# ---- mux_scan_n ----
mux_scan_n/closeup.png
Bar = 20 um. Region (0, 0) to (50, 50) um. Cells in gray, sequential cells in the stronger gray; small squares are vias.
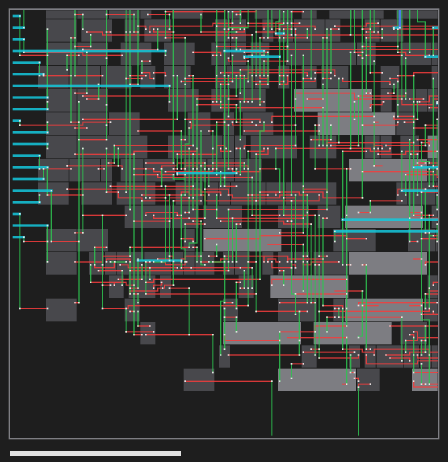

**src/rtl/mux_scan_n.sv**
```systemverilog
// Registered N-channel, W-bit multiplexer with manual select and round-robin auto-scan.
// Optional build macro MUX_SCAN_MASK_EN adds a per-channel mask that the scanner skips.
module mux_scan_n #(
  parameter int W        = 8,
  parameter int N        = 8,
  parameter int SW       = 3,
  parameter int SCAN_DIV = 50000
) (
  input  logic            clk,
  input  logic            rst_n,
  input  logic [N*W-1:0]  din,
  input  logic [SW-1:0]   sel,
  input  logic            mode,
  input  logic            en,
`ifdef MUX_SCAN_MASK_EN
  input  logic [N-1:0]    mask,
`endif
  output logic [W-1:0]    o,
  output logic [SW-1:0]   o_sel,
  output logic            o_valid,
  output logic            scan_tick
);

  localparam int               DIV_W    = (SCAN_DIV > 1) ? $clog2(SCAN_DIV) : 1;
  localparam logic [DIV_W-1:0] DIV_LAST = DIV_W'(SCAN_DIV - 1);
  localparam int               NW       = SW + 1;
  localparam logic [SW:0]      N_L      = NW'(N);

  logic [SW-1:0]    w_cur;
  logic             w_sel_legal;
  logic [W-1:0]     w_chan;
  logic             w_chan_vld;
  logic [SW-1:0]    w_ptr_next;

  logic [SW-1:0]    r_ptr;
  logic [DIV_W-1:0] r_div;
  logic             r_tick;
  logic [W-1:0]     r_data_p1;
  logic [SW-1:0]    r_sel_p1;
  logic             r_vld_p1;

  // Decode as a compare chain so an out-of-range index never reaches din.
  always_comb begin
    w_cur       = mode ? r_ptr : sel;
    w_sel_legal = ({1'b0, sel} < N_L);
    w_chan      = '0;
    w_chan_vld  = 1'b0;
    for (int k = 0; k < N; k++) begin
      if (w_cur == SW'(k)) begin
        w_chan     = din[k*W +: W];
`ifdef MUX_SCAN_MASK_EN
        w_chan_vld = !(mode && mask[k]);
`else
        w_chan_vld = 1'b1;
`endif
      end
    end
  end

`ifdef MUX_SCAN_MASK_EN
  // Nearest unmasked channel above p with wrap; p itself when all others are masked.
  function automatic logic [SW-1:0] next_unmasked(input logic [SW-1:0] p,
                                                  input logic [N-1:0]  m);
    logic [SW-1:0] res;
    logic          found;
    int            idx;
    res   = p;
    found = 1'b0;
    for (int i = 1; i < N; i++) begin
      idx = (int'(p) + i) % N;
      if (!found && !m[idx]) begin
        res   = SW'(idx);
        found = 1'b1;
      end
    end
    return res;
  endfunction

  assign w_ptr_next = next_unmasked(r_ptr, mask);
`else
  localparam logic [SW-1:0] PTR_LAST = SW'(N - 1);

  assign w_ptr_next = (r_ptr == PTR_LAST) ? '0 : r_ptr + 1'b1;
`endif

  // Stage p1: registered channel data plus scan pointer/divider state.
  always_ff @(posedge clk or negedge rst_n) begin
    if (!rst_n) begin
      r_data_p1 <= '0;
      r_sel_p1  <= '0;
      r_vld_p1  <= 1'b0;
      r_ptr     <= '0;
      r_div     <= '0;
      r_tick    <= 1'b0;
    end else if (en) begin
      r_data_p1 <= w_chan_vld ? w_chan : '0;
      r_sel_p1  <= w_cur;
      r_vld_p1  <= w_chan_vld;
      if (!mode) begin
        r_ptr  <= w_sel_legal ? sel : '0;
        r_div  <= '0;
        r_tick <= 1'b0;
      end else if (r_div == DIV_LAST) begin
        r_div  <= '0;
        r_ptr  <= w_ptr_next;
        r_tick <= 1'b1;
      end else begin
        r_div  <= r_div + 1'b1;
        r_tick <= 1'b0;
      end
    end
  end

  assign o         = r_data_p1;
  assign o_sel     = r_sel_p1;
  assign o_valid   = r_vld_p1;
  // A frozen block must not report an advance, so the held tick is gated by en.
  assign scan_tick = r_tick & en;

endmodule

```
**config.mk**
```make
export PLATFORM = sky130hd
export DESIGN_NAME = mux_scan_n
export DESIGN_NICKNAME = d
export VERILOG_FILES = /design/src/rtl/mux_scan_n.sv
export SDC_FILE = /design/constraint.sdc
export NUM_CORES = 1
export LEC_CHECK = 0
export CORE_MARGIN = 3
export CORE_UTILIZATION = 45
export CTS_CLUSTER_SIZE = 40
export DETAILED_ROUTE_END_ITERATION = 8
export GPL_ROUTABILITY_DRIVEN = 0
export PLACE_DENSITY = 0.76
export SYNTH_ARGS = -nofsm -noshare
export SYNTH_HDL_FRONTEND = slang
export SYNTH_SLANG_ARGS = --single-unit
```
**constraint.sdc**
```tcl
create_clock -name clk -period 3.5 [get_ports clk]
set_input_delay 0.875 -clock clk [delete_from_list [all_inputs] [get_ports clk]]
set_output_delay 0.875 -clock clk [all_outputs]
set_load 0.1 [all_outputs]
```
# ---- lane_serializer_flat ----
--- src/rtl/lane_serializer_if.sv ---
// Word handshake between the byte striper and one lane serializer.
interface lane_serializer_if;
  logic [31:0] lane_in;
  logic        valid_in;
  logic        ready_out;

  modport master (output lane_in, output valid_in, input ready_out);
  modport slave  (input lane_in, input valid_in, output ready_out);
endinterface

--- src/rtl/lane_serializer.sv ---
// Per-lane parallel-to-serial stage: 2-entry word buffer, idle/COM fill,
// post-reset training preamble, LSB-first serial output at 32x word rate.
module lane_serializer #(
  parameter int unsigned INIT_IDLE_WORDS  = 4,
  parameter logic [31:0] IDLE_WORD        = 32'hBCBCBCBC,
  parameter logic [15:0] SENT_RESET_VALUE = 16'h0000
) (
  input  logic              clk_32f,
  input  logic              reset,
  lane_serializer_if.slave  up,
  output logic              serial_out,
  output logic              word_start,
  output logic              data_active,
  output logic              link_up,
  output logic [15:0]       words_sent
);

  localparam logic [15:0] IDLE_TARGET = 16'(INIT_IDLE_WORDS);

  typedef enum logic [0:0] {
    ST_INIT   = 1'b0,
    ST_ACTIVE = 1'b1
  } state_t;

  state_t      state_r;
  state_t      state_next_s;
  logic        go_active_s;
  logic [15:0] idle_cnt_r;
  logic [4:0]  bit_cnt_r;
  logic [31:0] shift_r;
  logic [31:0] head_r;
  logic [31:0] tail_r;
  logic [1:0]  count_r;
  logic        boundary_s;
  logic        push_s;
  logic        pop_s;
  logic [31:0] load_word_s;

  assign boundary_s   = (bit_cnt_r == 5'd0);
  assign up.ready_out = (state_r == ST_ACTIVE) && (count_r < 2'd2);

  // Next-state logic: INIT leaves on the boundary that would start the extra idle word.
  always_comb begin
    state_next_s = state_r;
    go_active_s  = 1'b0;
    case (state_r)
      ST_INIT: begin
        if (boundary_s && (idle_cnt_r == IDLE_TARGET)) begin
          state_next_s = ST_ACTIVE;
          go_active_s  = 1'b1;
        end else begin
          state_next_s = ST_INIT;
        end
      end
      ST_ACTIVE: state_next_s = ST_ACTIVE;
      default:   state_next_s = ST_INIT;
    endcase
  end

  // Slot load decision uses the buffer contents as they were before the edge.
  always_comb begin
    push_s      = up.valid_in && up.ready_out;
    pop_s       = boundary_s && (state_r == ST_ACTIVE) && (count_r != 2'd0);
    load_word_s = IDLE_WORD;
    if (pop_s) begin
      load_word_s = head_r;
    end else begin
      load_word_s = IDLE_WORD;
    end
  end

  // State register, preamble idle-word counter and link status.
  always_ff @(posedge clk_32f or negedge reset) begin
    if (!reset) begin
      state_r    <= ST_INIT;
      idle_cnt_r <= 16'd0;
      link_up    <= 1'b0;
    end else begin
      state_r <= state_next_s;
      if (boundary_s && (state_r == ST_INIT) && !go_active_s) begin
        idle_cnt_r <= idle_cnt_r + 16'd1;
      end
      if (go_active_s) begin
        link_up <= 1'b1;
      end
    end
  end

  // Two-entry buffer; push and pop together only happen at count 1.
  always_ff @(posedge clk_32f or negedge reset) begin
    if (!reset) begin
      head_r  <= 32'd0;
      tail_r  <= 32'd0;
      count_r <= 2'd0;
    end else begin
      case ({push_s, pop_s})
        2'b10: begin
          if (count_r == 2'd0) begin
            head_r <= up.lane_in;
          end else begin
            tail_r <= up.lane_in;
          end
          count_r <= count_r + 2'd1;
        end
        2'b01: begin
          head_r  <= tail_r;
          count_r <= count_r - 2'd1;
        end
        2'b11: begin
          head_r <= up.lane_in;
        end
        default: begin
          count_r <= count_r;
        end
      endcase
    end
  end

  // Shifter: load a full word on a boundary, otherwise shift one bit out per edge.
  always_ff @(posedge clk_32f or negedge reset) begin
    if (!reset) begin
      bit_cnt_r   <= 5'd0;
      shift_r     <= 32'd0;
      serial_out  <= 1'b0;
      word_start  <= 1'b0;
      data_active <= 1'b0;
      words_sent  <= SENT_RESET_VALUE;
    end else begin
      bit_cnt_r  <= bit_cnt_r + 5'd1;
      word_start <= boundary_s;
      if (boundary_s) begin
        serial_out  <= load_word_s[0];
        shift_r     <= {1'b0, load_word_s[31:1]};
        data_active <= pop_s;
        if (pop_s && (words_sent != 16'hFFFF)) begin
          words_sent <= words_sent + 16'd1;
        end
      end else begin
        serial_out <= shift_r[0];
        shift_r    <= {1'b0, shift_r[31:1]};
      end
    end
  end

endmodule

--- src/flat_wrapper.sv ---
// flat-port wrapper written by rule: the top's interface ports become plain ports
module lane_serializer_flat 
#(
  parameter int unsigned INIT_IDLE_WORDS  = 4,
  parameter logic [31:0] IDLE_WORD        = 32'hBCBCBCBC,
  parameter logic [15:0] SENT_RESET_VALUE = 16'h0000
)
  (clk_32f, reset, serial_out, word_start, data_active, link_up, words_sent, up_lane_in, up_valid_in, up_ready_out);
  lane_serializer_if up_i ();
  input  logic clk_32f;
  input  logic reset;
  output logic serial_out;
  output logic word_start;
  output logic data_active;
  output logic link_up;
  output logic [15:0] words_sent;
  input wire logic [$bits(up_i.lane_in)-1:0] up_lane_in;
  input wire logic [$bits(up_i.valid_in)-1:0] up_valid_in;
  output wire logic [$bits(up_i.ready_out)-1:0] up_ready_out;
  assign up_i.lane_in = up_lane_in;
  assign up_i.valid_in = up_valid_in;
  assign up_ready_out = up_i.ready_out;
  lane_serializer #(.INIT_IDLE_WORDS(INIT_IDLE_WORDS), .IDLE_WORD(IDLE_WORD), .SENT_RESET_VALUE(SENT_RESET_VALUE)) u_core (.clk_32f(clk_32f), .reset(reset), .up(up_i), .serial_out(serial_out), .word_start(word_start), .data_active(data_active), .link_up(link_up), .words_sent(words_sent));
endmodule
--- config.mk ---
export PLATFORM = sky130hd
export DESIGN_NAME = lane_serializer_flat
export DESIGN_NICKNAME = d
export VERILOG_FILES = /design/src/rtl/lane_serializer_if.sv /design/src/rtl/lane_serializer.sv /design/src/flat_wrapper.sv
export SDC_FILE = /design/constraint.sdc
export NUM_CORES = 1
export LEC_CHECK = 0
export CAP_MARGIN = 20
export CORE_AREA = 2 2 118 120
export DETAILED_ROUTE_END_ITERATION = 16
export DIE_AREA = 0 0 120 122
export PLACE_DENSITY = 0.63
export REMOVE_ABC_BUFFERS = 1
export SKIP_LAST_GASP = 1
export SLEW_MARGIN = 30
export SYNTH_ARGS = -nofsm -noshare
export SYNTH_HDL_FRONTEND = slang
export SYNTH_SLANG_ARGS = --single-unit
--- constraint.sdc ---
create_clock -name clk_32f -period 5.6 [get_ports clk_32f]
set_clock_uncertainty 0.15 [all_clocks]
set_input_delay 1.68 -clock clk_32f [delete_from_list [all_inputs] [get_ports clk_32f]]
set_output_delay 1.68 -clock clk_32f [all_outputs]
set_load 0.02 [all_outputs]
# ---- rv_wb_arb ----
==> src/rtl/rv_wb_arb.sv <==
// -----------------------------------------------------------------------------
// rv_wb_arb -- write-back arbiter for the single register-file write port.
//
// Execution units (default: 0=ALU, 1=LSU, 2=MDU) raise write requests over a
// valid/ready handshake. At most one request is granted per cycle using a
// round-robin pointer. The granted write is captured into a registered output
// stage that drives the register-file write port one cycle later.
//
// Optional build macro:
//   RV_WB_BYPASS_EN - adds a same-cycle bypass of the write landing this cycle
//                     for the two decode read ports.
//
// Parameters:
//   NREQ  number of requesters (2..8)
//   PW    round-robin pointer / grant id width, 2**PW >= NREQ
//
// Ports:
//   clk, rstn            core clock, asynchronous active-low reset
//   req_valid_i[NREQ]    per-requester write request valid
//   req_rd_i             destination index, requester i at [5i +: 5]
//   req_data_i           write data, requester i at [MXLEN*i +: MXLEN]
//   req_ready_o[NREQ]    one-hot grant (combinational)
//   wr_reg_o/wr_data_o   register-file write index / data (registered)
//   wr_en_o              register-file write enable (registered, never for x0)
//   grant_id_o           index of the last granted requester (registered)
//   busy_o               any request valid this cycle (combinational)
//   rd_reg1_i/rd_reg2_i  (bypass) decode read indices
//   byp1_hit_o/byp2_hit_o(bypass) read index matches the write landing now
//   byp_data_o           (bypass) data of the write landing now
// -----------------------------------------------------------------------------

`ifndef MXLEN
`define MXLEN 32
`endif

module rv_wb_arb #(
    parameter int unsigned NREQ = 3,
    parameter int unsigned PW   = 2
) (
    input  logic                     clk,
    input  logic                     rstn,
    input  logic [NREQ-1:0]          req_valid_i,
    input  logic [NREQ*5-1:0]        req_rd_i,
    input  logic [NREQ*`MXLEN-1:0]   req_data_i,
    output logic [NREQ-1:0]          req_ready_o,
    output logic [4:0]               wr_reg_o,
    output logic [`MXLEN-1:0]        wr_data_o,
    output logic                     wr_en_o,
    output logic [PW-1:0]            grant_id_o,
`ifdef RV_WB_BYPASS_EN
    input  logic [4:0]               rd_reg1_i,
    input  logic [4:0]               rd_reg2_i,
    output logic                     byp1_hit_o,
    output logic                     byp2_hit_o,
    output logic [`MXLEN-1:0]        byp_data_o,
`endif
    output logic                     busy_o
);

    localparam int unsigned XLEN = `MXLEN;
    localparam int unsigned RW   = 5;

    logic [PW-1:0]   ptr;
    logic [NREQ-1:0] grant_c;
    logic [PW-1:0]   gnt_idx_c;
    logic            gnt_any_c;
    logic [RW-1:0]   gnt_rd_c;
    logic [XLEN-1:0] gnt_data_c;
    logic [PW-1:0]   ptr_nxt_c;

    // Round-robin scan: offset k from ptr, wrapped by explicit subtraction so
    // a non-power-of-two NREQ never selects a missing requester.
    always_comb begin
        int unsigned pos;
        grant_c   = '0;
        gnt_idx_c = '0;
        gnt_any_c = 1'b0;
        pos       = 0;
        for (int unsigned k = 0; k < NREQ; k++) begin
            pos = 32'(ptr) + k;
            if (pos >= NREQ) begin
                pos = pos - NREQ;
            end
            for (int unsigned i = 0; i < NREQ; i++) begin
                if (!gnt_any_c && (pos == i) && req_valid_i[i]) begin
                    grant_c[i] = 1'b1;
                    gnt_idx_c  = PW'(i);
                    gnt_any_c  = 1'b1;
                end
            end
        end
    end

    // One-hot mux of the granted requester's payload.
    always_comb begin
        gnt_rd_c   = '0;
        gnt_data_c = '0;
        for (int unsigned i = 0; i < NREQ; i++) begin
            if (grant_c[i]) begin
                gnt_rd_c   = gnt_rd_c   | req_rd_i[i*RW +: RW];
                gnt_data_c = gnt_data_c | req_data_i[i*XLEN +: XLEN];
            end
        end
    end

    // Pointer moves just past the winner, wrapping at NREQ-1.
    always_comb begin
        ptr_nxt_c = gnt_idx_c + PW'(1);
        if (gnt_idx_c == PW'(NREQ - 1)) begin
            ptr_nxt_c = '0;
        end
    end

    // Ready is the grant itself; suppressed while reset is asserted.
    assign req_ready_o = rstn ? grant_c : '0;
    assign busy_o      = |req_valid_i;

    // Handshake happens exactly when a grant exists (ready mirrors grant).
    always_ff @(posedge clk or negedge rstn) begin
        if (!rstn) begin
            ptr        <= '0;
            wr_en_o    <= 1'b0;
            wr_reg_o   <= '0;
            wr_data_o  <= '0;
            grant_id_o <= '0;
        end else if (gnt_any_c) begin
            ptr        <= ptr_nxt_c;
            wr_en_o    <= (gnt_rd_c != '0);
            wr_reg_o   <= gnt_rd_c;
            wr_data_o  <= gnt_data_c;
            grant_id_o <= gnt_idx_c;
        end else begin
            wr_en_o    <= 1'b0;
        end
    end

`ifdef RV_WB_BYPASS_EN
    // The register file only shows this write after the edge; forward it now.
    assign byp1_hit_o = wr_en_o && (wr_reg_o == rd_reg1_i) && (rd_reg1_i != '0);
    assign byp2_hit_o = wr_en_o && (wr_reg_o == rd_reg2_i) && (rd_reg2_i != '0);
    assign byp_data_o = wr_data_o;
`endif

endmodule

==> config.mk <==
export PLATFORM = sky130hd
export DESIGN_NAME = rv_wb_arb
export DESIGN_NICKNAME = d
export VERILOG_FILES = /design/src/rtl/rv_wb_arb.sv
export SDC_FILE = /design/constraint.sdc
export NUM_CORES = 1
export LEC_CHECK = 0
export CORE_MARGIN = 5
export CORE_UTILIZATION = 36
export DETAILED_ROUTE_END_ITERATION = 7
export PLACE_DENSITY = 0.8
export RECOVER_POWER = 100
export SKIP_LAST_GASP = 1
export SYNTH_ARGS = -nofsm -noshare
export SYNTH_HDL_FRONTEND = slang
export SYNTH_SLANG_ARGS = --single-unit
==> constraint.sdc <==
create_clock -name clk -period 2.4 [get_ports clk]
set_clock_uncertainty 0.05 [all_clocks]
set_input_delay 0.48 -clock clk [delete_from_list [all_inputs] [get_ports clk]]
set_output_delay 0.48 -clock clk [all_outputs]
set_load 0.05 [all_outputs]

## Gallery

Placed cells, one color a class.
Fill, decap, tap and diode cells in gray.
Plate I
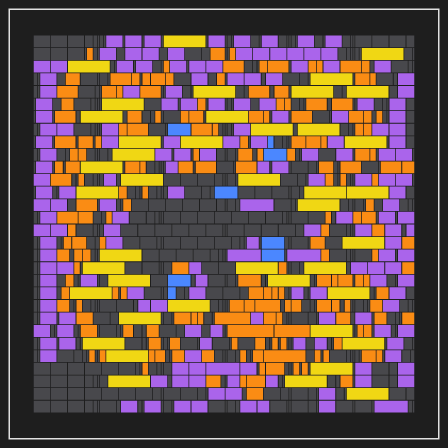
Plate II
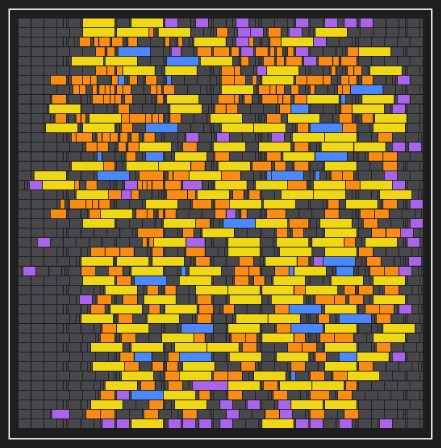
Plate III
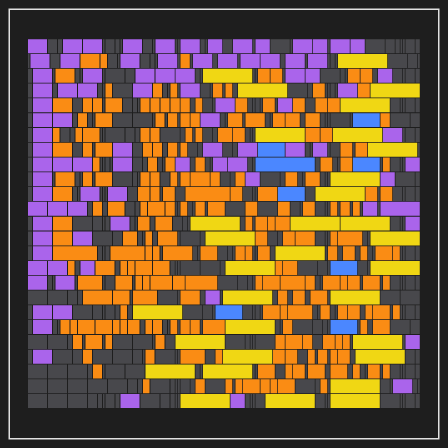
| picture | from |
|---|---|
| Plate II | lane_serializer_flat |
| Plate I | rv_wb_arb |
| Plate III | mux_scan_n |
Of these, most sequential cells: Plate II

Key to Plate I:
[clock drivers and dummy loads] blue | cells: 8 | share of their area: 2.2%
[sequential cells] yellow | cells: 42 | share of their area: 25%
[remaining buffers and delay cells] purple | cells: 176 | share of their area: 42%
[remaining logic cells] orange | cells: 181 | share of their area: 31%

lane_serializer_flat/placed.png
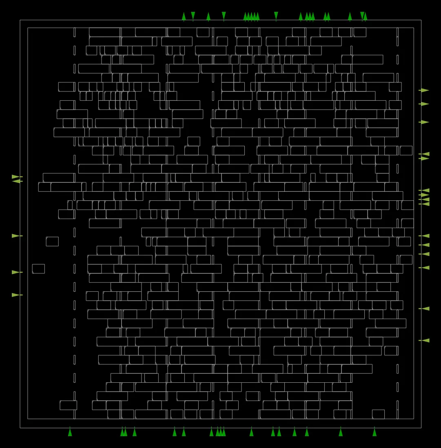
fillers: 1131
area of the core region: 13500 um^2
core occupancy in the finished layout: 54.4%

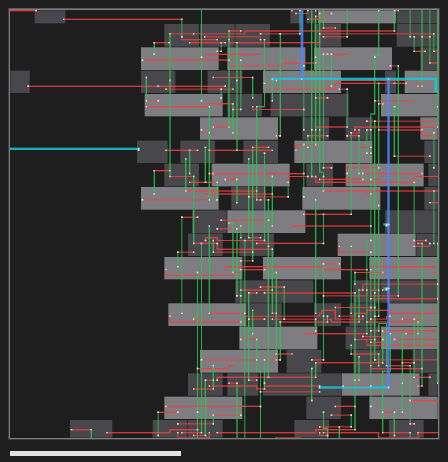
lane_serializer_flat/closeup.png
Bar = 20 um. Region (5, 6) to (55, 56) um. Cells in gray, sequential cells in the stronger gray; small squares are vias.
[M3] cyan
[M2] green
[M4] blue
[M1] red
cells with their middle in the window: 74
most frequent: dfrtp_1 (26), mux2_2 (24)
sequential cells in the window: 26
netlist names of flops here include: u_core.head_r (9), u_core.shift_r (9), u_core.tail_r (8)

==> notes.md, lane_serializer_flat <==
Implementation numbers.

- The run finished with clean final reports.
- The largest stage delay on the critical path reads 0.59 ns.
- The critical path capture point is u_core.head_r[6].
- The leakage component of the power reads 3.40 nW.
- In this run, the synthesized area fraction spent on xor and xnor cells is recorded as 5.07%.
- The final-layout worst hold slack reads 0.316 ns.
- The worst path uses 67.0% of the clock period.
- Multiplexer cells account for 19.0% of the synthesized area.
- Total power normalized to cell area comes to 282 nW/um^2.
- Looking at the post-CTS report, the setup buffer insertion count equals 0.
- The clock tree synthesis step divided the H-tree into 4 levels.
- The number of inserted diodes reads 0.
- The fraction of power consumed by combinational cells reads 3.0%.
- The worst-case setup slack after placement is 1.39 ns.
- The detailed-route wire length on metal 1 reads 5.28 mm.
lane_serializer_flat: Yosys cell counts (10+ instances only):
cell type	number	area, um^2
nand3_1	14	70.1
mux2_2	83	935
clkbuf_1	12	45.0
a22o_1	12	105
xor2_1	16	140
nand4_1	13	81.3
mux2_4	10	150
xnor2_1	19	166
nand2_1	18	67.6
o22a_1	19	166
dfrtp_1	139	3480
lane_serializer_flat: area by class of cell:
class	instances	area [um^2]
Clock buffer	30	524
Clock inverter	1	5.00
Fill cell	1131	6160
Inverter	9	37.5
Multi-Input combinational cell	265	2420
Sequential cell	139	3480
Tap cell	180	225
Timing Repair Buffer	63	649
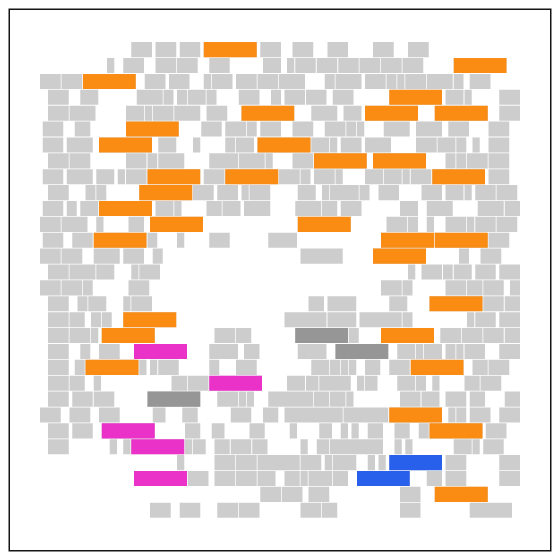
rv_wb_arb/ff_map.png
Other sequential cells in the stronger gray, the rest of the logic in the fainter gray.
[wr_reg_o] magenta | sequential cells: 5 | where: lower left
[wr_data_o] orange | sequential cells: 32
[grant_id_o] blue | sequential cells: 2
not colored: 3

==> notes.md, rv_wb_arb <==
Implementation numbers.

- The run finished with clean final reports.
- The leakage power in the latest report is 1.68 nW.
- At floorplan, the net count of the design was reported as 361.
- The simple-gate area share of the yosys netlist reads 10.6%.
- The clock tree cell share of total cell area reads 2.12%.
- The area share of and-or/or-and cells after synthesis reads 38.6%.
- In the post-route report, total wirelength is listed as 8.46 mm.
- The terminus of the critical flop-to-flop path is wr_data_o[24].
- The net count of the finished layout reads 524.
- The sum of net half-perimeters after detailed placement is 6.62 mm.
- The post-CTS clock slew at the launch and capture registers of the worst setup and hold paths reads 0.08 ns.
- The instance tally after logic synthesis is 243.
- The async set-or-reset flop fraction in the synthesized netlist reads 100%.
- The share of power burned in registers is 18.8%.
- The Yosys chip area is 2450 um^2.
- The power dissipated in combinational cells is 5.10 mW.
- The global-route wire length before repair is 13.3 mm.
- In this run, the synthesized area fraction spent on xor and xnor cells is recorded as 0%.
- The most frequent standard cell in the layout excluding fill and tap cells reads clkdlybuf4s50_1.
- The final setup TNS is 0 ns.
- The clock buffer count is 7.
- The count of pins over their slew limit is 0.
- The area-dominant cell class after layout is non-clock buffers.
- The flow reports that the clock network draws 6.9% of the design power.
- The OpenROAD report gives the critical path a required time of 1.87 ns.
- Per STA, the endpoint of the critical path is req_ready_o[1].
- The routed layout has 2542 vias.
- The switching fraction of total power is 51.8%.
- Setup slack on the critical path of the routed design comes to 0.0444 ns.
- Sequential cells placed in the final layout were counted as 42.
## rv_wb_arb: metal layers
metal  vias to the layer above  part of all wire [%]  GRT usage [%]
li1                       1213                     -              -
met1                      1209                    39           21.3
met2                       110                    52           36.6
met3                        10                   7.5           4.87
met4                         0                   1.1           5.20
met5                         -                     0              0
## rv_wb_arb: state kept, by name (all words and copies together), names as in the netlist
signal      count
ptr             2
grant_id_o      2
wr_reg_o        5
wr_data_o      32
wr_en_o         1
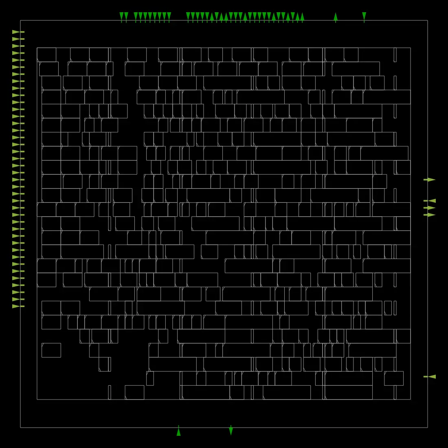
mux_scan_n/placed.png
core occupancy in the finished layout: 68.3%
flip-flops: 32
site row count: 25
Final Non-Filler Cells: 426

Notes on mux_scan_n/closeup.png above:
[M3] cyan
[M4] blue
[M2] green
[M1] red
netlist names of flops here include: r_div (5), r_ptr (3), o (2)
cells with their middle in the window: 137
sequential cells in the window: 11
most frequent: clkdlybuf4s50_1 (21), nor2_1 (16), dfrtp_1 (11)

==> notes.md, mux_scan_n <==
Implementation numbers.

- The run finished with clean final reports.
- The cell with the most instances after synthesis is nor2_1.
- The I/O pin count is 84.
- The clock buffer count reads 7.
- The met1 usage in global routing is 30.3%.
- The number of nets at floorplan is 351.
- In the final layout, the fill cell count is 418.
- The detailed router finished its first iteration with 166 violations.
- In the layout the commonest cells are 70 x clkdlybuf4s50_1, 33 x nor2_1, 32 x dfrtp_1.
- Overall routing resource usage recorded by global route was 22.2%.
- Hold timing on the final database bottoms out at a slack of 0.486 ns.
- The dominant cell type by area after synthesis is dfrtp_1.
- The routed wire length per instance reads 15.7 um.
- The topmost layer with routed signal wires is met4.
- The critical path's slowest cell is clkdlybuf4s50_1.
- In the detailed route, the total length drawn on met2 is 3.26 mm.
- The global-route wire length before repair is 11.0 mm.
- The vertical die dimension reported for this design is 78.7 um.
- Total power for the finished layout comes to 1.48 mW.
- The cell sitting at the root of the clock tree is a clkbuf_8.
- The worst setup path is launched from a primary input.
- Entering global routing, the biggest net connects 33 pins.
- Setup repair after global routing left no endpoint under its margin.
- The slack of the critical path reads 0.803 ns.
- The category of the worst setup path capture point is a flip-flop.
- The CTS tree is yes.
- The portion of the post-synthesis area used by sequential elements reads 33.6%.
- The fraction of cell area in non-clock buffers is 25.8%.
- The final setup TNS is 0 ns.
[mux_scan_n: power breakdown]
part	switching, mW	internal, mW
sequential	0.0456	0.410
combinational	0.407	0.227
clock	0.139	0.251
total	0.592	0.888
[mux_scan_n: path summary, 6_finish.rpt]
check / from / end / slack, ns / cells past startpoint
setup / recovery: mode / o[7] / 0.80 / 7
min in group asynchronous: rst_n / r_div[5] / 0.99 / 2
hold / removal: o_valid / o_valid / 0.49 / 1
hold reg to reg: o_valid / o_valid / 0.49 / 1
max in group asynchronous: rst_n / o_valid / 2.22 / 2
setup reg to reg: r_div[0] / r_div[12] / 1.67 / 6

# ---- datapath_sequencer ----
datapath_sequencer/ff_map.png
Other sequential cells in the stronger gray, the rest of the logic in the fainter gray.
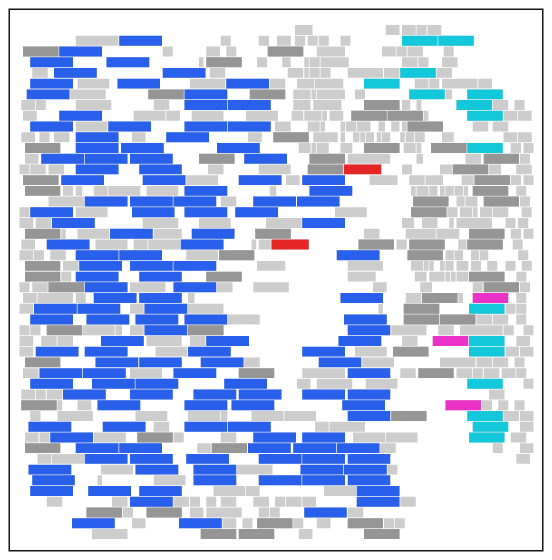

===== config.mk =====
export PLATFORM = sky130hd
export DESIGN_NAME = datapath_sequencer
export DESIGN_NICKNAME = d
export VERILOG_FILES = /design/src/rtl/datapath_sequencer.sv
export SDC_FILE = /design/constraint.sdc
export NUM_CORES = 1
export LEC_CHECK = 0
export CORE_AREA = 2 2 133 135
export DETAILED_ROUTE_END_ITERATION = 10
export DIE_AREA = 0 0 135 137
export PLACE_DENSITY = 0.81
export SLEW_MARGIN = 20
export SYNTH_ARGS = -nofsm -noshare
export SYNTH_HDL_FRONTEND = slang
export SYNTH_SLANG_ARGS = --single-unit

===== constraint.sdc =====
create_clock -name clk -period 2.45 [get_ports clk]
set_clock_uncertainty 0.1 [all_clocks]
set_input_delay 0.49 -clock clk [delete_from_list [all_inputs] [get_ports clk]]
set_output_delay 0.49 -clock clk [all_outputs]
set_load 0.1 [all_outputs]

===== src/rtl/datapath_sequencer.sv =====
// datapath_sequencer
// Queues {a, b, op} commands in a small FIFO and issues them one at a time to
// an external datapath. It waits out the datapath's pipeline latency, captures
// the result, and holds it for a valid/ready consumer.
module datapath_sequencer #(
  parameter int N     = 16,
  parameter int PIPE  = 0,
  parameter int DEPTH = 4
) (
  input  logic                clk,
  input  logic                rst_n,
  input  logic                cmd_valid,
  output logic                cmd_ready,
  input  logic signed [N-1:0] cmd_a,
  input  logic signed [N-1:0] cmd_b,
  input  logic [2:0]          cmd_op,
  output logic [N-1:0]        dp_A,
  output logic [N-1:0]        dp_B,
  output logic [2:0]          dp_opcode,
  input  logic signed [N-1:0] dp_Y,
  input  logic                dp_co,
  output logic                res_valid,
  input  logic                res_ready,
  output logic [N-1:0]        res_y,
  output logic                res_co,
  output logic [2:0]          res_op,
  output logic                busy,
  output logic [15:0]         ops_done
);

  // Pointer width; DEPTH is a power of two, so pointers wrap for free.
  localparam int AW = (DEPTH > 1) ? $clog2(DEPTH) : 1;
  // The count needs one extra bit to represent "full".
  localparam int CW = AW + 1;
  // One FIFO entry holds {a, b, op}.
  localparam int EW = 2 * N + 3;
  // The wait counter only has to hold the value PIPE.
  localparam int CNTW = (PIPE > 1) ? $clog2(PIPE + 1) : 1;

  localparam logic [CW-1:0]   FULL_CNT  = CW'(DEPTH);
  localparam logic [CNTW-1:0] PIPE_LOAD = CNTW'(PIPE);

  typedef enum logic [1:0] {
    IDLE   = 2'd0,
    WAIT   = 2'd1,
    RESULT = 2'd2
  } state_t;

  // ---------------------------------------------------------------------------
  // Command FIFO
  // ---------------------------------------------------------------------------
  logic [EW-1:0] fifo_mem [DEPTH];
  logic [AW-1:0] wr_ptr;
  logic [AW-1:0] rd_ptr;
  logic [CW-1:0] fifo_cnt;
  logic          fifo_empty;
  logic          fifo_full;
  logic          push;
  logic          pop;
  logic [N-1:0]  head_a;
  logic [N-1:0]  head_b;
  logic [2:0]    head_op;

  assign fifo_empty = (fifo_cnt == '0);
  assign fifo_full  = (fifo_cnt == FULL_CNT);
  // Ready depends only on the count: a pop on the same edge does not free a
  // slot for a push while the FIFO is full.
  assign cmd_ready  = !fifo_full;
  assign push       = cmd_valid && cmd_ready;

  assign {head_a, head_b, head_op} = fifo_mem[rd_ptr];

  // Write the accepted command into the slot at the write pointer.
  // NOTE: the storage array has no reset. Only the pointers and the count are
  // cleared, and a slot is always written before it is read.
  always_ff @(posedge clk) begin
    if (push) begin
      fifo_mem[wr_ptr] <= {cmd_a, cmd_b, cmd_op};
    end
  end

  // Advance the pointers and track occupancy. A simultaneous push and pop
  // leaves the count unchanged.
  // NOTE: every clocked block uses non-blocking (<=) assignments so that all
  // registers update from their pre-edge values.
  always_ff @(posedge clk or negedge rst_n) begin
    if (!rst_n) begin
      wr_ptr   <= '0;
      rd_ptr   <= '0;
      fifo_cnt <= '0;
    end else begin
      if (push) wr_ptr <= wr_ptr + AW'(1);
      if (pop)  rd_ptr <= rd_ptr + AW'(1);
      case ({push, pop})
        2'b10:   fifo_cnt <= fifo_cnt + CW'(1);
        2'b01:   fifo_cnt <= fifo_cnt - CW'(1);
        default: fifo_cnt <= fifo_cnt;
      endcase
    end
  end

  // ---------------------------------------------------------------------------
  // Sequencing FSM: IDLE -> WAIT -> RESULT -> IDLE
  // ---------------------------------------------------------------------------
  state_t          state;
  state_t          state_nxt;
  logic [CNTW-1:0] wait_cnt;
  logic            issue;
  logic            wait_tick;
  logic            capture;
  logic            retire;

  // State register.
  always_ff @(posedge clk or negedge rst_n) begin
    if (!rst_n) begin
      state <= IDLE;
    end else begin
      state <= state_nxt;
    end
  end

  // Next-state logic. Only one operation is in flight at a time.
  always_comb begin
    state_nxt = state;
    unique case (state)
      IDLE:    if (!fifo_empty)       state_nxt = WAIT;
      WAIT:    if (wait_cnt == '0)    state_nxt = RESULT;
      RESULT:  if (res_ready)         state_nxt = IDLE;
      default:                        state_nxt = IDLE;
    endcase
  end

  // Per-state action strobes that drive the datapath and result registers.
  // NOTE: each strobe gets a default before the case statement, so no path can
  // leave it unassigned and infer a latch.
  always_comb begin
    issue     = 1'b0;
    wait_tick = 1'b0;
    capture   = 1'b0;
    retire    = 1'b0;
    unique case (state)
      IDLE:    issue     = !fifo_empty;
      WAIT:    begin
        capture   = (wait_cnt == '0);
        wait_tick = (wait_cnt != '0);
      end
      RESULT:  retire    = res_ready;
      default: ;
    endcase
  end

  assign pop  = issue;
  assign busy = (state != IDLE) || !fifo_empty;

  // Drive the datapath from the FIFO head. The registers hold their values
  // between operations.
  always_ff @(posedge clk or negedge rst_n) begin
    if (!rst_n) begin
      dp_A      <= '0;
      dp_B      <= '0;
      dp_opcode <= '0;
    end else if (issue) begin
      dp_A      <= head_a;
      dp_B      <= head_b;
      dp_opcode <= head_op;
    end
  end

  // Count down the datapath's internal register stages. The result is
  // sampled (1 + PIPE) edges after the operands are loaded.
  always_ff @(posedge clk or negedge rst_n) begin
    if (!rst_n) begin
      wait_cnt <= '0;
    end else if (issue) begin
      wait_cnt <= PIPE_LOAD;
    end else if (wait_tick) begin
      wait_cnt <= wait_cnt - CNTW'(1);
    end
  end

  // Capture the datapath outputs unmodified and hold them until the
  // consumer's handshake.
  always_ff @(posedge clk or negedge rst_n) begin
    if (!rst_n) begin
      res_valid <= 1'b0;
      res_y     <= '0;
      res_co    <= 1'b0;
      res_op    <= '0;
    end else if (capture) begin
      res_valid <= 1'b1;
      res_y     <= dp_Y;
      res_co    <= dp_co;
      res_op    <= dp_opcode;
    end else if (retire) begin
      res_valid <= 1'b0;
    end
  end

  // Count completed result handshakes. The counter wraps naturally at 16 bits.
  always_ff @(posedge clk or negedge rst_n) begin
    if (!rst_n) begin
      ops_done <= '0;
    end else if (retire) begin
      ops_done <= ops_done + 16'd1;
    end
  end

endmodule


# ---- ifid_pipe_reg ----
### src/rtl/mips_pipe_pkg.sv
`default_nettype none
// ============================================================================
//  Module   : mips_pipe_pkg
//  Purpose  : Shared widths, NOP encoding and the IF/ID entry type for the
//             MIPS pipeline registers (IF/ID and its IDEX/EXMEM successors).
//  Contents : MIPS_ADDR_W     default width of the PC+4 path
//             MIPS_INSTR_W    default width of the instruction word
//             MIPS_NOP_INSTR  sll $0,$0,0 encoding (all zeros)
//             ifid_entry_t    {pc, instr, hit} payload of one IF/ID entry
//             ifid_pack       helper that packs the three fields
//  Revision : 1.0  initial release
// ============================================================================
package mips_pipe_pkg;

    localparam int MIPS_ADDR_W  = 32;
    localparam int MIPS_INSTR_W = 32;
    localparam logic [MIPS_INSTR_W-1:0] MIPS_NOP_INSTR = '0;

    typedef struct packed {
        logic [MIPS_ADDR_W-1:0]  pc;
        logic [MIPS_INSTR_W-1:0] instr;
        logic                    hit;
    } ifid_entry_t;

    function automatic ifid_entry_t ifid_pack(
        input logic [MIPS_ADDR_W-1:0]  pc,
        input logic [MIPS_INSTR_W-1:0] instr,
        input logic                    hit
    );
        ifid_entry_t e;
        e.pc    = pc;
        e.instr = instr;
        e.hit   = hit;
        return e;
    endfunction

endpackage
`default_nettype wire

### src/rtl/ifid_skid_slot.sv
`default_nettype none
// ============================================================================
//  Module   : ifid_skid_slot
//  Purpose  : Single-entry holding register with a valid flag. Used twice in
//             the IF/ID stage: once as the main (ID-facing) register and once
//             as the skid entry that absorbs one beat of back-pressure.
//  Ports    : clk    in   rising-edge clock
//             rst    in   asynchronous active-high reset
//             load   in   capture d and mark valid
//             clear  in   mark empty (wins over load; data is left untouched)
//             d      in   W-bit payload
//             valid  out  slot holds an entry
//             q      out  held payload (unchanged while not loading)
//  Revision : 1.0  initial release
// ============================================================================
module ifid_skid_slot #(
    parameter int W = 1
) (
    input  logic         clk,
    input  logic         rst,
    input  logic         load,
    input  logic         clear,
    input  logic [W-1:0] d,
    output logic         valid,
    output logic [W-1:0] q
);

    logic         valid_q;
    logic         valid_d;
    logic [W-1:0] data_q;
    logic [W-1:0] data_d;

    always_comb begin
        valid_d = valid_q;
        data_d  = data_q;
        if (clear) begin
            valid_d = 1'b0;
        end else if (load) begin
            valid_d = 1'b1;
            data_d  = d;
        end
    end

    always_ff @(posedge clk or posedge rst) begin
        if (rst) begin
            valid_q <= 1'b0;
            data_q  <= '0;
        end else begin
            valid_q <= valid_d;
            data_q  <= data_d;
        end
    end

    assign valid = valid_q;
    assign q     = data_q;

endmodule
`default_nettype wire

### src/rtl/ifid_pipe_reg.sv
`default_nettype none
// ============================================================================
//  Module   : ifid_pipe_reg
//  Purpose  : IF/ID pipeline register with valid/ready handshake, a 2-entry
//             skid buffer (main + skid slot) and flush. Carries PC+4, the
//             instruction word and the branch-predictor hit bit to decode.
//  Options  : IFID_PERF_CNT_EN  adds CNT_W parameter, stall_cnt/flush_cnt
//                               ports and saturating performance counters.
//  Ports    : clk, rst (async active-high), flush
//             in_valid/in_ready, nextPC, Instruction, hit       (IF side)
//             out_valid/out_ready, nextPC_out, instruction_out,
//             hit_out                                           (ID side)
//             stall_cnt, flush_cnt                (IFID_PERF_CNT_EN only)
//  Revision : 1.0  initial release
// ============================================================================
module ifid_pipe_reg
    import mips_pipe_pkg::*;
#(
    parameter int                 ADDR_W    = MIPS_ADDR_W,
    parameter int                 INSTR_W   = MIPS_INSTR_W,
    parameter logic [INSTR_W-1:0] NOP_INSTR = {INSTR_W{1'b0}}
`ifdef IFID_PERF_CNT_EN
    ,
    parameter int                 CNT_W     = 16
`endif
) (
    input  logic               clk,
    input  logic               rst,
    input  logic               flush,
    input  logic               in_valid,
    output logic               in_ready,
    input  logic [ADDR_W-1:0]  nextPC,
    input  logic [INSTR_W-1:0] Instruction,
    input  logic               hit,
    output logic               out_valid,
    input  logic               out_ready,
    output logic [ADDR_W-1:0]  nextPC_out,
    output logic [INSTR_W-1:0] instruction_out,
    output logic               hit_out
`ifdef IFID_PERF_CNT_EN
    ,
    output logic [CNT_W-1:0]   stall_cnt,
    output logic [CNT_W-1:0]   flush_cnt
`endif
);

    // Entry layout: {pc, instr, hit}, same field order as ifid_entry_t.
    localparam int ENTRY_W = ADDR_W + INSTR_W + 1;

    logic [ENTRY_W-1:0] w_in_entry;
    logic [ENTRY_W-1:0] w_main_d;
    logic [ENTRY_W-1:0] w_main_q;
    logic [ENTRY_W-1:0] w_skid_q;
    logic               w_main_valid;
    logic               w_skid_valid;
    logic               w_main_load;
    logic               w_main_clear;
    logic               w_skid_load;
    logic               w_skid_clear;
    logic               w_in_fire;
    logic               w_main_open;

    assign w_in_entry = {nextPC, Instruction, hit};

    // in_ready comes straight from the skid flop, so there is no
    // combinational path from out_ready back to the fetch stage.
    assign in_ready    = !w_skid_valid;
    assign w_in_fire   = in_valid & in_ready;
    assign w_main_open = !w_main_valid | out_ready;

    always_comb begin
        w_main_load  = 1'b0;
        w_main_clear = 1'b0;
        w_main_d     = w_in_entry;
        w_skid_load  = 1'b0;
        w_skid_clear = 1'b0;
        if (flush) begin
            // Drops held entries and whatever IF offers this cycle. If ID
            // also takes the current entry, that consumption still stands.
            w_main_clear = 1'b1;
            w_skid_clear = 1'b1;
        end else if (w_main_open) begin
            if (w_skid_valid) begin
                // Older skid entry drains first; in_ready is low so no new
                // input can be accepted this cycle.
                w_main_load  = 1'b1;
                w_main_d     = w_skid_q;
                w_skid_clear = 1'b1;
            end else if (w_in_fire) begin
                w_main_load  = 1'b1;
            end else begin
                // Main was empty or just consumed, and nothing replaces it.
                w_main_clear = 1'b1;
            end
        end else if (w_in_fire) begin
            // Main is stalled: park the accepted entry in the skid slot.
            w_skid_load = 1'b1;
        end
    end

    ifid_skid_slot #(
        .W (ENTRY_W)
    ) u_main (
        .clk   (clk),
        .rst   (rst),
        .load  (w_main_load),
        .clear (w_main_clear),
        .d     (w_main_d),
        .valid (w_main_valid),
        .q     (w_main_q)
    );

    ifid_skid_slot #(
        .W (ENTRY_W)
    ) u_skid (
        .clk   (clk),
        .rst   (rst),
        .load  (w_skid_load),
        .clear (w_skid_clear),
        .d     (w_in_entry),
        .valid (w_skid_valid),
        .q     (w_skid_q)
    );

    assign out_valid       = w_main_valid;
    assign nextPC_out      = w_main_q[ENTRY_W-1 -: ADDR_W];
    assign instruction_out = w_main_valid ? w_main_q[INSTR_W:1] : NOP_INSTR;
    assign hit_out         = w_main_valid & w_main_q[0];

`ifdef IFID_PERF_CNT_EN
    logic [CNT_W-1:0] stall_cnt_q;
    logic [CNT_W-1:0] stall_cnt_d;
    logic [CNT_W-1:0] flush_cnt_q;
    logic [CNT_W-1:0] flush_cnt_d;
    logic             w_stall;
    logic             w_discard;

    assign w_stall   = w_main_valid & !out_ready;
    // A flush discards something if the main entry is not being consumed,
    // the skid holds an entry, or IF is offering an acceptable entry.
    assign w_discard = flush & ((w_main_valid & !out_ready) | w_skid_valid | w_in_fire);

    always_comb begin
        stall_cnt_d = stall_cnt_q;
        flush_cnt_d = flush_cnt_q;
        if (w_stall && (stall_cnt_q != {CNT_W{1'b1}})) begin
            stall_cnt_d = stall_cnt_q + CNT_W'(1);
        end
        if (w_discard && (flush_cnt_q != {CNT_W{1'b1}})) begin
            flush_cnt_d = flush_cnt_q + CNT_W'(1);
        end
    end

    always_ff @(posedge clk or posedge rst) begin
        if (rst) begin
            stall_cnt_q <= '0;
            flush_cnt_q <= '0;
        end else begin
            stall_cnt_q <= stall_cnt_d;
            flush_cnt_q <= flush_cnt_d;
        end
    end

    assign stall_cnt = stall_cnt_q;
    assign flush_cnt = flush_cnt_q;
`endif

endmodule
`default_nettype wire
### config.mk
export PLATFORM = sky130hd
export DESIGN_NAME = ifid_pipe_reg
export DESIGN_NICKNAME = d
export VERILOG_FILES = /design/src/rtl/mips_pipe_pkg.sv /design/src/rtl/ifid_skid_slot.sv /design/src/rtl/ifid_pipe_reg.sv
export SDC_FILE = /design/constraint.sdc
export NUM_CORES = 1
export LEC_CHECK = 0
export ABC_AREA = 1
export CORE_AREA = 2 2 167 169
export CTS_CLUSTER_SIZE = 28
export DETAILED_ROUTE_END_ITERATION = 8
export DIE_AREA = 0 0 169 171
export DONT_BUFFER_PORTS = 1
export GPL_TIMING_DRIVEN = 0
export SETUP_SLACK_MARGIN = 0.3
export SYNTH_ARGS = -nofsm -noshare
export SYNTH_HDL_FRONTEND = slang
export SYNTH_SLANG_ARGS = --single-unit
### constraint.sdc
create_clock -name clk -period 5.7 [get_ports clk]
set_clock_uncertainty 0.2 [all_clocks]
set_input_delay 0.57 -clock clk [delete_from_list [all_inputs] [get_ports clk]]
set_output_delay 0.57 -clock clk [all_outputs]
set_load 0.03 [all_outputs]
datapath_sequencer/closeup.png
Bar = 20 um. Region (9, 9) to (59, 59) um. Cells in gray, sequential cells in the stronger gray; small squares are vias.
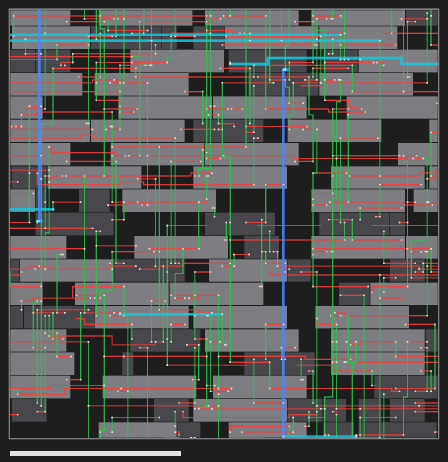
[M1] red
[M3] cyan
[M4] blue
[M2] green
most frequent: edfxtp_1 (42), mux4_2 (10), mux2_2 (9)
cells with their middle in the window: 83
netlist names of flops here include: fifo_mem (42), dp_B (5)
sequential cells in the window: 48

Notes on datapath_sequencer/ff_map.png above:
[rd_ptr] red | sequential cells: 2
[fifo_mem] blue | sequential cells: 140
[res_y] cyan | sequential cells: 16
[res_op] magenta | sequential cells: 3
not colored: 61
sequential cell area: 6260 um^2
core occupancy in the finished layout: 62.6%
sequential portion of the cell area: 58.7%

==> notes.md, datapath_sequencer <==
Implementation numbers.

- The dominant cell type by area after synthesis reads edfxtp_1.
- Looking at the worst setup and hold paths, the clock pins of their registers show a slew of 0.06 ns.
- The CTS buffer count is 23.
- The number of sequential storage elements reads 222.
- The detail route stage leaves a number of antenna-violating nets equal to 0.
- From left edge to right edge, the die measures 135 um.
- The initial antenna violation count is 0.
- The synthesis report lists the most area-consuming cells as edfxtp_1 50%, dfrtp_1 24%, mux4_2 9.4%.
- The worst setup path is of the flip-flop to flip-flop kind.
- The arithmetic-cell share of the synthesized area counting full adders, half adders and majority gates is 1.13%.
- The count of pins over their slew limit reads 0.
- Measured against the total synthesized area, the mux share comes to 17.1%.
- The iteration count of the initial detailed-routing pass is 6.
- The startpoint identified for the worst register-to-register timing path is fifo_cnt[0].
- The met3 layer wire length in the routed design reads 1.08 mm.
- The met2 usage in global routing reads 29.8%.
- The layer carrying the most global-route usage is met2.
- The amount of wire on met2 after detailed routing reads 7.71 mm.
- The total clock sinks reads 222.
- The worst endpoint required time reads 2.78 ns.
- The flow ran to the end, and the final reports show no timing, DRC or antenna violations.
- Excluding fillers, the count of instances in the completed layout stands at 807.
- The tap cell count is 225.
- The filler cell count is 1235.
- The synthesis-to-layout area growth is 26.9%.
- The CTS tree reads yes.
- The net count of the finished layout reads 628.
- In the routed layout, each cell is associated on average with a via count of 5.28.
- Per the CTS log, the buffer count on the longest clock path is 3.
==> datapath_sequencer: timing repair <==
action / CTS / global route
gates resized: 0 / 0
hold endpoints to repair: 39 / 0
hold buffers: 1 / 0
==> datapath_sequencer: flip-flops by register name (all words and copies together), names as in the netlist, 3 cells and up <==
| signal | count |
|---|---|
| ops_done | 16 |
| dp_B | 16 |
| dp_opcode | 3 |
| res_y | 16 |
| fifo_mem | 140 |
| fifo_cnt | 3 |
| res_op | 3 |
| dp_A | 16 |
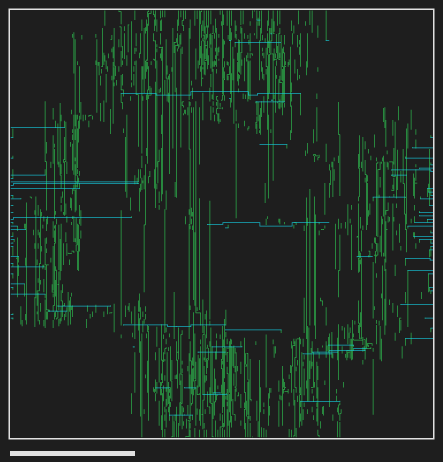
ifid_pipe_reg/layers.png
Bar = 50 um. Only two layers are drawn.
[M3] cyan | wire length: 835 um
[M2] green | wire length: 8340 um

==> notes.md, ifid_pipe_reg <==
Implementation numbers.

- Per the finish-stage timing summary, setup violations number 0.
- The startpoint of the worst-slack reg-to-reg timing path reads u_main.valid.
- The top flip-flop cell by instance count after synthesis reads dfrtp_1.
- STA reports the tightest min-delay check as being of type primary input to flip-flop.
- The total clock sinks reads 132.
- The post-route DRC violation count is 0.
- The cell class contributing the biggest share of worst-path delay reads buffers and inverters.
- Per the cell usage report, the commonest logic cells after layout are 296 x nand2_1, 167 x inv_1, 132 x dfrtp_1.
- The flow ran to the end, and the final reports show no timing, DRC or antenna violations.
- The instance tally after logic synthesis reads 887.
- The filler cell count is 2939.
- Setup repair after global routing left no endpoint under its margin.
- The finished layout cell area is 7770 um^2.
- The iteration count of the initial detailed-routing pass is 4.
- The total of buffers placed on input and output ports is 0.
- The number of nets with antenna violations after detailed routing is 0.
- The relative max-transition margin reads 64.8%.
- For this run, the script counts the antenna cells in the layout as 0.
- The maximum fanout along the worst path reads 10.
- The sequential cell area in the final layout is 3300 um^2.
- Pin placement for this block handled 137 I/O pins.
- The count of pins over their slew limit reads 0.
- Walking the worst path, the cells encountered are buf_4 -> clkbuf_1 -> nand2_1 -> inv_1.
- The DRC marker count from the first detailed-route iteration is 296.
[ifid_pipe_reg: area by class of cell]
| type | count | share of cell area (%) |
|---|---|---|
| sequential | 132 | 42.5 |
| timing repair buffer | 2 | 0.483 |
| multi-input combinational | 499 | 27.6 |
| clock buffer | 20 | 6.01 |
| buffer | 85 | 7.17 |
| clock inverter | 12 | 2.29 |
| inverter | 171 | 8.33 |
| tap | 346 | 5.57 |
[ifid_pipe_reg: per-layer routing]
layer	up-vias	share of wire, %	GRT usage [%]
met3	17	4.6	3.35
met1	2490	47	16.9
met5	-	0	0
met4	0	1.7	4.76
met2	122	46	20.0
li1	2681	-	-

==> gallery <==
Wiring heat map.
shot_01.png
Bar = 50 um. 27 x 27 tiles, from black (low) to pale yellow (high), scaled to the fullest tile. Values are wire area over tile area, all layers added.
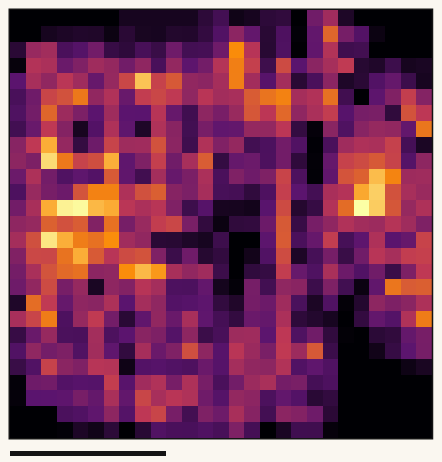
shot_02.png
Bar = 50 um. 34 x 34 tiles, from black (low) to pale yellow (high), scaled to the fullest tile. Values are wire area over tile area, all layers added.
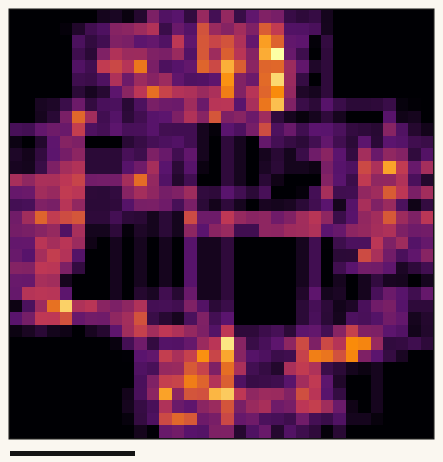
datapath_sequencer -> shot_01.png
ifid_pipe_reg -> shot_02.png
- largest die: shot_02.png


# ---- mmio_irq_sched ----
mmio_irq_sched/closeup.png
Bar = 20 um. Region (0, 0) to (50, 50) um. Cells in gray, sequential cells in the stronger gray; small squares are vias.
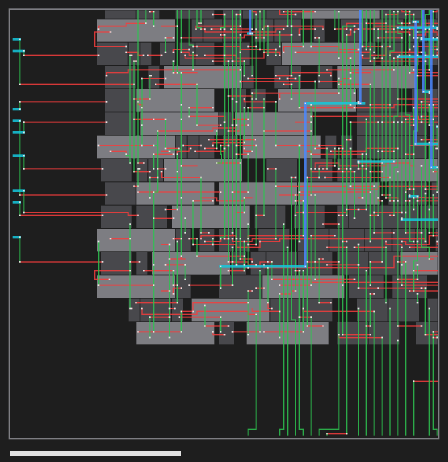

### config.mk
export PLATFORM = sky130hd
export DESIGN_NAME = mmio_irq_sched
export DESIGN_NICKNAME = d
export VERILOG_FILES = /design/src/rtl/mmio_irq_pkg.sv /design/src/rtl/mmio_irq_rr_arb.sv /design/src/rtl/mmio_irq_sched.sv
export SDC_FILE = /design/constraint.sdc
export NUM_CORES = 1
export LEC_CHECK = 0
export CAP_MARGIN = 20
export CORE_MARGIN = 10
export CORE_UTILIZATION = 55
export CTS_BUF_LIST = sky130_fd_sc_hd__clkbuf_8
export DETAILED_ROUTE_END_ITERATION = 12
export PLACE_DENSITY = 0.89
export SLEW_MARGIN = 20
export SYNTH_ARGS = -nofsm -noshare
export SYNTH_HDL_FRONTEND = slang
export SYNTH_SLANG_ARGS = --single-unit
export TNS_END_PERCENT = 10
### constraint.sdc
create_clock -name CLK -period 6.1 [get_ports CLK]
set_input_delay 0.915 -clock CLK [delete_from_list [all_inputs] [get_ports CLK]]
set_output_delay 0.915 -clock CLK [all_outputs]
set_load 0.02 [all_outputs]
### src/rtl/mmio_irq_pkg.sv
// Shared types, widths and parameter defaults for the MMIO interrupt scheduler.
package mmio_irq_pkg;

  localparam int unsigned IdW            = 5;
  localparam int unsigned HoldCntW       = 4;
  localparam int unsigned NumSrcDefault  = 8;
  localparam int unsigned AckBitDefault  = 0;
  localparam int unsigned HoldoffDefault = 4;
  localparam int unsigned TimeoutDefault = 1024;

  typedef enum logic [1:0] {
    StIdle,
    StAssert,
    StHold
  } state_e;

  // HOLD plus the IDLE pass-through together span the holdoff gap (minimum two cycles).
  function automatic logic [HoldCntW-1:0] hold_load(input int unsigned holdoff);
    return (holdoff >= 2) ? HoldCntW'(holdoff - 2) : '0;
  endfunction

endpackage

### src/rtl/mmio_irq_rr_arb.sv
// Round-robin selector: first set request at or after ptr, wrapping at N.
module mmio_irq_rr_arb
  import mmio_irq_pkg::*;
#(
  parameter int unsigned N = NumSrcDefault
) (
  input  logic [N-1:0]   req,
  input  logic [IdW-1:0] ptr,
  output logic [IdW-1:0] grant,
  output logic           valid
);

  logic [31:0]  req_w;
  logic [IdW:0] idx;

  assign req_w = 32'(req);

  // Walk offsets from farthest to nearest so the nearest hit is the final assignment.
  always_comb begin
    grant = '0;
    valid = 1'b0;
    idx   = '0;
    for (int k = int'(N) - 1; k >= 0; k--) begin
      idx = {1'b0, ptr} + (IdW + 1)'(k);
      if (idx >= (IdW + 1)'(N)) idx = idx - (IdW + 1)'(N);
      if (req_w[idx[IdW-1:0]]) begin
        grant = idx[IdW-1:0];
        valid = 1'b1;
      end
    end
  end

endmodule

### src/rtl/mmio_irq_sched.sv
// MMIO interrupt scheduler: edge-captured pending bits, round-robin service, toggle ack.
// Optional ack watchdog is built when MMIO_IRQ_TIMEOUT_EN is defined.
module mmio_irq_sched
  import mmio_irq_pkg::*;
#(
  parameter int unsigned NUM_SRC        = NumSrcDefault,
  parameter int unsigned ACK_BIT        = AckBitDefault,
  parameter int unsigned HOLDOFF        = HoldoffDefault,
  parameter int unsigned TIMEOUT_CYCLES = TimeoutDefault
) (
  input  logic               CLK,
  input  logic               BReset,
  input  logic [NUM_SRC-1:0] src_irq,
  input  logic               cfg_we,
  input  logic [NUM_SRC-1:0] cfg_wdata,
  input  logic [31:0]        TIE_EXPSTATE,
  output logic               BInterrupt06,
  output logic [IdW-1:0]     irq_id,
  output logic [NUM_SRC-1:0] pending,
  output logic [NUM_SRC-1:0] mask,
  output logic               timeout_flag
);

  localparam logic [HoldCntW-1:0] HoldLoad = hold_load(HOLDOFF);

  state_e               state_q, state_d;
  logic [NUM_SRC-1:0]   src_q, pending_q, pending_d, mask_q, mask_d, rise, clr;
  logic [IdW-1:0]       irq_id_q, irq_id_d, rr_ptr_q, rr_ptr_d, next_ptr, grant;
  logic [HoldCntW-1:0]  hold_cnt_q, hold_cnt_d;
  logic                 ack_q, ack_bit, ack, grant_valid, timeout_hit;
  logic                 unused_exp;

  assign unused_exp = ^TIE_EXPSTATE;
  assign ack_bit    = TIE_EXPSTATE[ACK_BIT];
  assign rise       = src_irq & ~src_q;
  assign ack        = (state_q == StAssert) && (ack_bit != ack_q);
  assign next_ptr   = (irq_id_q == IdW'(NUM_SRC - 1)) ? '0 : irq_id_q + IdW'(1);

  mmio_irq_rr_arb #(
    .N(NUM_SRC)
  ) u_arb (
    .req  (pending_q & mask_q),
    .ptr  (rr_ptr_q),
    .grant(grant),
    .valid(grant_valid)
  );

`ifdef MMIO_IRQ_TIMEOUT_EN
  localparam int unsigned ToW = $clog2(TIMEOUT_CYCLES + 1);

  logic [ToW-1:0] to_cnt_q, to_cnt_d;
  logic           to_flag_q, to_flag_d;

  always_comb begin
    timeout_hit = (state_q == StAssert) && (to_cnt_q == ToW'(TIMEOUT_CYCLES - 1));
    to_cnt_d    = (state_q == StAssert) ? to_cnt_q + ToW'(1) : '0;
    to_flag_d   = to_flag_q | (timeout_hit & ~ack);
  end

  always_ff @(posedge CLK or posedge BReset) begin
    if (BReset) begin
      to_cnt_q  <= '0;
      to_flag_q <= 1'b0;
    end else begin
      to_cnt_q  <= to_cnt_d;
      to_flag_q <= to_flag_d;
    end
  end

  assign timeout_flag = to_flag_q;
`else
  localparam int unsigned unused_timeout = TIMEOUT_CYCLES;

  assign timeout_hit  = 1'b0;
  assign timeout_flag = 1'b0;
`endif

  always_comb begin
    state_d    = state_q;
    irq_id_d   = irq_id_q;
    rr_ptr_d   = rr_ptr_q;
    hold_cnt_d = hold_cnt_q;
    clr        = '0;
    unique case (state_q)
      StIdle: begin
        if (grant_valid) begin
          state_d  = StAssert;
          irq_id_d = grant;
        end
      end
      StAssert: begin
        // Ack beats a coincident timeout; only an ack retires the pending bit.
        if (ack || timeout_hit) begin
          state_d    = StHold;
          rr_ptr_d   = next_ptr;
          hold_cnt_d = HoldLoad;
          for (int i = 0; i < int'(NUM_SRC); i++) begin
            clr[i] = ack && (irq_id_q == IdW'(i));
          end
        end
      end
      StHold: begin
        if (hold_cnt_q == '0) state_d = StIdle;
        else                  hold_cnt_d = hold_cnt_q - HoldCntW'(1);
      end
      default: state_d = StIdle;
    endcase
    // A rise in the ack cycle re-arms the bit being cleared.
    pending_d = (pending_q & ~clr) | rise;
    mask_d    = cfg_we ? cfg_wdata : mask_q;
  end

  always_ff @(posedge CLK or posedge BReset) begin
    if (BReset) begin
      state_q    <= StIdle;
      src_q      <= '0;
      pending_q  <= '0;
      mask_q     <= '1;
      irq_id_q   <= '0;
      rr_ptr_q   <= '0;
      hold_cnt_q <= '0;
      ack_q      <= 1'b0;
    end else begin
      state_q    <= state_d;
      src_q      <= src_irq;
      pending_q  <= pending_d;
      mask_q     <= mask_d;
      irq_id_q   <= irq_id_d;
      rr_ptr_q   <= rr_ptr_d;
      hold_cnt_q <= hold_cnt_d;
      ack_q      <= ack_bit;
    end
  end

  assign BInterrupt06 = (state_q == StAssert);
  assign irq_id       = irq_id_q;
  assign pending      = pending_q;
  assign mask         = mask_q;

endmodule

# ---- eoc_monitor ----
===== src/rtl/eoc_monitor.sv =====
// rtl/eoc_monitor.sv - end-of-computation / watchdog monitor snooping a write-request channel
module eoc_monitor #(
  parameter int unsigned          AddrWidth     = 48,
  parameter logic [AddrWidth-1:0] EocAddr       = 48'h0300_0008,
  parameter logic [31:0]          TimeoutCycles = 32'd10_000_000
) (
  input  logic                 clk_i,
  input  logic                 rst_i,
  input  logic                 en_i,
  input  logic                 req_valid_i,
  input  logic                 req_ready_i,
  input  logic                 req_write_i,
  input  logic [AddrWidth-1:0] req_addr_i,
  input  logic [31:0]          req_data_i,
  input  logic [3:0]           req_strb_i,
  output logic                 eoc_o,
  output logic                 timeout_o,
  output logic [31:0]          exit_code_o,
  output logic                 busy_o,
  output logic [15:0]          hb_count_o
);

  typedef enum logic [1:0] {IDLE, RUN, DONE, TIMEOUT} state_t;

  state_t      state_q, state_d;
  logic [31:0] cnt_q, cnt_d;
  logic [15:0] hb_d;
  logic [31:0] exit_d;
  logic        eoc_d, timeout_d, busy_d;

  logic qual, eoc_hit, hb_hit, expire;

  // Only a completed handshake of a full-word write to the scratch register counts.
  assign qual    = req_valid_i & req_ready_i & req_write_i &
                   (req_addr_i == EocAddr) & (req_strb_i == 4'hF);
  assign eoc_hit = qual &  req_data_i[0];
  assign hb_hit  = qual & ~req_data_i[0];
  assign expire  = (TimeoutCycles != 32'd0) && (cnt_q == TimeoutCycles - 32'd1);

  always_ff @(posedge clk_i or posedge rst_i) begin
    if (rst_i) begin
      state_q     <= IDLE;
      cnt_q       <= '0;
      hb_count_o  <= '0;
      exit_code_o <= '0;
      eoc_o       <= 1'b0;
      timeout_o   <= 1'b0;
      busy_o      <= 1'b0;
    end else begin
      state_q     <= state_d;
      cnt_q       <= cnt_d;
      hb_count_o  <= hb_d;
      exit_code_o <= exit_d;
      eoc_o       <= eoc_d;
      timeout_o   <= timeout_d;
      busy_o      <= busy_d;
    end
  end

  always_comb begin
    state_d = state_q;
    if (!en_i) begin
      state_d = IDLE;
    end else begin
      case (state_q)
        IDLE:    state_d = RUN;
        RUN: begin
          if (eoc_hit)               state_d = DONE;
          else if (!hb_hit && expire) state_d = TIMEOUT;
        end
        default: state_d = state_q;
      endcase
    end
  end

  // Result registers are sticky: only arming clears them, disarming keeps them readable.
  always_comb begin
    cnt_d     = cnt_q;
    hb_d      = hb_count_o;
    exit_d    = exit_code_o;
    eoc_d     = eoc_o;
    timeout_d = timeout_o;
    if (!en_i) begin
      cnt_d = '0;
    end else begin
      case (state_q)
        IDLE: begin
          cnt_d     = '0;
          hb_d      = '0;
          exit_d    = '0;
          eoc_d     = 1'b0;
          timeout_d = 1'b0;
        end
        RUN: begin
          if (eoc_hit) begin
            eoc_d  = 1'b1;
            exit_d = {1'b0, req_data_i[31:1]};
          end else if (hb_hit) begin
            cnt_d = '0;
            hb_d  = (hb_count_o == 16'hFFFF) ? hb_count_o : hb_count_o + 16'd1;
          end else if (expire) begin
            timeout_d = 1'b1;
            exit_d    = 32'hFFFF_FFFF;
          end else begin
            cnt_d = cnt_q + 32'd1;
          end
        end
        default: ;
      endcase
    end
    busy_d = (state_d == RUN);
  end

endmodule


===== config.mk =====
export PLATFORM = sky130hd
export DESIGN_NAME = eoc_monitor
export DESIGN_NICKNAME = d
export VERILOG_FILES = /design/src/rtl/eoc_monitor.sv
export SDC_FILE = /design/constraint.sdc
export NUM_CORES = 1
export LEC_CHECK = 0
export CAP_MARGIN = 40
export CORE_ASPECT_RATIO = 1.5
export CORE_MARGIN = 2
export CORE_UTILIZATION = 40
export DETAILED_ROUTE_END_ITERATION = 10
export GPL_ROUTABILITY_DRIVEN = 1
export PLACE_DENSITY = 0.7
export REMOVE_ABC_BUFFERS = 1
export SETUP_SLACK_MARGIN = 0.5
export SYNTH_ARGS = -nofsm -noshare
export SYNTH_HDL_FRONTEND = slang
export SYNTH_SLANG_ARGS = --single-unit

===== constraint.sdc =====
create_clock -name clk_i -period 4.37 [get_ports clk_i]
set_clock_uncertainty 0.2 [all_clocks]
set_input_delay 0.437 -clock clk_i [delete_from_list [all_inputs] [get_ports clk_i]]
set_output_delay 0.437 -clock clk_i [all_outputs]
set_load 0.05 [all_outputs]

# ---- fetch_stage ----
==> config.mk <==
export PLATFORM = sky130hd
export DESIGN_NAME = fetch_stage
export DESIGN_NICKNAME = d
export VERILOG_FILES = /design/src/rtl/mips_pkg.sv /design/src/rtl/fetch_stage_ifid_register.sv /design/src/rtl/fetch_stage.sv
export SDC_FILE = /design/constraint.sdc
export NUM_CORES = 1
export LEC_CHECK = 0
export ABC_AREA = 1
export CAP_MARGIN = 20
export CORE_MARGIN = 5
export CORE_UTILIZATION = 50
export CTS_BUF_LIST = sky130_fd_sc_hd__clkbuf_4
export CTS_CLUSTER_SIZE = 16
export DETAILED_ROUTE_END_ITERATION = 16
export PLACE_DENSITY = 0.91
export SLEW_MARGIN = 15
export SYNTH_ARGS = -nofsm -noshare
export SYNTH_HDL_FRONTEND = slang
export SYNTH_SLANG_ARGS = --single-unit
==> constraint.sdc <==
create_clock -name clk -period 2.77 [get_ports clk]
set_input_delay 0.554 -clock clk [delete_from_list [all_inputs] [get_ports clk]]
set_output_delay 0.554 -clock clk [all_outputs]
set_load 0.03 [all_outputs]
==> src/rtl/mips_pkg.sv <==
// Shared MIPS pipeline definitions: datapath widths, fetch defaults and the
// fetch-stage state encoding.
package mips_pkg;

    localparam int unsigned WORD_W = 32;
    localparam int unsigned JIDX_W = 26;

    localparam logic [WORD_W-1:0] RESET_PC_DEFAULT = 32'h0000_0028;
    localparam logic [WORD_W-1:0] NOP_WORD_DEFAULT = 32'h0000_0000;

    typedef enum logic {
        HOLD = 1'b0,
        RUN  = 1'b1
    } fetch_state_t;

endpackage

==> src/rtl/fetch_stage_ifid_register.sv <==
// IF/ID pipeline register: instruction, its PC+4 and a valid bit.
// A bubble overrides hold; hold overrides load.
module ifid_register
    import mips_pkg::*;
#(
    parameter logic [WORD_W-1:0] NOP_WORD = NOP_WORD_DEFAULT
) (
    input  logic              clk,
    input  logic              i_reset,
    input  logic              i_load,
    input  logic              i_bubble,
    input  logic              i_hold,
    input  logic [WORD_W-1:0] i_instruction,
    input  logic [WORD_W-1:0] i_pc_plus4,
    output logic [WORD_W-1:0] o_instruction,
    output logic [WORD_W-1:0] o_pc_plus4,
    output logic              o_valid
);

    logic [WORD_W-1:0] r_instruction;
    logic [WORD_W-1:0] r_pc_plus4;
    logic              r_valid;

    always_ff @(posedge clk) begin
        if (i_reset || i_bubble) begin
            r_instruction <= NOP_WORD;
            r_pc_plus4    <= '0;
            r_valid       <= 1'b0;
        end else if (i_hold) begin
            r_instruction <= r_instruction;
            r_pc_plus4    <= r_pc_plus4;
            r_valid       <= r_valid;
        end else if (i_load) begin
            r_instruction <= i_instruction;
            r_pc_plus4    <= i_pc_plus4;
            r_valid       <= 1'b1;
        end
    end

    assign o_instruction = r_instruction;
    assign o_pc_plus4    = r_pc_plus4;
    assign o_valid       = r_valid;

endmodule

==> src/rtl/fetch_stage.sv <==
// MIPS instruction-fetch stage: owns the PC, a HOLD/RUN start-up FSM, the
// next-PC mux, the misaligned-redirect flag and the accepted-fetch counter.
module fetch_stage
    import mips_pkg::*;
#(
    parameter logic [WORD_W-1:0] RESET_PC = RESET_PC_DEFAULT,
    parameter logic [WORD_W-1:0] NOP_WORD = NOP_WORD_DEFAULT
) (
    input  logic              clk,
    input  logic              reset,
    input  logic              stall,
    input  logic              flush,
    input  logic              branch_taken,
    input  logic [WORD_W-1:0] branch_target,
    input  logic              jump,
    input  logic [JIDX_W-1:0] jump_index,
    input  logic [WORD_W-1:0] imem_instruction,
    output logic [WORD_W-1:0] imem_address,
    output logic [WORD_W-1:0] ifid_instruction,
    output logic [WORD_W-1:0] ifid_pc_plus4,
    output logic              ifid_valid,
    output logic              misaligned,
    output logic [WORD_W-1:0] fetch_count
);

    fetch_state_t      r_state;
    fetch_state_t      w_state_next;
    logic [WORD_W-1:0] r_pc;
    logic [WORD_W-1:0] w_pc_next;
    logic [WORD_W-1:0] w_pc_plus4;
    logic              r_misaligned;
    logic [WORD_W-1:0] r_fetch_count;
    logic              w_run;
    logic              w_redirect;
    logic              w_bubble;
    logic              w_capture;

    assign w_pc_plus4 = r_pc + 32'd4;
    assign w_run      = (r_state == RUN);
    assign w_redirect = w_run && (branch_taken || jump);
    assign w_bubble   = !w_run || w_redirect || flush;
    assign w_capture  = w_run && !w_redirect && !flush && !stall;

    // HOLD lasts exactly one cycle after reset; RUN is absorbing.
    always_comb begin
        w_state_next = r_state;
        if (r_state == HOLD) begin
            w_state_next = RUN;
        end
    end

    always_comb begin
        w_pc_next = w_pc_plus4;
        if (!w_run) begin
            w_pc_next = r_pc;
        end else if (branch_taken) begin
            w_pc_next = {branch_target[WORD_W-1:2], 2'b00};
        end else if (jump) begin
            w_pc_next = {w_pc_plus4[WORD_W-1:WORD_W-4], jump_index, 2'b00};
        end else if (stall) begin
            w_pc_next = r_pc;
        end
    end

    always_ff @(posedge clk) begin
        if (reset) begin
            r_state       <= HOLD;
            r_pc          <= RESET_PC;
            r_misaligned  <= 1'b0;
            r_fetch_count <= '0;
        end else begin
            r_state <= w_state_next;
            r_pc    <= w_pc_next;
            // Only branch targets can be misaligned; jump targets are built word-aligned.
            if (w_run && branch_taken && (branch_target[1:0] != 2'b00)) begin
                r_misaligned <= 1'b1;
            end
            if (w_capture) begin
                r_fetch_count <= r_fetch_count + 32'd1;
            end
        end
    end

    ifid_register #(
        .NOP_WORD(NOP_WORD)
    ) u_ifid (
        .clk           (clk),
        .i_reset       (reset),
        .i_load        (w_run),
        .i_bubble      (w_bubble),
        .i_hold        (stall),
        .i_instruction (imem_instruction),
        .i_pc_plus4    (w_pc_plus4),
        .o_instruction (ifid_instruction),
        .o_pc_plus4    (ifid_pc_plus4),
        .o_valid       (ifid_valid)
    );

    assign imem_address = r_pc;
    assign misaligned   = r_misaligned;
    assign fetch_count  = r_fetch_count;

endmodule

# ---- ps2_scancode_decoder_flat ----
==> src/rtl/ps2_scancode_decoder_if.sv <==
// ps2_scancode_decoder_if: key event pop handshake between decoder (master) and reader (slave)
interface ps2_scancode_decoder_if;
    logic [7:0] key_code;
    logic       key_ext;
    logic       key_break;
    logic       key_valid;
    logic       key_ready;
    modport master (output key_code, key_ext, key_break, key_valid, input key_ready);
    modport slave (input key_code, key_ext, key_break, key_valid, output key_ready);
endinterface

==> src/rtl/ps2_scancode_decoder.sv <==
// ps2_scancode_decoder: Set-2 prefix decoder (E0/F0/E1) feeding a key event FIFO with pop handshake
module ps2_scancode_decoder #(
    parameter int FIFO_DEPTH = 8,
    parameter int CW = $clog2(FIFO_DEPTH) + 1
) (
    input  logic                         clk,
    input  logic                         rst,
    input  logic [7:0]                   ps2_data,
    input  logic                         ps2_valid,
    input  logic                         ps2_err,
    ps2_scancode_decoder_if.master       key,
    output logic [CW-1:0]                count,
    output logic                         overflow,
    output logic                         proto_err,
    input  logic                         clr_err
);
    localparam int AW = $clog2(FIFO_DEPTH);
    typedef enum logic [2:0] {IDLE, EXT, BRK, EXT_BRK, PAUSE} state_t;
    state_t st, nxt;
    logic [2:0] pcnt, ncnt;
    logic [9:0] ev;
    logic [9:0] mem [FIFO_DEPTH];
    logic [AW-1:0] wp, rp;
    logic push, bad, pop, push_ok, full, pfx;
    assign pfx = ps2_data inside {8'hE0, 8'hE1, 8'hF0};
    always_comb begin
        nxt = st;
        ncnt = pcnt;
        push = 1'b0;
        ev = {ps2_data, 2'b00};
        bad = 1'b0;
        if (ps2_valid && ps2_err) begin
            nxt = IDLE;
            ncnt = '0;
            bad = 1'b1;
        end else if (ps2_valid) begin
            case (st)
                IDLE:
                    if (ps2_data == 8'hE0) nxt = EXT;
                    else if (ps2_data == 8'hF0) nxt = BRK;
                    else if (ps2_data == 8'hE1) begin
                        nxt = PAUSE;
                        ncnt = 3'd7;
                    end else if (ps2_data == 8'h00 || ps2_data == 8'hFF) bad = 1'b1;
                    else push = 1'b1;
                EXT:
                    if (ps2_data == 8'hF0) nxt = EXT_BRK;
                    else if (ps2_data == 8'hE1) begin
                        nxt = IDLE;
                        bad = 1'b1;
                    end else if (ps2_data != 8'hE0) begin
                        nxt = IDLE;
                        push = 1'b1;
                        ev = {ps2_data, 2'b10};
                    end
                BRK, EXT_BRK: begin
                    nxt = IDLE;
                    bad = pfx;
                    push = ~pfx;
                    ev = {ps2_data, st == EXT_BRK, 1'b1};
                end
                PAUSE: begin
                    // Pause bytes are counted, never inspected
                    ncnt = pcnt - 3'd1;
                    if (pcnt == 3'd1) begin
                        nxt = IDLE;
                        push = 1'b1;
                        ev = {8'hE1, 2'b00};
                    end
                end
                default: nxt = IDLE;
            endcase
        end
    end
    assign key.key_valid = count != '0;
    assign full = count == CW'(FIFO_DEPTH);
    assign pop = key.key_valid & key.key_ready;
    assign push_ok = push & (~full | pop);
    assign {key.key_code, key.key_ext, key.key_break} = key.key_valid ? mem[rp] : 10'd0;
    always_ff @(posedge clk)
        if (push_ok) mem[wp] <= ev;
    always_ff @(posedge clk) begin
        if (rst) begin
            st <= IDLE;
            pcnt <= '0;
            wp <= '0;
            rp <= '0;
            count <= '0;
            overflow <= 1'b0;
            proto_err <= 1'b0;
        end else begin
            st <= nxt;
            pcnt <= ncnt;
            wp <= wp + AW'(push_ok);
            rp <= rp + AW'(pop);
            count <= count + CW'(push_ok) - CW'(pop);
            overflow <= (push & ~push_ok) | (overflow & ~clr_err);
            proto_err <= bad | (proto_err & ~clr_err);
        end
    end
endmodule

==> src/flat_wrapper.sv <==
// flat-port wrapper written by rule: the top's interface ports become plain ports
module ps2_scancode_decoder_flat 
#(
    parameter int FIFO_DEPTH = 8,
    parameter int CW = $clog2(FIFO_DEPTH) + 1
)
  (clk, rst, ps2_data, ps2_valid, ps2_err, count, overflow, proto_err, clr_err, key_key_code, key_key_ext, key_key_break, key_key_valid, key_key_ready);
  ps2_scancode_decoder_if key_i ();
  input  logic clk;
  input  logic rst;
  input  logic [7:0] ps2_data;
  input  logic ps2_valid;
  input  logic ps2_err;
  output logic [CW-1:0] count;
  output logic overflow;
  output logic proto_err;
  input  logic clr_err;
  output wire logic [$bits(key_i.key_code)-1:0] key_key_code;
  output wire logic [$bits(key_i.key_ext)-1:0] key_key_ext;
  output wire logic [$bits(key_i.key_break)-1:0] key_key_break;
  output wire logic [$bits(key_i.key_valid)-1:0] key_key_valid;
  input wire logic [$bits(key_i.key_ready)-1:0] key_key_ready;
  assign key_key_code = key_i.key_code;
  assign key_key_ext = key_i.key_ext;
  assign key_key_break = key_i.key_break;
  assign key_key_valid = key_i.key_valid;
  assign key_i.key_ready = key_key_ready;
  ps2_scancode_decoder #(.FIFO_DEPTH(FIFO_DEPTH), .CW(CW)) u_core (.clk(clk), .rst(rst), .ps2_data(ps2_data), .ps2_valid(ps2_valid), .ps2_err(ps2_err), .key(key_i), .count(count), .overflow(overflow), .proto_err(proto_err), .clr_err(clr_err));
endmodule
==> config.mk <==
export PLATFORM = sky130hd
export DESIGN_NAME = ps2_scancode_decoder_flat
export DESIGN_NICKNAME = d
export VERILOG_FILES = /design/src/rtl/ps2_scancode_decoder_if.sv /design/src/rtl/ps2_scancode_decoder.sv /design/src/flat_wrapper.sv
export SDC_FILE = /design/constraint.sdc
export NUM_CORES = 1
export LEC_CHECK = 0
export CAP_MARGIN = 20
export CORE_MARGIN = 2
export CORE_UTILIZATION = 60
export CTS_CLUSTER_DIAMETER = 80
export CTS_CLUSTER_SIZE = 16
export DETAILED_ROUTE_END_ITERATION = 8
export PLACE_DENSITY = 0.81
export SETUP_SLACK_MARGIN = 0.5
export SYNTH_ARGS = -nofsm -noshare
export SYNTH_HDL_FRONTEND = slang
export SYNTH_SLANG_ARGS = --single-unit
==> constraint.sdc <==
create_clock -name clk -period 3.5 [get_ports clk]
set_input_delay 0.7 -clock clk [delete_from_list [all_inputs] [get_ports clk]]
set_output_delay 0.7 -clock clk [all_outputs]
set_load 0.05 [all_outputs]
eoc_monitor/ff_map.png
Other sequential cells in the stronger gray, the rest of the logic in the fainter gray.
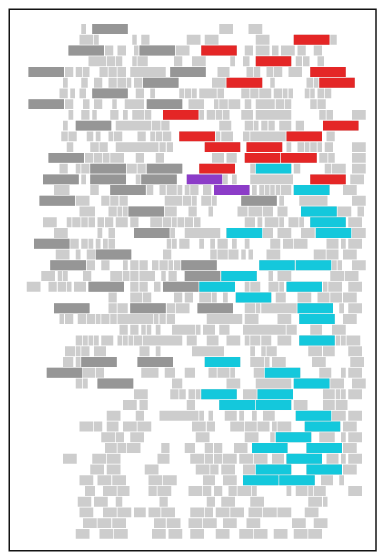
[state_q] purple | sequential cells: 2
[exit_code_o] cyan | sequential cells: 32
[hb_count_o] red | sequential cells: 16
not colored: 35
Flop+latch power: 833 uW
sequential cell area: 2130 um^2
sequential portion of the cell area: 31.9%

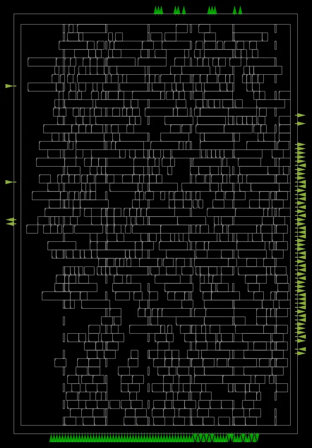
eoc_monitor/placed.png
tap cells: 150
core occupancy in the finished layout: 58.1%

==> notes.md, eoc_monitor <==
Implementation numbers.

- The flow ran to the end, and the final reports show no timing, DRC or antenna violations.
- The internal portion of the total power is 1.53 mW.
- The number of global-route vias before repair is 4846.
- The global routing met3 resource utilization reads 4.07%.
- Of the cells placed in the final design, the portion with a size suffix greater than 1 is 6.32%.
- The number of cell rows is 48.
- The H-tree depth is 3.
- The total number of vias is 4794.
- The global-route wire length before repair is 23.8 mm.
- The post-route DRC violation count reads 0.
- The DRC marker count from the first detailed-route iteration reads 177.
- The largest net degree at the start of global routing reads 38.
- The tally of OpenROAD warnings reads 25.
- The clock tree cell share of total cell area reads 5.39%.
- The terminus of the critical flop-to-flop path is cnt_q[31].
- The number of vias per cell reads 5.88.
- In this run, the clock network consumes 44.6% of the power.
- The main area contributors are dfrtp_1 45%, a31oi_1 5.2%, nand2_1 4.7%.
- Per the cell usage report, the commonest logic cells after layout are 140 x clkdlybuf4s50_1, 85 x dfrtp_1, 59 x nand2_1.
- The critical path capture point is hb_count_o[14].
- The leakage component of the power reads 2.63 nW.
- The power per standard cell area is 304 nW/um^2.
- The registers reported with the highest flop counts are cnt_q x32, exit_code_o x32, hb_count_o x16.
- The number of buffers inserted by hold repair at cts is 0.
- The slew check shows that the tightest pin keeps a relative margin of 45.4%.
- For this run, the top clock speed supported by timing is 0.314 GHz.
- The clock drives 85 sinks.
- The sum of routed wire length over all layers is 14.4 mm.
- The detailed-route wire length on metal 1 reads 5.85 mm.
- The simple-gate area share of the yosys netlist is 28.4%.
==> eoc_monitor: stage by stage <==
stage | total power [mW] | cells | cell area, um^2
after floorplan | 0.979 | 495 | 4570
after global placement | 1.13 | 794 | 6230
after detailed placement | 1.14 | 799 | 6310
after CTS | 2.04 | 815 | 6670
after global routing | 2.10 | 815 | 6670
final | 2.03 | 815 | 6670
==> eoc_monitor: critical path, delay by kind of cell <==
| kind | cells | cell delay (ns) |
|---|---|---|
| AND-OR/OR-AND | 2 | 0.70 |
| buffers and inverters | 1 | 0.44 |
| AND/OR/NAND/NOR | 4 | 1.66 |
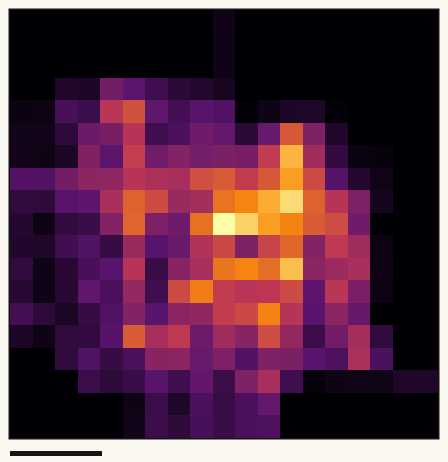
mmio_irq_sched/route_heat.png
Bar = 20 um. 19 x 19 tiles, from black (low) to pale yellow (high), scaled to the fullest tile. Values are wire area over tile area, all layers added.
mean over tiles: 0.14
densest ninth of the die: center
nearly empty tiles: 36%
all-layer global routing usage: 17.7%
post-detailed-route wirelength per cell: 18.3 um
Total Routed Length: 7.43 mm
DR vias: 2430

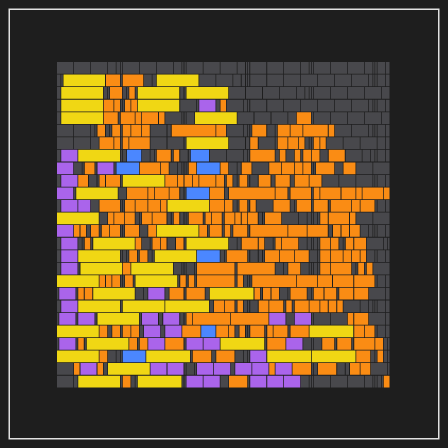
mmio_irq_sched/class_map.png
Fill, decap, tap and diode cells in gray.
[sequential cells] yellow | cells: 41 | share of their area: 31%
[clock drivers and dummy loads] blue | cells: 8 | share of their area: 2.9%
[remaining buffers and delay cells] purple | cells: 42 | share of their area: 12%
[remaining logic cells] orange | cells: 246 | share of their area: 54%

Notes on mmio_irq_sched/closeup.png above:
[M3] cyan
[M2] green
[M1] red
[M4] blue
netlist names of flops here include: pending (8), src_q (8), mask (4)
most frequent: clkdlybuf4s50_1 (24), dfrtp_1 (19), o21ai_0 (17)
cells with their middle in the window: 117
sequential cells in the window: 23

==> notes.md, mmio_irq_sched <==
Implementation numbers.

- The launch point of the worst register-to-register path is recorded as rr_ptr_q[1].
- The final setup TNS reads 0 ns.
- The H-tree depth reads 2.
- The I/O pin count is 74.
- The run finished with clean final reports.
- The filler cell count reads 386.
- The flow inserted 70 tap cells.
- The fraction of cell area in non-clock buffers is 12.1%.
- The distinct cell type count of the synthesized netlist reads 63.
- The area-dominant cell class after layout reads combinational gates.
- The layout has 5 clock buffers.
- The critical path's slowest cell reads dfrtp_1.
- The CTS tree is yes.
- The largest voltage drop on the vdd net reads 0.199 mV.
- For hold timing, the worst endpoint is pending[7].
- The maximum number of buffers from clock root to sink reads 2.
- The register-to-register setup slack is 2.30 ns.
- The area fraction of the largest cell type after synthesis is 28.3%.
==> mmio_irq_sched: layout by cell type (no fill, tap or decap), types with 6 or more instances in the layout <==
cell type	count
nand4b_1	6
nor2b_1	6
dfrtp_1	33
dfstp_2	8
mux2i_1	7
ha_1	16
xnor2_1	9
nor3_1	6
clkdlybuf4s50_1	41
inv_1	22
mux2_2	10
a21oi_1	14
nand2_1	28
nand2b_1	7
nor2_1	11
nand3_1	7
o21ai_0	21
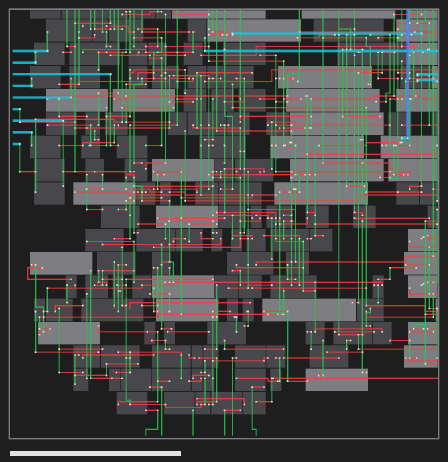
ps2_scancode_decoder_flat/closeup.png
Bar = 20 um. Region (0, 0) to (50, 50) um. Cells in gray, sequential cells in the stronger gray; small squares are vias.
[M2] green
[M1] red
[M3] cyan
[M4] blue
sequential cells in the window: 22
netlist names of flops here include: u_core.mem (10), u_core.count (4), u_core.rp (3)
most frequent: clkdlybuf4s50_1 (15), buf_4 (14), dfxtp_1 (12)
cells with their middle in the window: 129

==> notes.md, ps2_scancode_decoder_flat <==
Implementation numbers.

- The flow ran to the end, and the final reports show no timing, DRC or antenna violations.
- Per STA, the worst path is made up of inv_1 -> ha_1 -> inv_1 -> nor3_1 -> buf_4 -> inv_1 -> clkdlybuf4s50_1.
- Per the post-run analysis, buffers plus inverters along the critical path come to 5.
- The DRC marker count from the first detailed-route iteration is 197.
- The async set-or-reset flop fraction in the synthesized netlist reads 0%.
- The master cell of the clock root buffer reads clkbuf_8.
- The number of standard cells in the final layout excluding fillers is 417.
- The launch point of the worst hold path reads u_core.proto_err.
- The share of layout cells above drive strength 1 is 24.3%.
- The launch point of the worst register-to-register path is recorded as u_core.count[2].
- The fraction of power consumed by combinational cells reads 38.5%.
- The filler cell count is 457.
- The final timing summary puts the cycle share of the worst path at 81.0%.
- After its last routability iteration, the placer logged a weighted congestion of 0.826.
- The initial standard-cell utilization of the core is 62.8%.
- The top flip-flop cell by instance count after synthesis reads edfxtp_1.
[ps2_scancode_decoder_flat: area by class of cell]
type / count / area share, %
clock inverters: 7 / 0.886
clock buffers: 9 / 2.51
inverters: 12 / 0.911
repair buffers: 46 / 8.00
well taps: 96 / 2.43
multi-input cells: 149 / 29.4
flip-flops and latches: 98 / 55.9
[ps2_scancode_decoder_flat: sequential cells by signal, summed over array words and instances, names as in the netlist]
register,count
u_core.overflow,1
u_core.wp,3
u_core.rp,3
u_core.count,4
u_core.proto_err,1
u_core.st,3
u_core.pcnt,3
u_core.mem,80
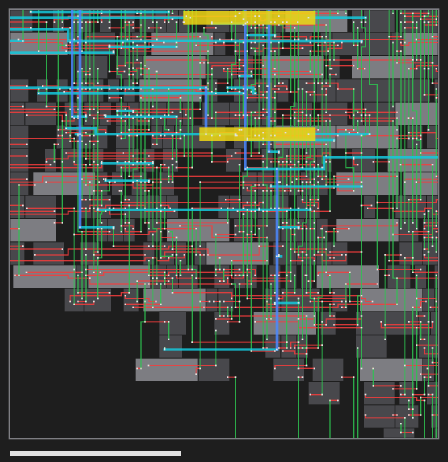
fetch_stage/closeup.png
Bar = 20 um. Region (7, 7) to (57, 57) um. Cells in gray, sequential cells in the stronger gray; small squares are vias.
[M3] cyan
[M1] red
[M4] blue
[M2] green
[M5] yellow
sequential cells in the window: 27
most frequent: nand2_1 (30), dfxtp_1 (27), nor2_1 (25)
cells with their middle in the window: 214
netlist names of flops here include: fetch_count (21), imem_address (4)

==> notes.md, fetch_stage <==
Implementation numbers.

- The largest net degree at the start of global routing reads 74.
- The category of the worst setup path launch point reads a flip-flop.
- The cell depth of the worst min-delay path reads 2.
- The post-CTS hold buffer count recorded in the log is 0.
- The placer congestion estimate reads 0.992.
- The tool flagged a number of max-cap violations equal to 0.
- The iteration count of the initial detailed-routing pass is 6.
- The multi-input combinational cells in the finished layout cover a total of 3640 um^2.
- Sorting the Yosys area breakdown by cell type puts at the top dfxtp_1.
- The startpoint of the worst-slack reg-to-reg timing path is imem_address[2].
- The layer carrying the most global-route usage is met2.
- The highest layer touched by signal routing is met5.
- The instance tally after logic synthesis reads 1040.
- The run finished with clean final reports.
- The post-synth register bit count is 127.
- The clock tree cell share of total cell area reads 2.98%.
- The sequential power reported by the tool is 1.92 mW.
- The distinct cell type count of the synthesized netlist reads 41.
-- fetch_stage: metrics by stage --
step / setup slack [ns] / util, % / hold WS (ns) / area, um^2
final: 0.407 / 70.8 / 0.466 / 9380
after global routing: 0.342 / 70.8 / 0.486 / 9380
after CTS: 0.383 / 70.8 / 0.467 / 9380
after detailed placement: 0.374 / 68.7 / 0.451 / 9100
after global placement: 0.410 / 68.7 / 0.443 / 9100
after floorplan: 1.00 / - / 0.464 / 6770

# ---- operand_stage_flat ----
operand_stage_flat/ff_map.png
Other sequential cells in the stronger gray, the rest of the logic in the fainter gray.
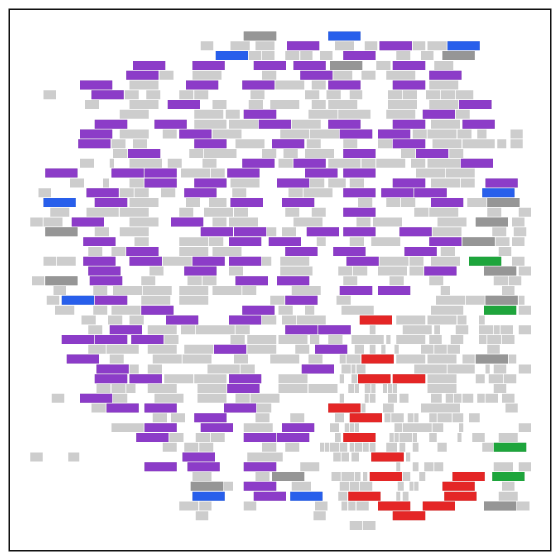

<file path="src/rtl/operand_stage_if.sv">
// Handshake and writeback bundle between decode, the operand stage and the ALU.
// The slave modport is the operand stage; master is the surrounding environment.
interface operand_stage_if #(
  parameter int W   = 8,
  parameter int A   = 4,
  parameter int Ops = 4
);
  logic           InValid;
  logic           InReady;
  logic [A-1:0]   RaddrA;
  logic [A-1:0]   RaddrB;
  logic [Ops-1:0] OpIn;
  logic [A-1:0]   DestIn;
  logic           WenIn;

  logic           OutValid;
  logic           OutReady;
  logic [W-1:0]   InputA;
  logic [W-1:0]   InputB;
  logic [Ops-1:0] OP;
  logic [A-1:0]   DestOut;
  logic           WenOut;

  logic           WbEn;
  logic [A-1:0]   WbAddr;
  logic [W-1:0]   WbData;

  modport master (
    output InValid, RaddrA, RaddrB, OpIn, DestIn, WenIn, OutReady, WbEn, WbAddr, WbData,
    input  InReady, OutValid, InputA, InputB, OP, DestOut, WenOut
  );

  modport slave (
    input  InValid, RaddrA, RaddrB, OpIn, DestIn, WenIn, OutReady, WbEn, WbAddr, WbData,
    output InReady, OutValid, InputA, InputB, OP, DestOut, WenOut
  );
endinterface

</file>
<file path="src/rtl/operand_stage.sv">
// Operand-fetch stage: register file, pending scoreboard and registered ALU operands.
// Optional macro REG_BYPASS_EN forwards same-cycle writeback data into the fetch.
module operand_stage #(
  parameter int W   = 8,
  parameter int A   = 4,
  parameter int Ops = 4
) (
  input  logic            Clk,
  input  logic            Reset,
  operand_stage_if.slave  bus
);
  localparam int N = 1 << A;

  logic [W-1:0]   r_regfile [N];
  logic [N-1:0]   r_pending;
  logic           r_out_valid;
  logic [W-1:0]   r_input_a;
  logic [W-1:0]   r_input_b;
  logic [Ops-1:0] r_op;
  logic [A-1:0]   r_dest;
  logic           r_wen;

  logic [N-1:0]   w_wb_hit;
  logic [N-1:0]   w_set_hit;
  logic [N-1:0]   w_pend_view;
  logic [W-1:0]   w_src_a;
  logic [W-1:0]   w_src_b;
  logic           w_hazard;
  logic           w_in_ready;
  logic           w_accept;

  generate
    for (genvar gi = 0; gi < N; gi++) begin : g_dec
      assign w_wb_hit[gi]  = bus.WbEn && (bus.WbAddr == A'(gi));
      assign w_set_hit[gi] = w_accept && bus.WenIn && (bus.DestIn == A'(gi));
    end
  endgenerate

`ifdef REG_BYPASS_EN
  // A register being written back this cycle is already resolved for the hazard check.
  assign w_pend_view = r_pending & ~w_wb_hit;
  assign w_src_a = (bus.WbEn && (bus.WbAddr == bus.RaddrA)) ? bus.WbData : r_regfile[bus.RaddrA];
  assign w_src_b = (bus.WbEn && (bus.WbAddr == bus.RaddrB)) ? bus.WbData : r_regfile[bus.RaddrB];
`else
  assign w_pend_view = r_pending;
  assign w_src_a = r_regfile[bus.RaddrA];
  assign w_src_b = r_regfile[bus.RaddrB];
`endif

  assign w_hazard   = w_pend_view[bus.RaddrA] | w_pend_view[bus.RaddrB]
                    | (bus.WenIn & w_pend_view[bus.DestIn]);
  assign w_in_ready = (!r_out_valid || bus.OutReady) && !w_hazard;
  assign w_accept   = bus.InValid && w_in_ready;

  // Set after clear: a same-cycle accept to the written-back register stays pending.
  always_ff @(posedge Clk or posedge Reset) begin
    if (Reset) begin
      r_pending <= '0;
      for (int i = 0; i < N; i++) r_regfile[i] <= '0;
    end else begin
      r_pending <= (r_pending & ~w_wb_hit) | w_set_hit;
      for (int i = 0; i < N; i++) begin
        if (w_wb_hit[i]) r_regfile[i] <= bus.WbData;
      end
    end
  end

  always_ff @(posedge Clk or posedge Reset) begin
    if (Reset) begin
      r_out_valid <= 1'b0;
      r_input_a   <= '0;
      r_input_b   <= '0;
      r_op        <= '0;
      r_dest      <= '0;
      r_wen       <= 1'b0;
    end else if (w_accept) begin
      r_out_valid <= 1'b1;
      r_input_a   <= w_src_a;
      r_input_b   <= w_src_b;
      r_op        <= bus.OpIn;
      r_dest      <= bus.DestIn;
      r_wen       <= bus.WenIn;
    end else if (r_out_valid && bus.OutReady) begin
      r_out_valid <= 1'b0;
    end
  end

  assign bus.InReady  = w_in_ready;
  assign bus.OutValid = r_out_valid;
  assign bus.InputA   = r_input_a;
  assign bus.InputB   = r_input_b;
  assign bus.OP       = r_op;
  assign bus.DestOut  = r_dest;
  assign bus.WenOut   = r_wen;
endmodule

</file>
<file path="src/flat_wrapper.sv">
// flat-port wrapper written by rule: the top's interface ports become plain ports
module operand_stage_flat 
#(
  parameter int W   = 8,
  parameter int A   = 4,
  parameter int Ops = 4
)
  (Clk, Reset, bus_InValid, bus_RaddrA, bus_RaddrB, bus_OpIn, bus_DestIn, bus_WenIn, bus_OutReady, bus_WbEn, bus_WbAddr, bus_WbData, bus_InReady, bus_OutValid, bus_InputA, bus_InputB, bus_OP, bus_DestOut, bus_WenOut);
  operand_stage_if #(.W(W), .A(A), .Ops(Ops)) bus_i ();
  input  logic Clk;
  input  logic Reset;
  input wire logic [$bits(bus_i.InValid)-1:0] bus_InValid;
  input wire logic [$bits(bus_i.RaddrA)-1:0] bus_RaddrA;
  input wire logic [$bits(bus_i.RaddrB)-1:0] bus_RaddrB;
  input wire logic [$bits(bus_i.OpIn)-1:0] bus_OpIn;
  input wire logic [$bits(bus_i.DestIn)-1:0] bus_DestIn;
  input wire logic [$bits(bus_i.WenIn)-1:0] bus_WenIn;
  input wire logic [$bits(bus_i.OutReady)-1:0] bus_OutReady;
  input wire logic [$bits(bus_i.WbEn)-1:0] bus_WbEn;
  input wire logic [$bits(bus_i.WbAddr)-1:0] bus_WbAddr;
  input wire logic [$bits(bus_i.WbData)-1:0] bus_WbData;
  output wire logic [$bits(bus_i.InReady)-1:0] bus_InReady;
  output wire logic [$bits(bus_i.OutValid)-1:0] bus_OutValid;
  output wire logic [$bits(bus_i.InputA)-1:0] bus_InputA;
  output wire logic [$bits(bus_i.InputB)-1:0] bus_InputB;
  output wire logic [$bits(bus_i.OP)-1:0] bus_OP;
  output wire logic [$bits(bus_i.DestOut)-1:0] bus_DestOut;
  output wire logic [$bits(bus_i.WenOut)-1:0] bus_WenOut;
  assign bus_i.InValid = bus_InValid;
  assign bus_i.RaddrA = bus_RaddrA;
  assign bus_i.RaddrB = bus_RaddrB;
  assign bus_i.OpIn = bus_OpIn;
  assign bus_i.DestIn = bus_DestIn;
  assign bus_i.WenIn = bus_WenIn;
  assign bus_i.OutReady = bus_OutReady;
  assign bus_i.WbEn = bus_WbEn;
  assign bus_i.WbAddr = bus_WbAddr;
  assign bus_i.WbData = bus_WbData;
  assign bus_InReady = bus_i.InReady;
  assign bus_OutValid = bus_i.OutValid;
  assign bus_InputA = bus_i.InputA;
  assign bus_InputB = bus_i.InputB;
  assign bus_OP = bus_i.OP;
  assign bus_DestOut = bus_i.DestOut;
  assign bus_WenOut = bus_i.WenOut;
  operand_stage #(.W(W), .A(A), .Ops(Ops)) u_core (.Clk(Clk), .Reset(Reset), .bus(bus_i));
endmodule
</file>
<file path="config.mk">
export PLATFORM = sky130hd
export DESIGN_NAME = operand_stage_flat
export DESIGN_NICKNAME = d
export VERILOG_FILES = /design/src/rtl/operand_stage_if.sv /design/src/rtl/operand_stage.sv /design/src/flat_wrapper.sv
export SDC_FILE = /design/constraint.sdc
export NUM_CORES = 1
export LEC_CHECK = 0
export CAP_MARGIN = 20
export CORE_MARGIN = 5
export CORE_UTILIZATION = 45
export CTS_CLUSTER_SIZE = 28
export DETAILED_ROUTE_END_ITERATION = 10
export PLACE_DENSITY = 0.68
export SKIP_CTS_REPAIR_TIMING = 1
export SYNTH_ARGS = -nofsm -noshare
export SYNTH_HDL_FRONTEND = slang
export SYNTH_SLANG_ARGS = --single-unit
export TNS_END_PERCENT = 5
</file>
<file path="constraint.sdc">
create_clock -name Clk -period 7.4 [get_ports Clk]
set_clock_uncertainty 0.05 [all_clocks]
set_input_delay 1.85 -clock Clk [delete_from_list [all_inputs] [get_ports Clk]]
set_output_delay 1.85 -clock Clk [all_outputs]
set_load 0.05 [all_outputs]
</file>
# ---- sha3_seq_ctrl_flat ----
[config.mk]
export PLATFORM = sky130hd
export DESIGN_NAME = sha3_seq_ctrl_flat
export DESIGN_NICKNAME = d
export VERILOG_FILES = /design/src/rtl/sha3_seq_ctrl_if.sv /design/src/rtl/sha3_seq_ctrl.sv /design/src/flat_wrapper.sv
export SDC_FILE = /design/constraint.sdc
export NUM_CORES = 1
export LEC_CHECK = 0
export ABC_AREA = 1
export CORE_ASPECT_RATIO = 1.75
export CORE_UTILIZATION = 30
export CTS_CLUSTER_SIZE = 10
export DETAILED_ROUTE_END_ITERATION = 7
export SLEW_MARGIN = 10
export SYNTH_ARGS = -nofsm -noshare
export SYNTH_HDL_FRONTEND = slang
export SYNTH_SLANG_ARGS = --single-unit
[constraint.sdc]
create_clock -name clk -period 1.65 [get_ports clk]
set_clock_uncertainty 0.1 [all_clocks]
set_input_delay 0.2475 -clock clk [delete_from_list [all_inputs] [get_ports clk]]
set_output_delay 0.2475 -clock clk [all_outputs]
set_load 0.01 [all_outputs]
[src/rtl/sha3_seq_ctrl_if.sv]
// Rate-block handshake between the KEM-side block source and the sponge sequencer.
interface sha3_seq_ctrl_if;
    logic blk_valid;
    logic blk_last;
    logic blk_mode;
    logic blk_ready;

    modport master (
        output blk_valid,
        output blk_last,
        output blk_mode,
        input  blk_ready
    );

    modport slave (
        input  blk_valid,
        input  blk_last,
        input  blk_mode,
        output blk_ready
    );
endinterface

[src/rtl/sha3_seq_ctrl.sv]
// SHA3-256 sponge sequencer: per rate block it strobes padding capture,
// absorption, NR two-phase Keccak rounds and the result commit, and flags
// digest completion to the KEM top level.
module sha3_seq_ctrl #(
    parameter int unsigned NR    = 24,
    parameter int unsigned GAP   = 0,
    parameter int unsigned CNT_W = 8
) (
    input  logic             clk,
    input  logic             rst1,
    sha3_seq_ctrl_if.slave   blk,
    input  logic             abort,
    output logic             sample_o,
    output logic             ksp_o,
    output logic             kclk_o,
    output logic             answer_o,
    output logic             rst2_o,
    output logic             finish_o,
    output logic             sel_o,
    output logic             clr_o,
    output logic             busy,
    output logic             done,
    output logic [4:0]       rnd,
    output logic [CNT_W-1:0] blk_cnt
);

    localparam int unsigned GW = 3;

    typedef enum logic [2:0] {
        IDLE,
        SAMPLE,
        LOAD,
        RND_A,
        RND_B,
        ANSWER,
        DONE
    } state_t;

    state_t        state;
    logic [GW-1:0] gap_cnt;
    logic          in_msg;
    logic          ready_q;
    logic          accept_c;
    logic          gap_end_c;

    // ready_q is only ever high in IDLE, so it doubles as the IDLE qualifier
    assign accept_c      = blk.blk_valid & ready_q & ~abort;
    assign gap_end_c     = (gap_cnt == GW'(GAP));
    assign blk.blk_ready = ready_q;

    // Sequencer FSM; every strobe is a one-cycle pulse issued on state entry
    always_ff @(posedge clk or posedge rst1) begin
        if (rst1) begin
            state    <= IDLE;
            gap_cnt  <= '0;
            in_msg   <= 1'b0;
            ready_q  <= 1'b1;
            sample_o <= 1'b0;
            ksp_o    <= 1'b0;
            kclk_o   <= 1'b0;
            answer_o <= 1'b0;
            rst2_o   <= 1'b1;
            finish_o <= 1'b0;
            sel_o    <= 1'b0;
            clr_o    <= 1'b0;
            busy     <= 1'b0;
            done     <= 1'b0;
            rnd      <= '0;
            blk_cnt  <= '0;
        end else begin
            sample_o <= 1'b0;
            ksp_o    <= 1'b0;
            kclk_o   <= 1'b0;
            answer_o <= 1'b0;
            clr_o    <= 1'b0;
            done     <= 1'b0;

            if (abort) begin
                // Drop the message; the clear pulse scrubs the sponge output
                state    <= IDLE;
                gap_cnt  <= '0;
                in_msg   <= 1'b0;
                ready_q  <= 1'b1;
                rst2_o   <= 1'b1;
                finish_o <= 1'b0;
                clr_o    <= 1'b1;
                busy     <= 1'b0;
                rnd      <= '0;
                blk_cnt  <= '0;
            end else if (state == IDLE) begin
                if (accept_c) begin
                    state    <= SAMPLE;
                    gap_cnt  <= '0;
                    ready_q  <= 1'b0;
                    busy     <= 1'b1;
                    sample_o <= 1'b1;
                    finish_o <= blk.blk_last;
                    if (!in_msg) begin
                        in_msg  <= 1'b1;
                        sel_o   <= blk.blk_mode;
                        blk_cnt <= '0;
                        clr_o   <= 1'b1;
                    end
                end
            end else if (!gap_end_c) begin
                gap_cnt <= gap_cnt + GW'(1);
            end else begin
                gap_cnt <= '0;
                case (state)
                    SAMPLE: begin
                        state  <= LOAD;
                        ksp_o  <= 1'b1;
                        rst2_o <= 1'b1;
                        rnd    <= '0;
                    end
                    LOAD: begin
                        state  <= RND_A;
                        kclk_o <= 1'b1;
                        rst2_o <= 1'b0;
                    end
                    RND_A: begin
                        state <= RND_B;
                        ksp_o <= 1'b1;
                    end
                    RND_B: begin
                        if (rnd == 5'(NR - 1)) begin
                            state    <= ANSWER;
                            answer_o <= 1'b1;
                        end else begin
                            state  <= RND_A;
                            kclk_o <= 1'b1;
                            rnd    <= rnd + 5'd1;
                        end
                    end
                    ANSWER: begin
                        if (blk_cnt != {CNT_W{1'b1}}) begin
                            blk_cnt <= blk_cnt + CNT_W'(1);
                        end
                        if (finish_o) begin
                            state <= DONE;
                            done  <= 1'b1;
                        end else begin
                            state   <= IDLE;
                            ready_q <= 1'b1;
                            rst2_o  <= 1'b1;
                            busy    <= in_msg;
                        end
                    end
                    DONE: begin
                        state    <= IDLE;
                        ready_q  <= 1'b1;
                        rst2_o   <= 1'b1;
                        in_msg   <= 1'b0;
                        finish_o <= 1'b0;
                        rnd      <= '0;
                        busy     <= 1'b0;
                    end
                    default: begin
                        state   <= IDLE;
                        ready_q <= 1'b1;
                        rst2_o  <= 1'b1;
                        busy    <= in_msg;
                    end
                endcase
            end
        end
    end

endmodule

[src/flat_wrapper.sv]
// flat-port wrapper written by rule: the top's interface ports become plain ports
module sha3_seq_ctrl_flat 
#(
    parameter int unsigned NR    = 24,
    parameter int unsigned GAP   = 0,
    parameter int unsigned CNT_W = 8
)
  (clk, rst1, abort, sample_o, ksp_o, kclk_o, answer_o, rst2_o, finish_o, sel_o, clr_o, busy, done, rnd, blk_cnt, blk_blk_valid, blk_blk_last, blk_blk_mode, blk_blk_ready);
  sha3_seq_ctrl_if blk_i ();
  input  logic clk;
  input  logic rst1;
  input  logic abort;
  output logic sample_o;
  output logic ksp_o;
  output logic kclk_o;
  output logic answer_o;
  output logic rst2_o;
  output logic finish_o;
  output logic sel_o;
  output logic clr_o;
  output logic busy;
  output logic done;
  output logic [4:0] rnd;
  output logic [CNT_W-1:0] blk_cnt;
  input wire logic [$bits(blk_i.blk_valid)-1:0] blk_blk_valid;
  input wire logic [$bits(blk_i.blk_last)-1:0] blk_blk_last;
  input wire logic [$bits(blk_i.blk_mode)-1:0] blk_blk_mode;
  output wire logic [$bits(blk_i.blk_ready)-1:0] blk_blk_ready;
  assign blk_i.blk_valid = blk_blk_valid;
  assign blk_i.blk_last = blk_blk_last;
  assign blk_i.blk_mode = blk_blk_mode;
  assign blk_blk_ready = blk_i.blk_ready;
  sha3_seq_ctrl #(.NR(NR), .GAP(GAP), .CNT_W(CNT_W)) u_core (.clk(clk), .rst1(rst1), .blk(blk_i), .abort(abort), .sample_o(sample_o), .ksp_o(ksp_o), .kclk_o(kclk_o), .answer_o(answer_o), .rst2_o(rst2_o), .finish_o(finish_o), .sel_o(sel_o), .clr_o(clr_o), .busy(busy), .done(done), .rnd(rnd), .blk_cnt(blk_cnt));
endmodule

==> layout pictures side by side <==
Wiring heat map.
(a)
Bar = 20 um. 12 x 21 tiles, from black (low) to pale yellow (high), scaled to the fullest tile. Values are wire area over tile area, all layers added.
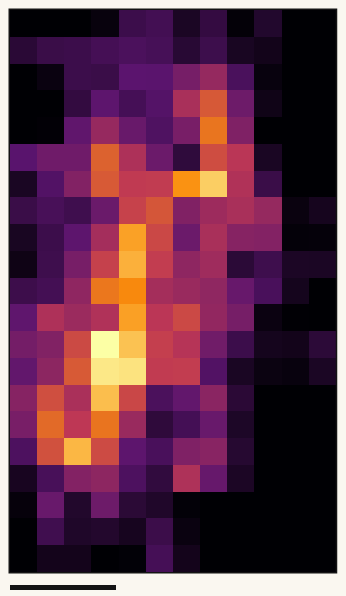
(b)
Bar = 50 um. 30 x 30 tiles, from black (low) to pale yellow (high), scaled to the fullest tile. Values are wire area over tile area, all layers added.
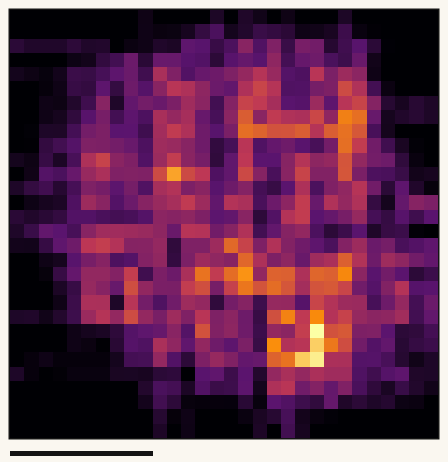
(a) -> sha3_seq_ctrl_flat
(b) -> operand_stage_flat
The one with the largest die is (b).

Key to (a):
nearly empty tiles: 25%
fullest tile: 0.48
densest ninth of the die: center
tiles over half the peak: 15%
emptiest ninth of the die: lower right

sha3_seq_ctrl_flat/ff_map.png
Other sequential cells in the stronger gray, the rest of the logic in the fainter gray.
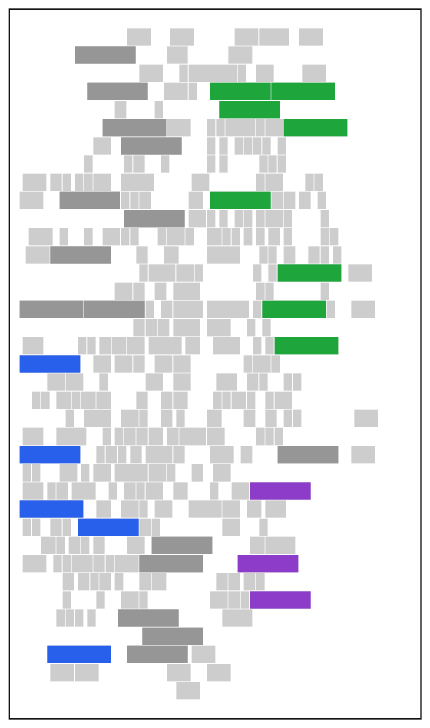
[u_core.gap_cnt] purple | sequential cells: 3
[u_core.rnd] blue | sequential cells: 5
[u_core.blk_cnt] green | sequential cells: 8

==> notes.md, sha3_seq_ctrl_flat <==
Implementation numbers.

- The buffering stage count on the worst path with inverters included reads 1.
- In this run, synthesis produced a sequential element count of 31.
- The area share of and-or/or-and cells after synthesis is 5.93%.
- The register fraction of the total cell area is 30.3%.
- The die width reads 61.5 um.
- For the sequential group, total power comes out at 1.01 mW.
- The total clock sinks reads 31.
- The combinational gate count is 185.
- The internal portion of total power is 1.82 mW.
- The number of warnings printed during yosys synthesis reads 0.
- The flow ran to the end, and the final reports show no timing, DRC or antenna violations.
- STA lists the endpoint of the worst register-to-register path as u_core.state[2].
- The final layout contains 325 nets.
- The average cell area after synthesis reads 7.45 um^2.
- The number of sequential storage elements reads 31.
- The total overflow left after global routing is 0.
- The sum of net half-perimeters after detailed placement is 3.56 mm.
- The routed wire length per instance reads 12.0 um.
- The signal on the critical path passes through clkdlybuf4s50_1.
[sha3_seq_ctrl_flat: sequential cells by signal (all words and copies together), names as in the netlist]
register              flops
u_core.ksp_o              1
u_core.state              3
u_core.rst2_o             1
u_core.done               1
u_core.blk.blk_ready      1
u_core.kclk_o             1
u_core.busy               1
u_core.gap_cnt            3
u_core.answer_o           1
u_core.sample_o           1
u_core.blk_cnt            8
u_core.finish_o           1
u_core.rnd                5
u_core.sel_o              1
u_core.clr_o              1
u_core.in_msg             1
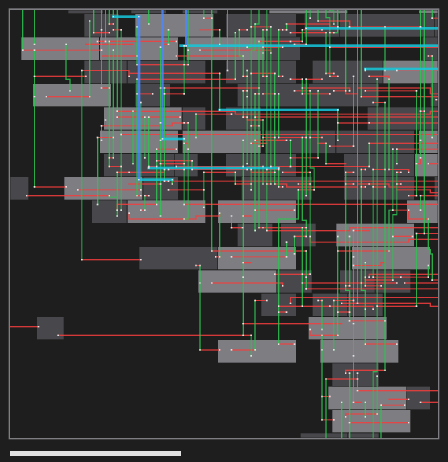
operand_stage_flat/closeup.png
Bar = 20 um. Region (13, 13) to (63, 63) um. Cells in gray, sequential cells in the stronger gray; small squares are vias.
[M2] green
[M3] cyan
[M4] blue
[M1] red
most frequent: dfrtp_1 (21), mux2_2 (17), mux4_2 (10)
sequential cells in the window: 21
netlist names of flops here include: u_core.r_regfile (19)
cells with their middle in the window: 60

Notes on operand_stage_flat/ff_map.png above:
[u_core.bus.DestOut] green | sequential cells: 4
[u_core.r_pending] red | sequential cells: 16
[u_core.bus.InputB] blue | sequential cells: 8 | where: spread over the die
[u_core.r_regfile] purple | sequential cells: 128
not colored: 14

==> notes.md, operand_stage_flat <==
Implementation numbers.

- According to the finish report, the design has a final net count of 640.
- The max-capacitance violation count reads 0.
- The distinct cell type count of the synthesized netlist is 33.
- The total die size reads 22500 um^2.
- The net switching power reads 1.08 mW.
- The insertion delay at the late pin of the worst-skew pair reads 0.43 ns.
- Yosys reports the multiplexer fraction of the synthesized area as 44.2%.
- The dominant cell type by area after synthesis is dfrtp_1.
- For this floorplan the total number of well-tap instances is 265.
- At the end of the flow the core is filled with cells to 53.2%.
- The sum of net half-perimeters after detailed placement is 14.5 mm.
- At the worst endpoint, the arrival time is 4.63 ns.
- The placer congestion estimate reads 0.913.
- The topmost layer with routed signal wires is met4.
- The category of the worst setup path capture point reads an output pin.
- The master cell of the clock root buffer reads clkbuf_16.
- The flow ran to the end, and the final reports show no timing, DRC or antenna violations.
- The number of nets with antenna violations after detailed routing is 0.
- The largest net degree at the start of global routing reads 81.
- The number of sequential storage elements reads 170.
- The terminus of the critical flop-to-flop path reads u_core.bus.InputA[7].
- The fraction of final cell area spent on clock buffers and inverters in this run is 5.58%.
- The share of layout cells above drive strength 1 reads 48.4%.
- The synthesized netlist devotes 3.39% of its cell area to simple gates.
- The stage logs contain a warning count of 26.
- The group drawing the most power reads registers.
- The category of the worst setup path launch point is a primary input.
- The flip-flop count of the largest register, all copies and words added is 128.
- Per the final timing report, the hold violations number 0.
- Wire segments on met3 add up to 1.05 mm in the final route.
-- operand_stage_flat: synth_stat cells (2+ instances only) --
master,instances
dfrtp_1,170
mux2_2,135
mux4_2,90
clkbuf_1,25
mux2_4,19
o21ai_0,15
nor2_1,14
nand2_1,13
buf_1,8
mux2i_1,7
inv_1,6
buf_2,5
nand3b_1,5
nand2b_1,4
nand3_1,3
nor2b_1,3
o31ai_1,3
or3_1,3
a2111oi_0,2
a22o_1,2
buf_6,2
nand4_1,2
nor3b_1,2


==> layout pictures side by side <==
Layout detail.
panel A
Bar = 20 um. Region (0, 0) to (50, 50) um. Cells in gray, sequential cells in the stronger gray; small squares are vias.
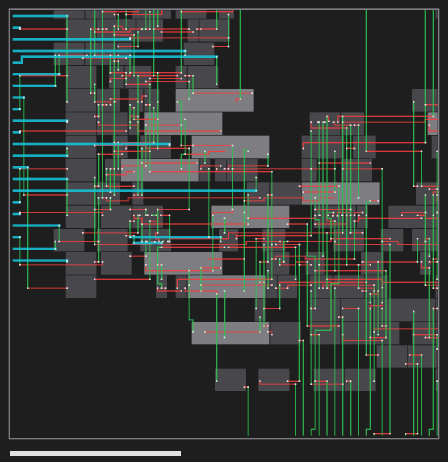
panel B
Bar = 20 um. Region (0, 9) to (50, 59) um. Cells in gray, sequential cells in the stronger gray; small squares are vias.
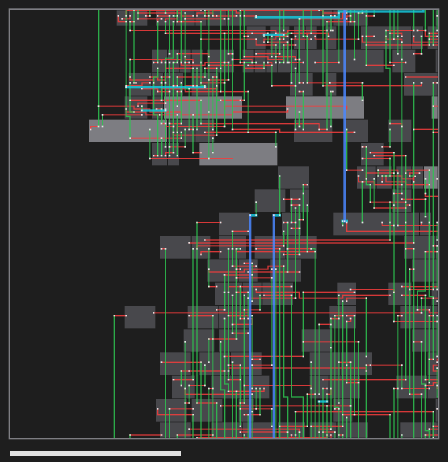
panel C
Bar = 20 um. Region (17, 18) to (67, 68) um. Cells in gray, sequential cells in the stronger gray; small squares are vias.
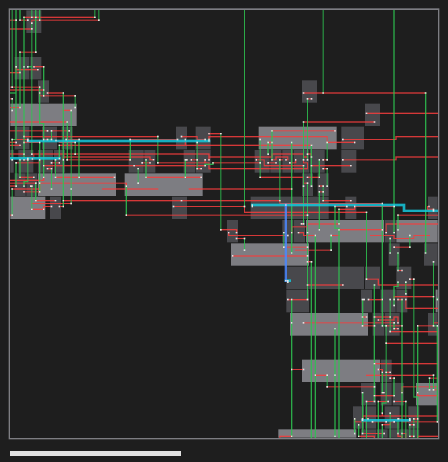
ifid_pipe_reg -> panel C
rv_wb_arb -> panel A
eoc_monitor -> panel B
- smallest die: panel A
- largest die: panel C


==> layout pictures side by side <==
Where the registers sit.
Other sequential cells in the stronger gray, the rest of the logic in the fainter gray.
picture 1
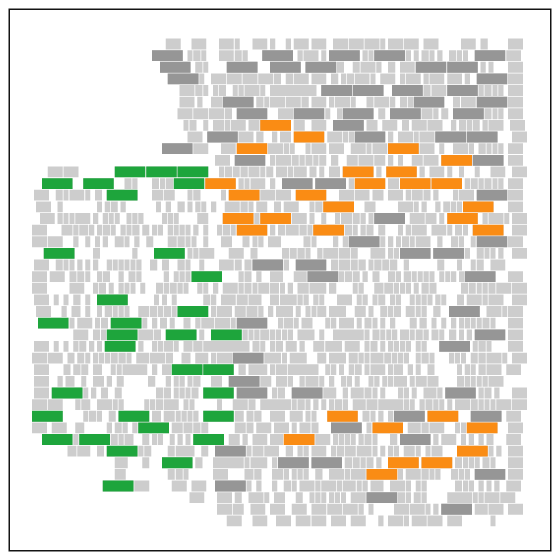
picture 2
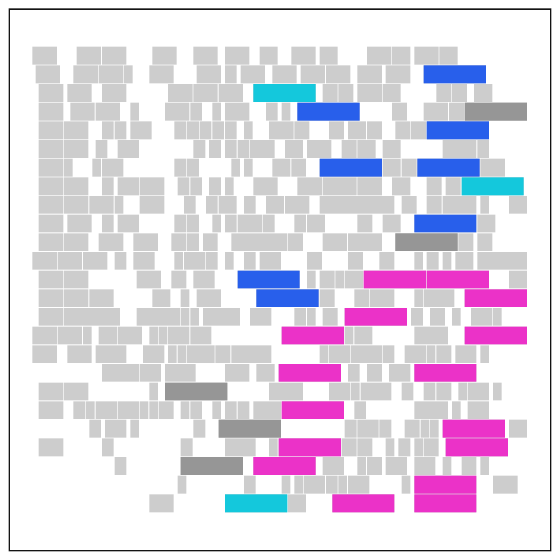
picture 3
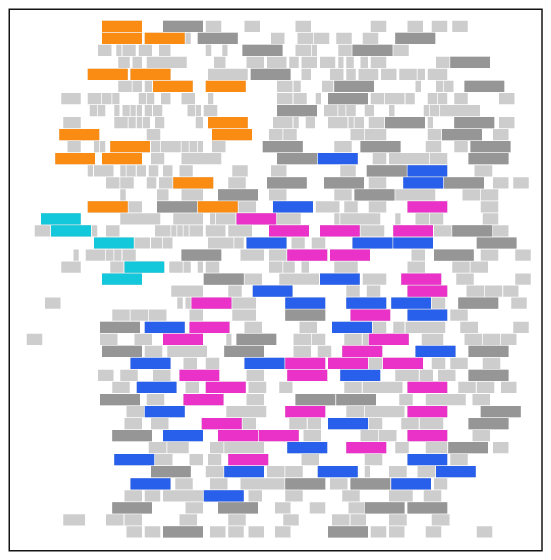
picture 4
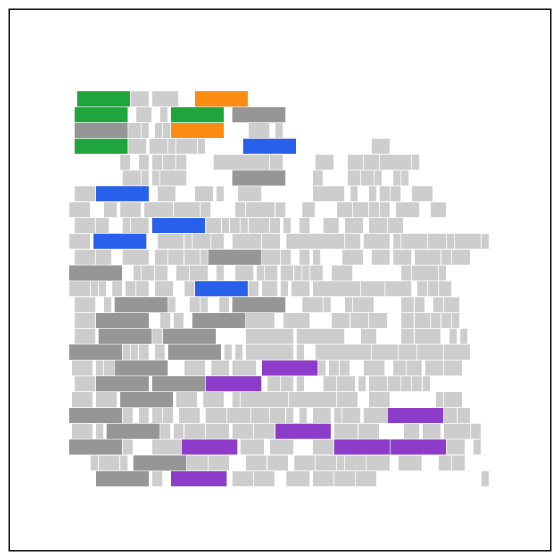
picture 5
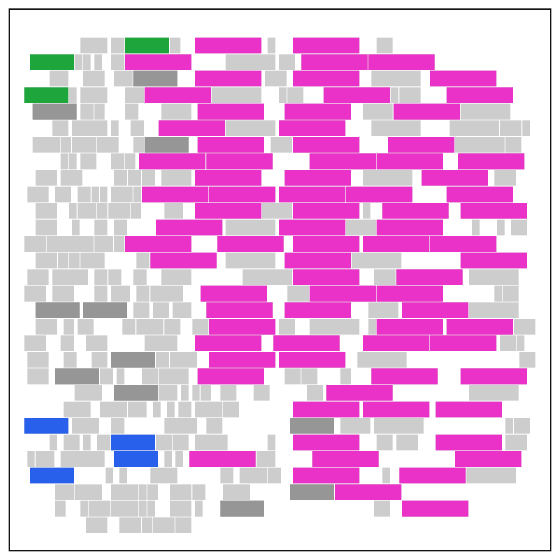
Of these, most cells: picture 1
Of these, fewest sequential cells: picture 2
picture 1 -> fetch_stage
picture 5 -> ps2_scancode_decoder_flat
picture 2 -> mux_scan_n
picture 4 -> mmio_irq_sched
picture 3 -> lane_serializer_flat

Power figures rest on the tool's default switching activity, not on a simulated workload.
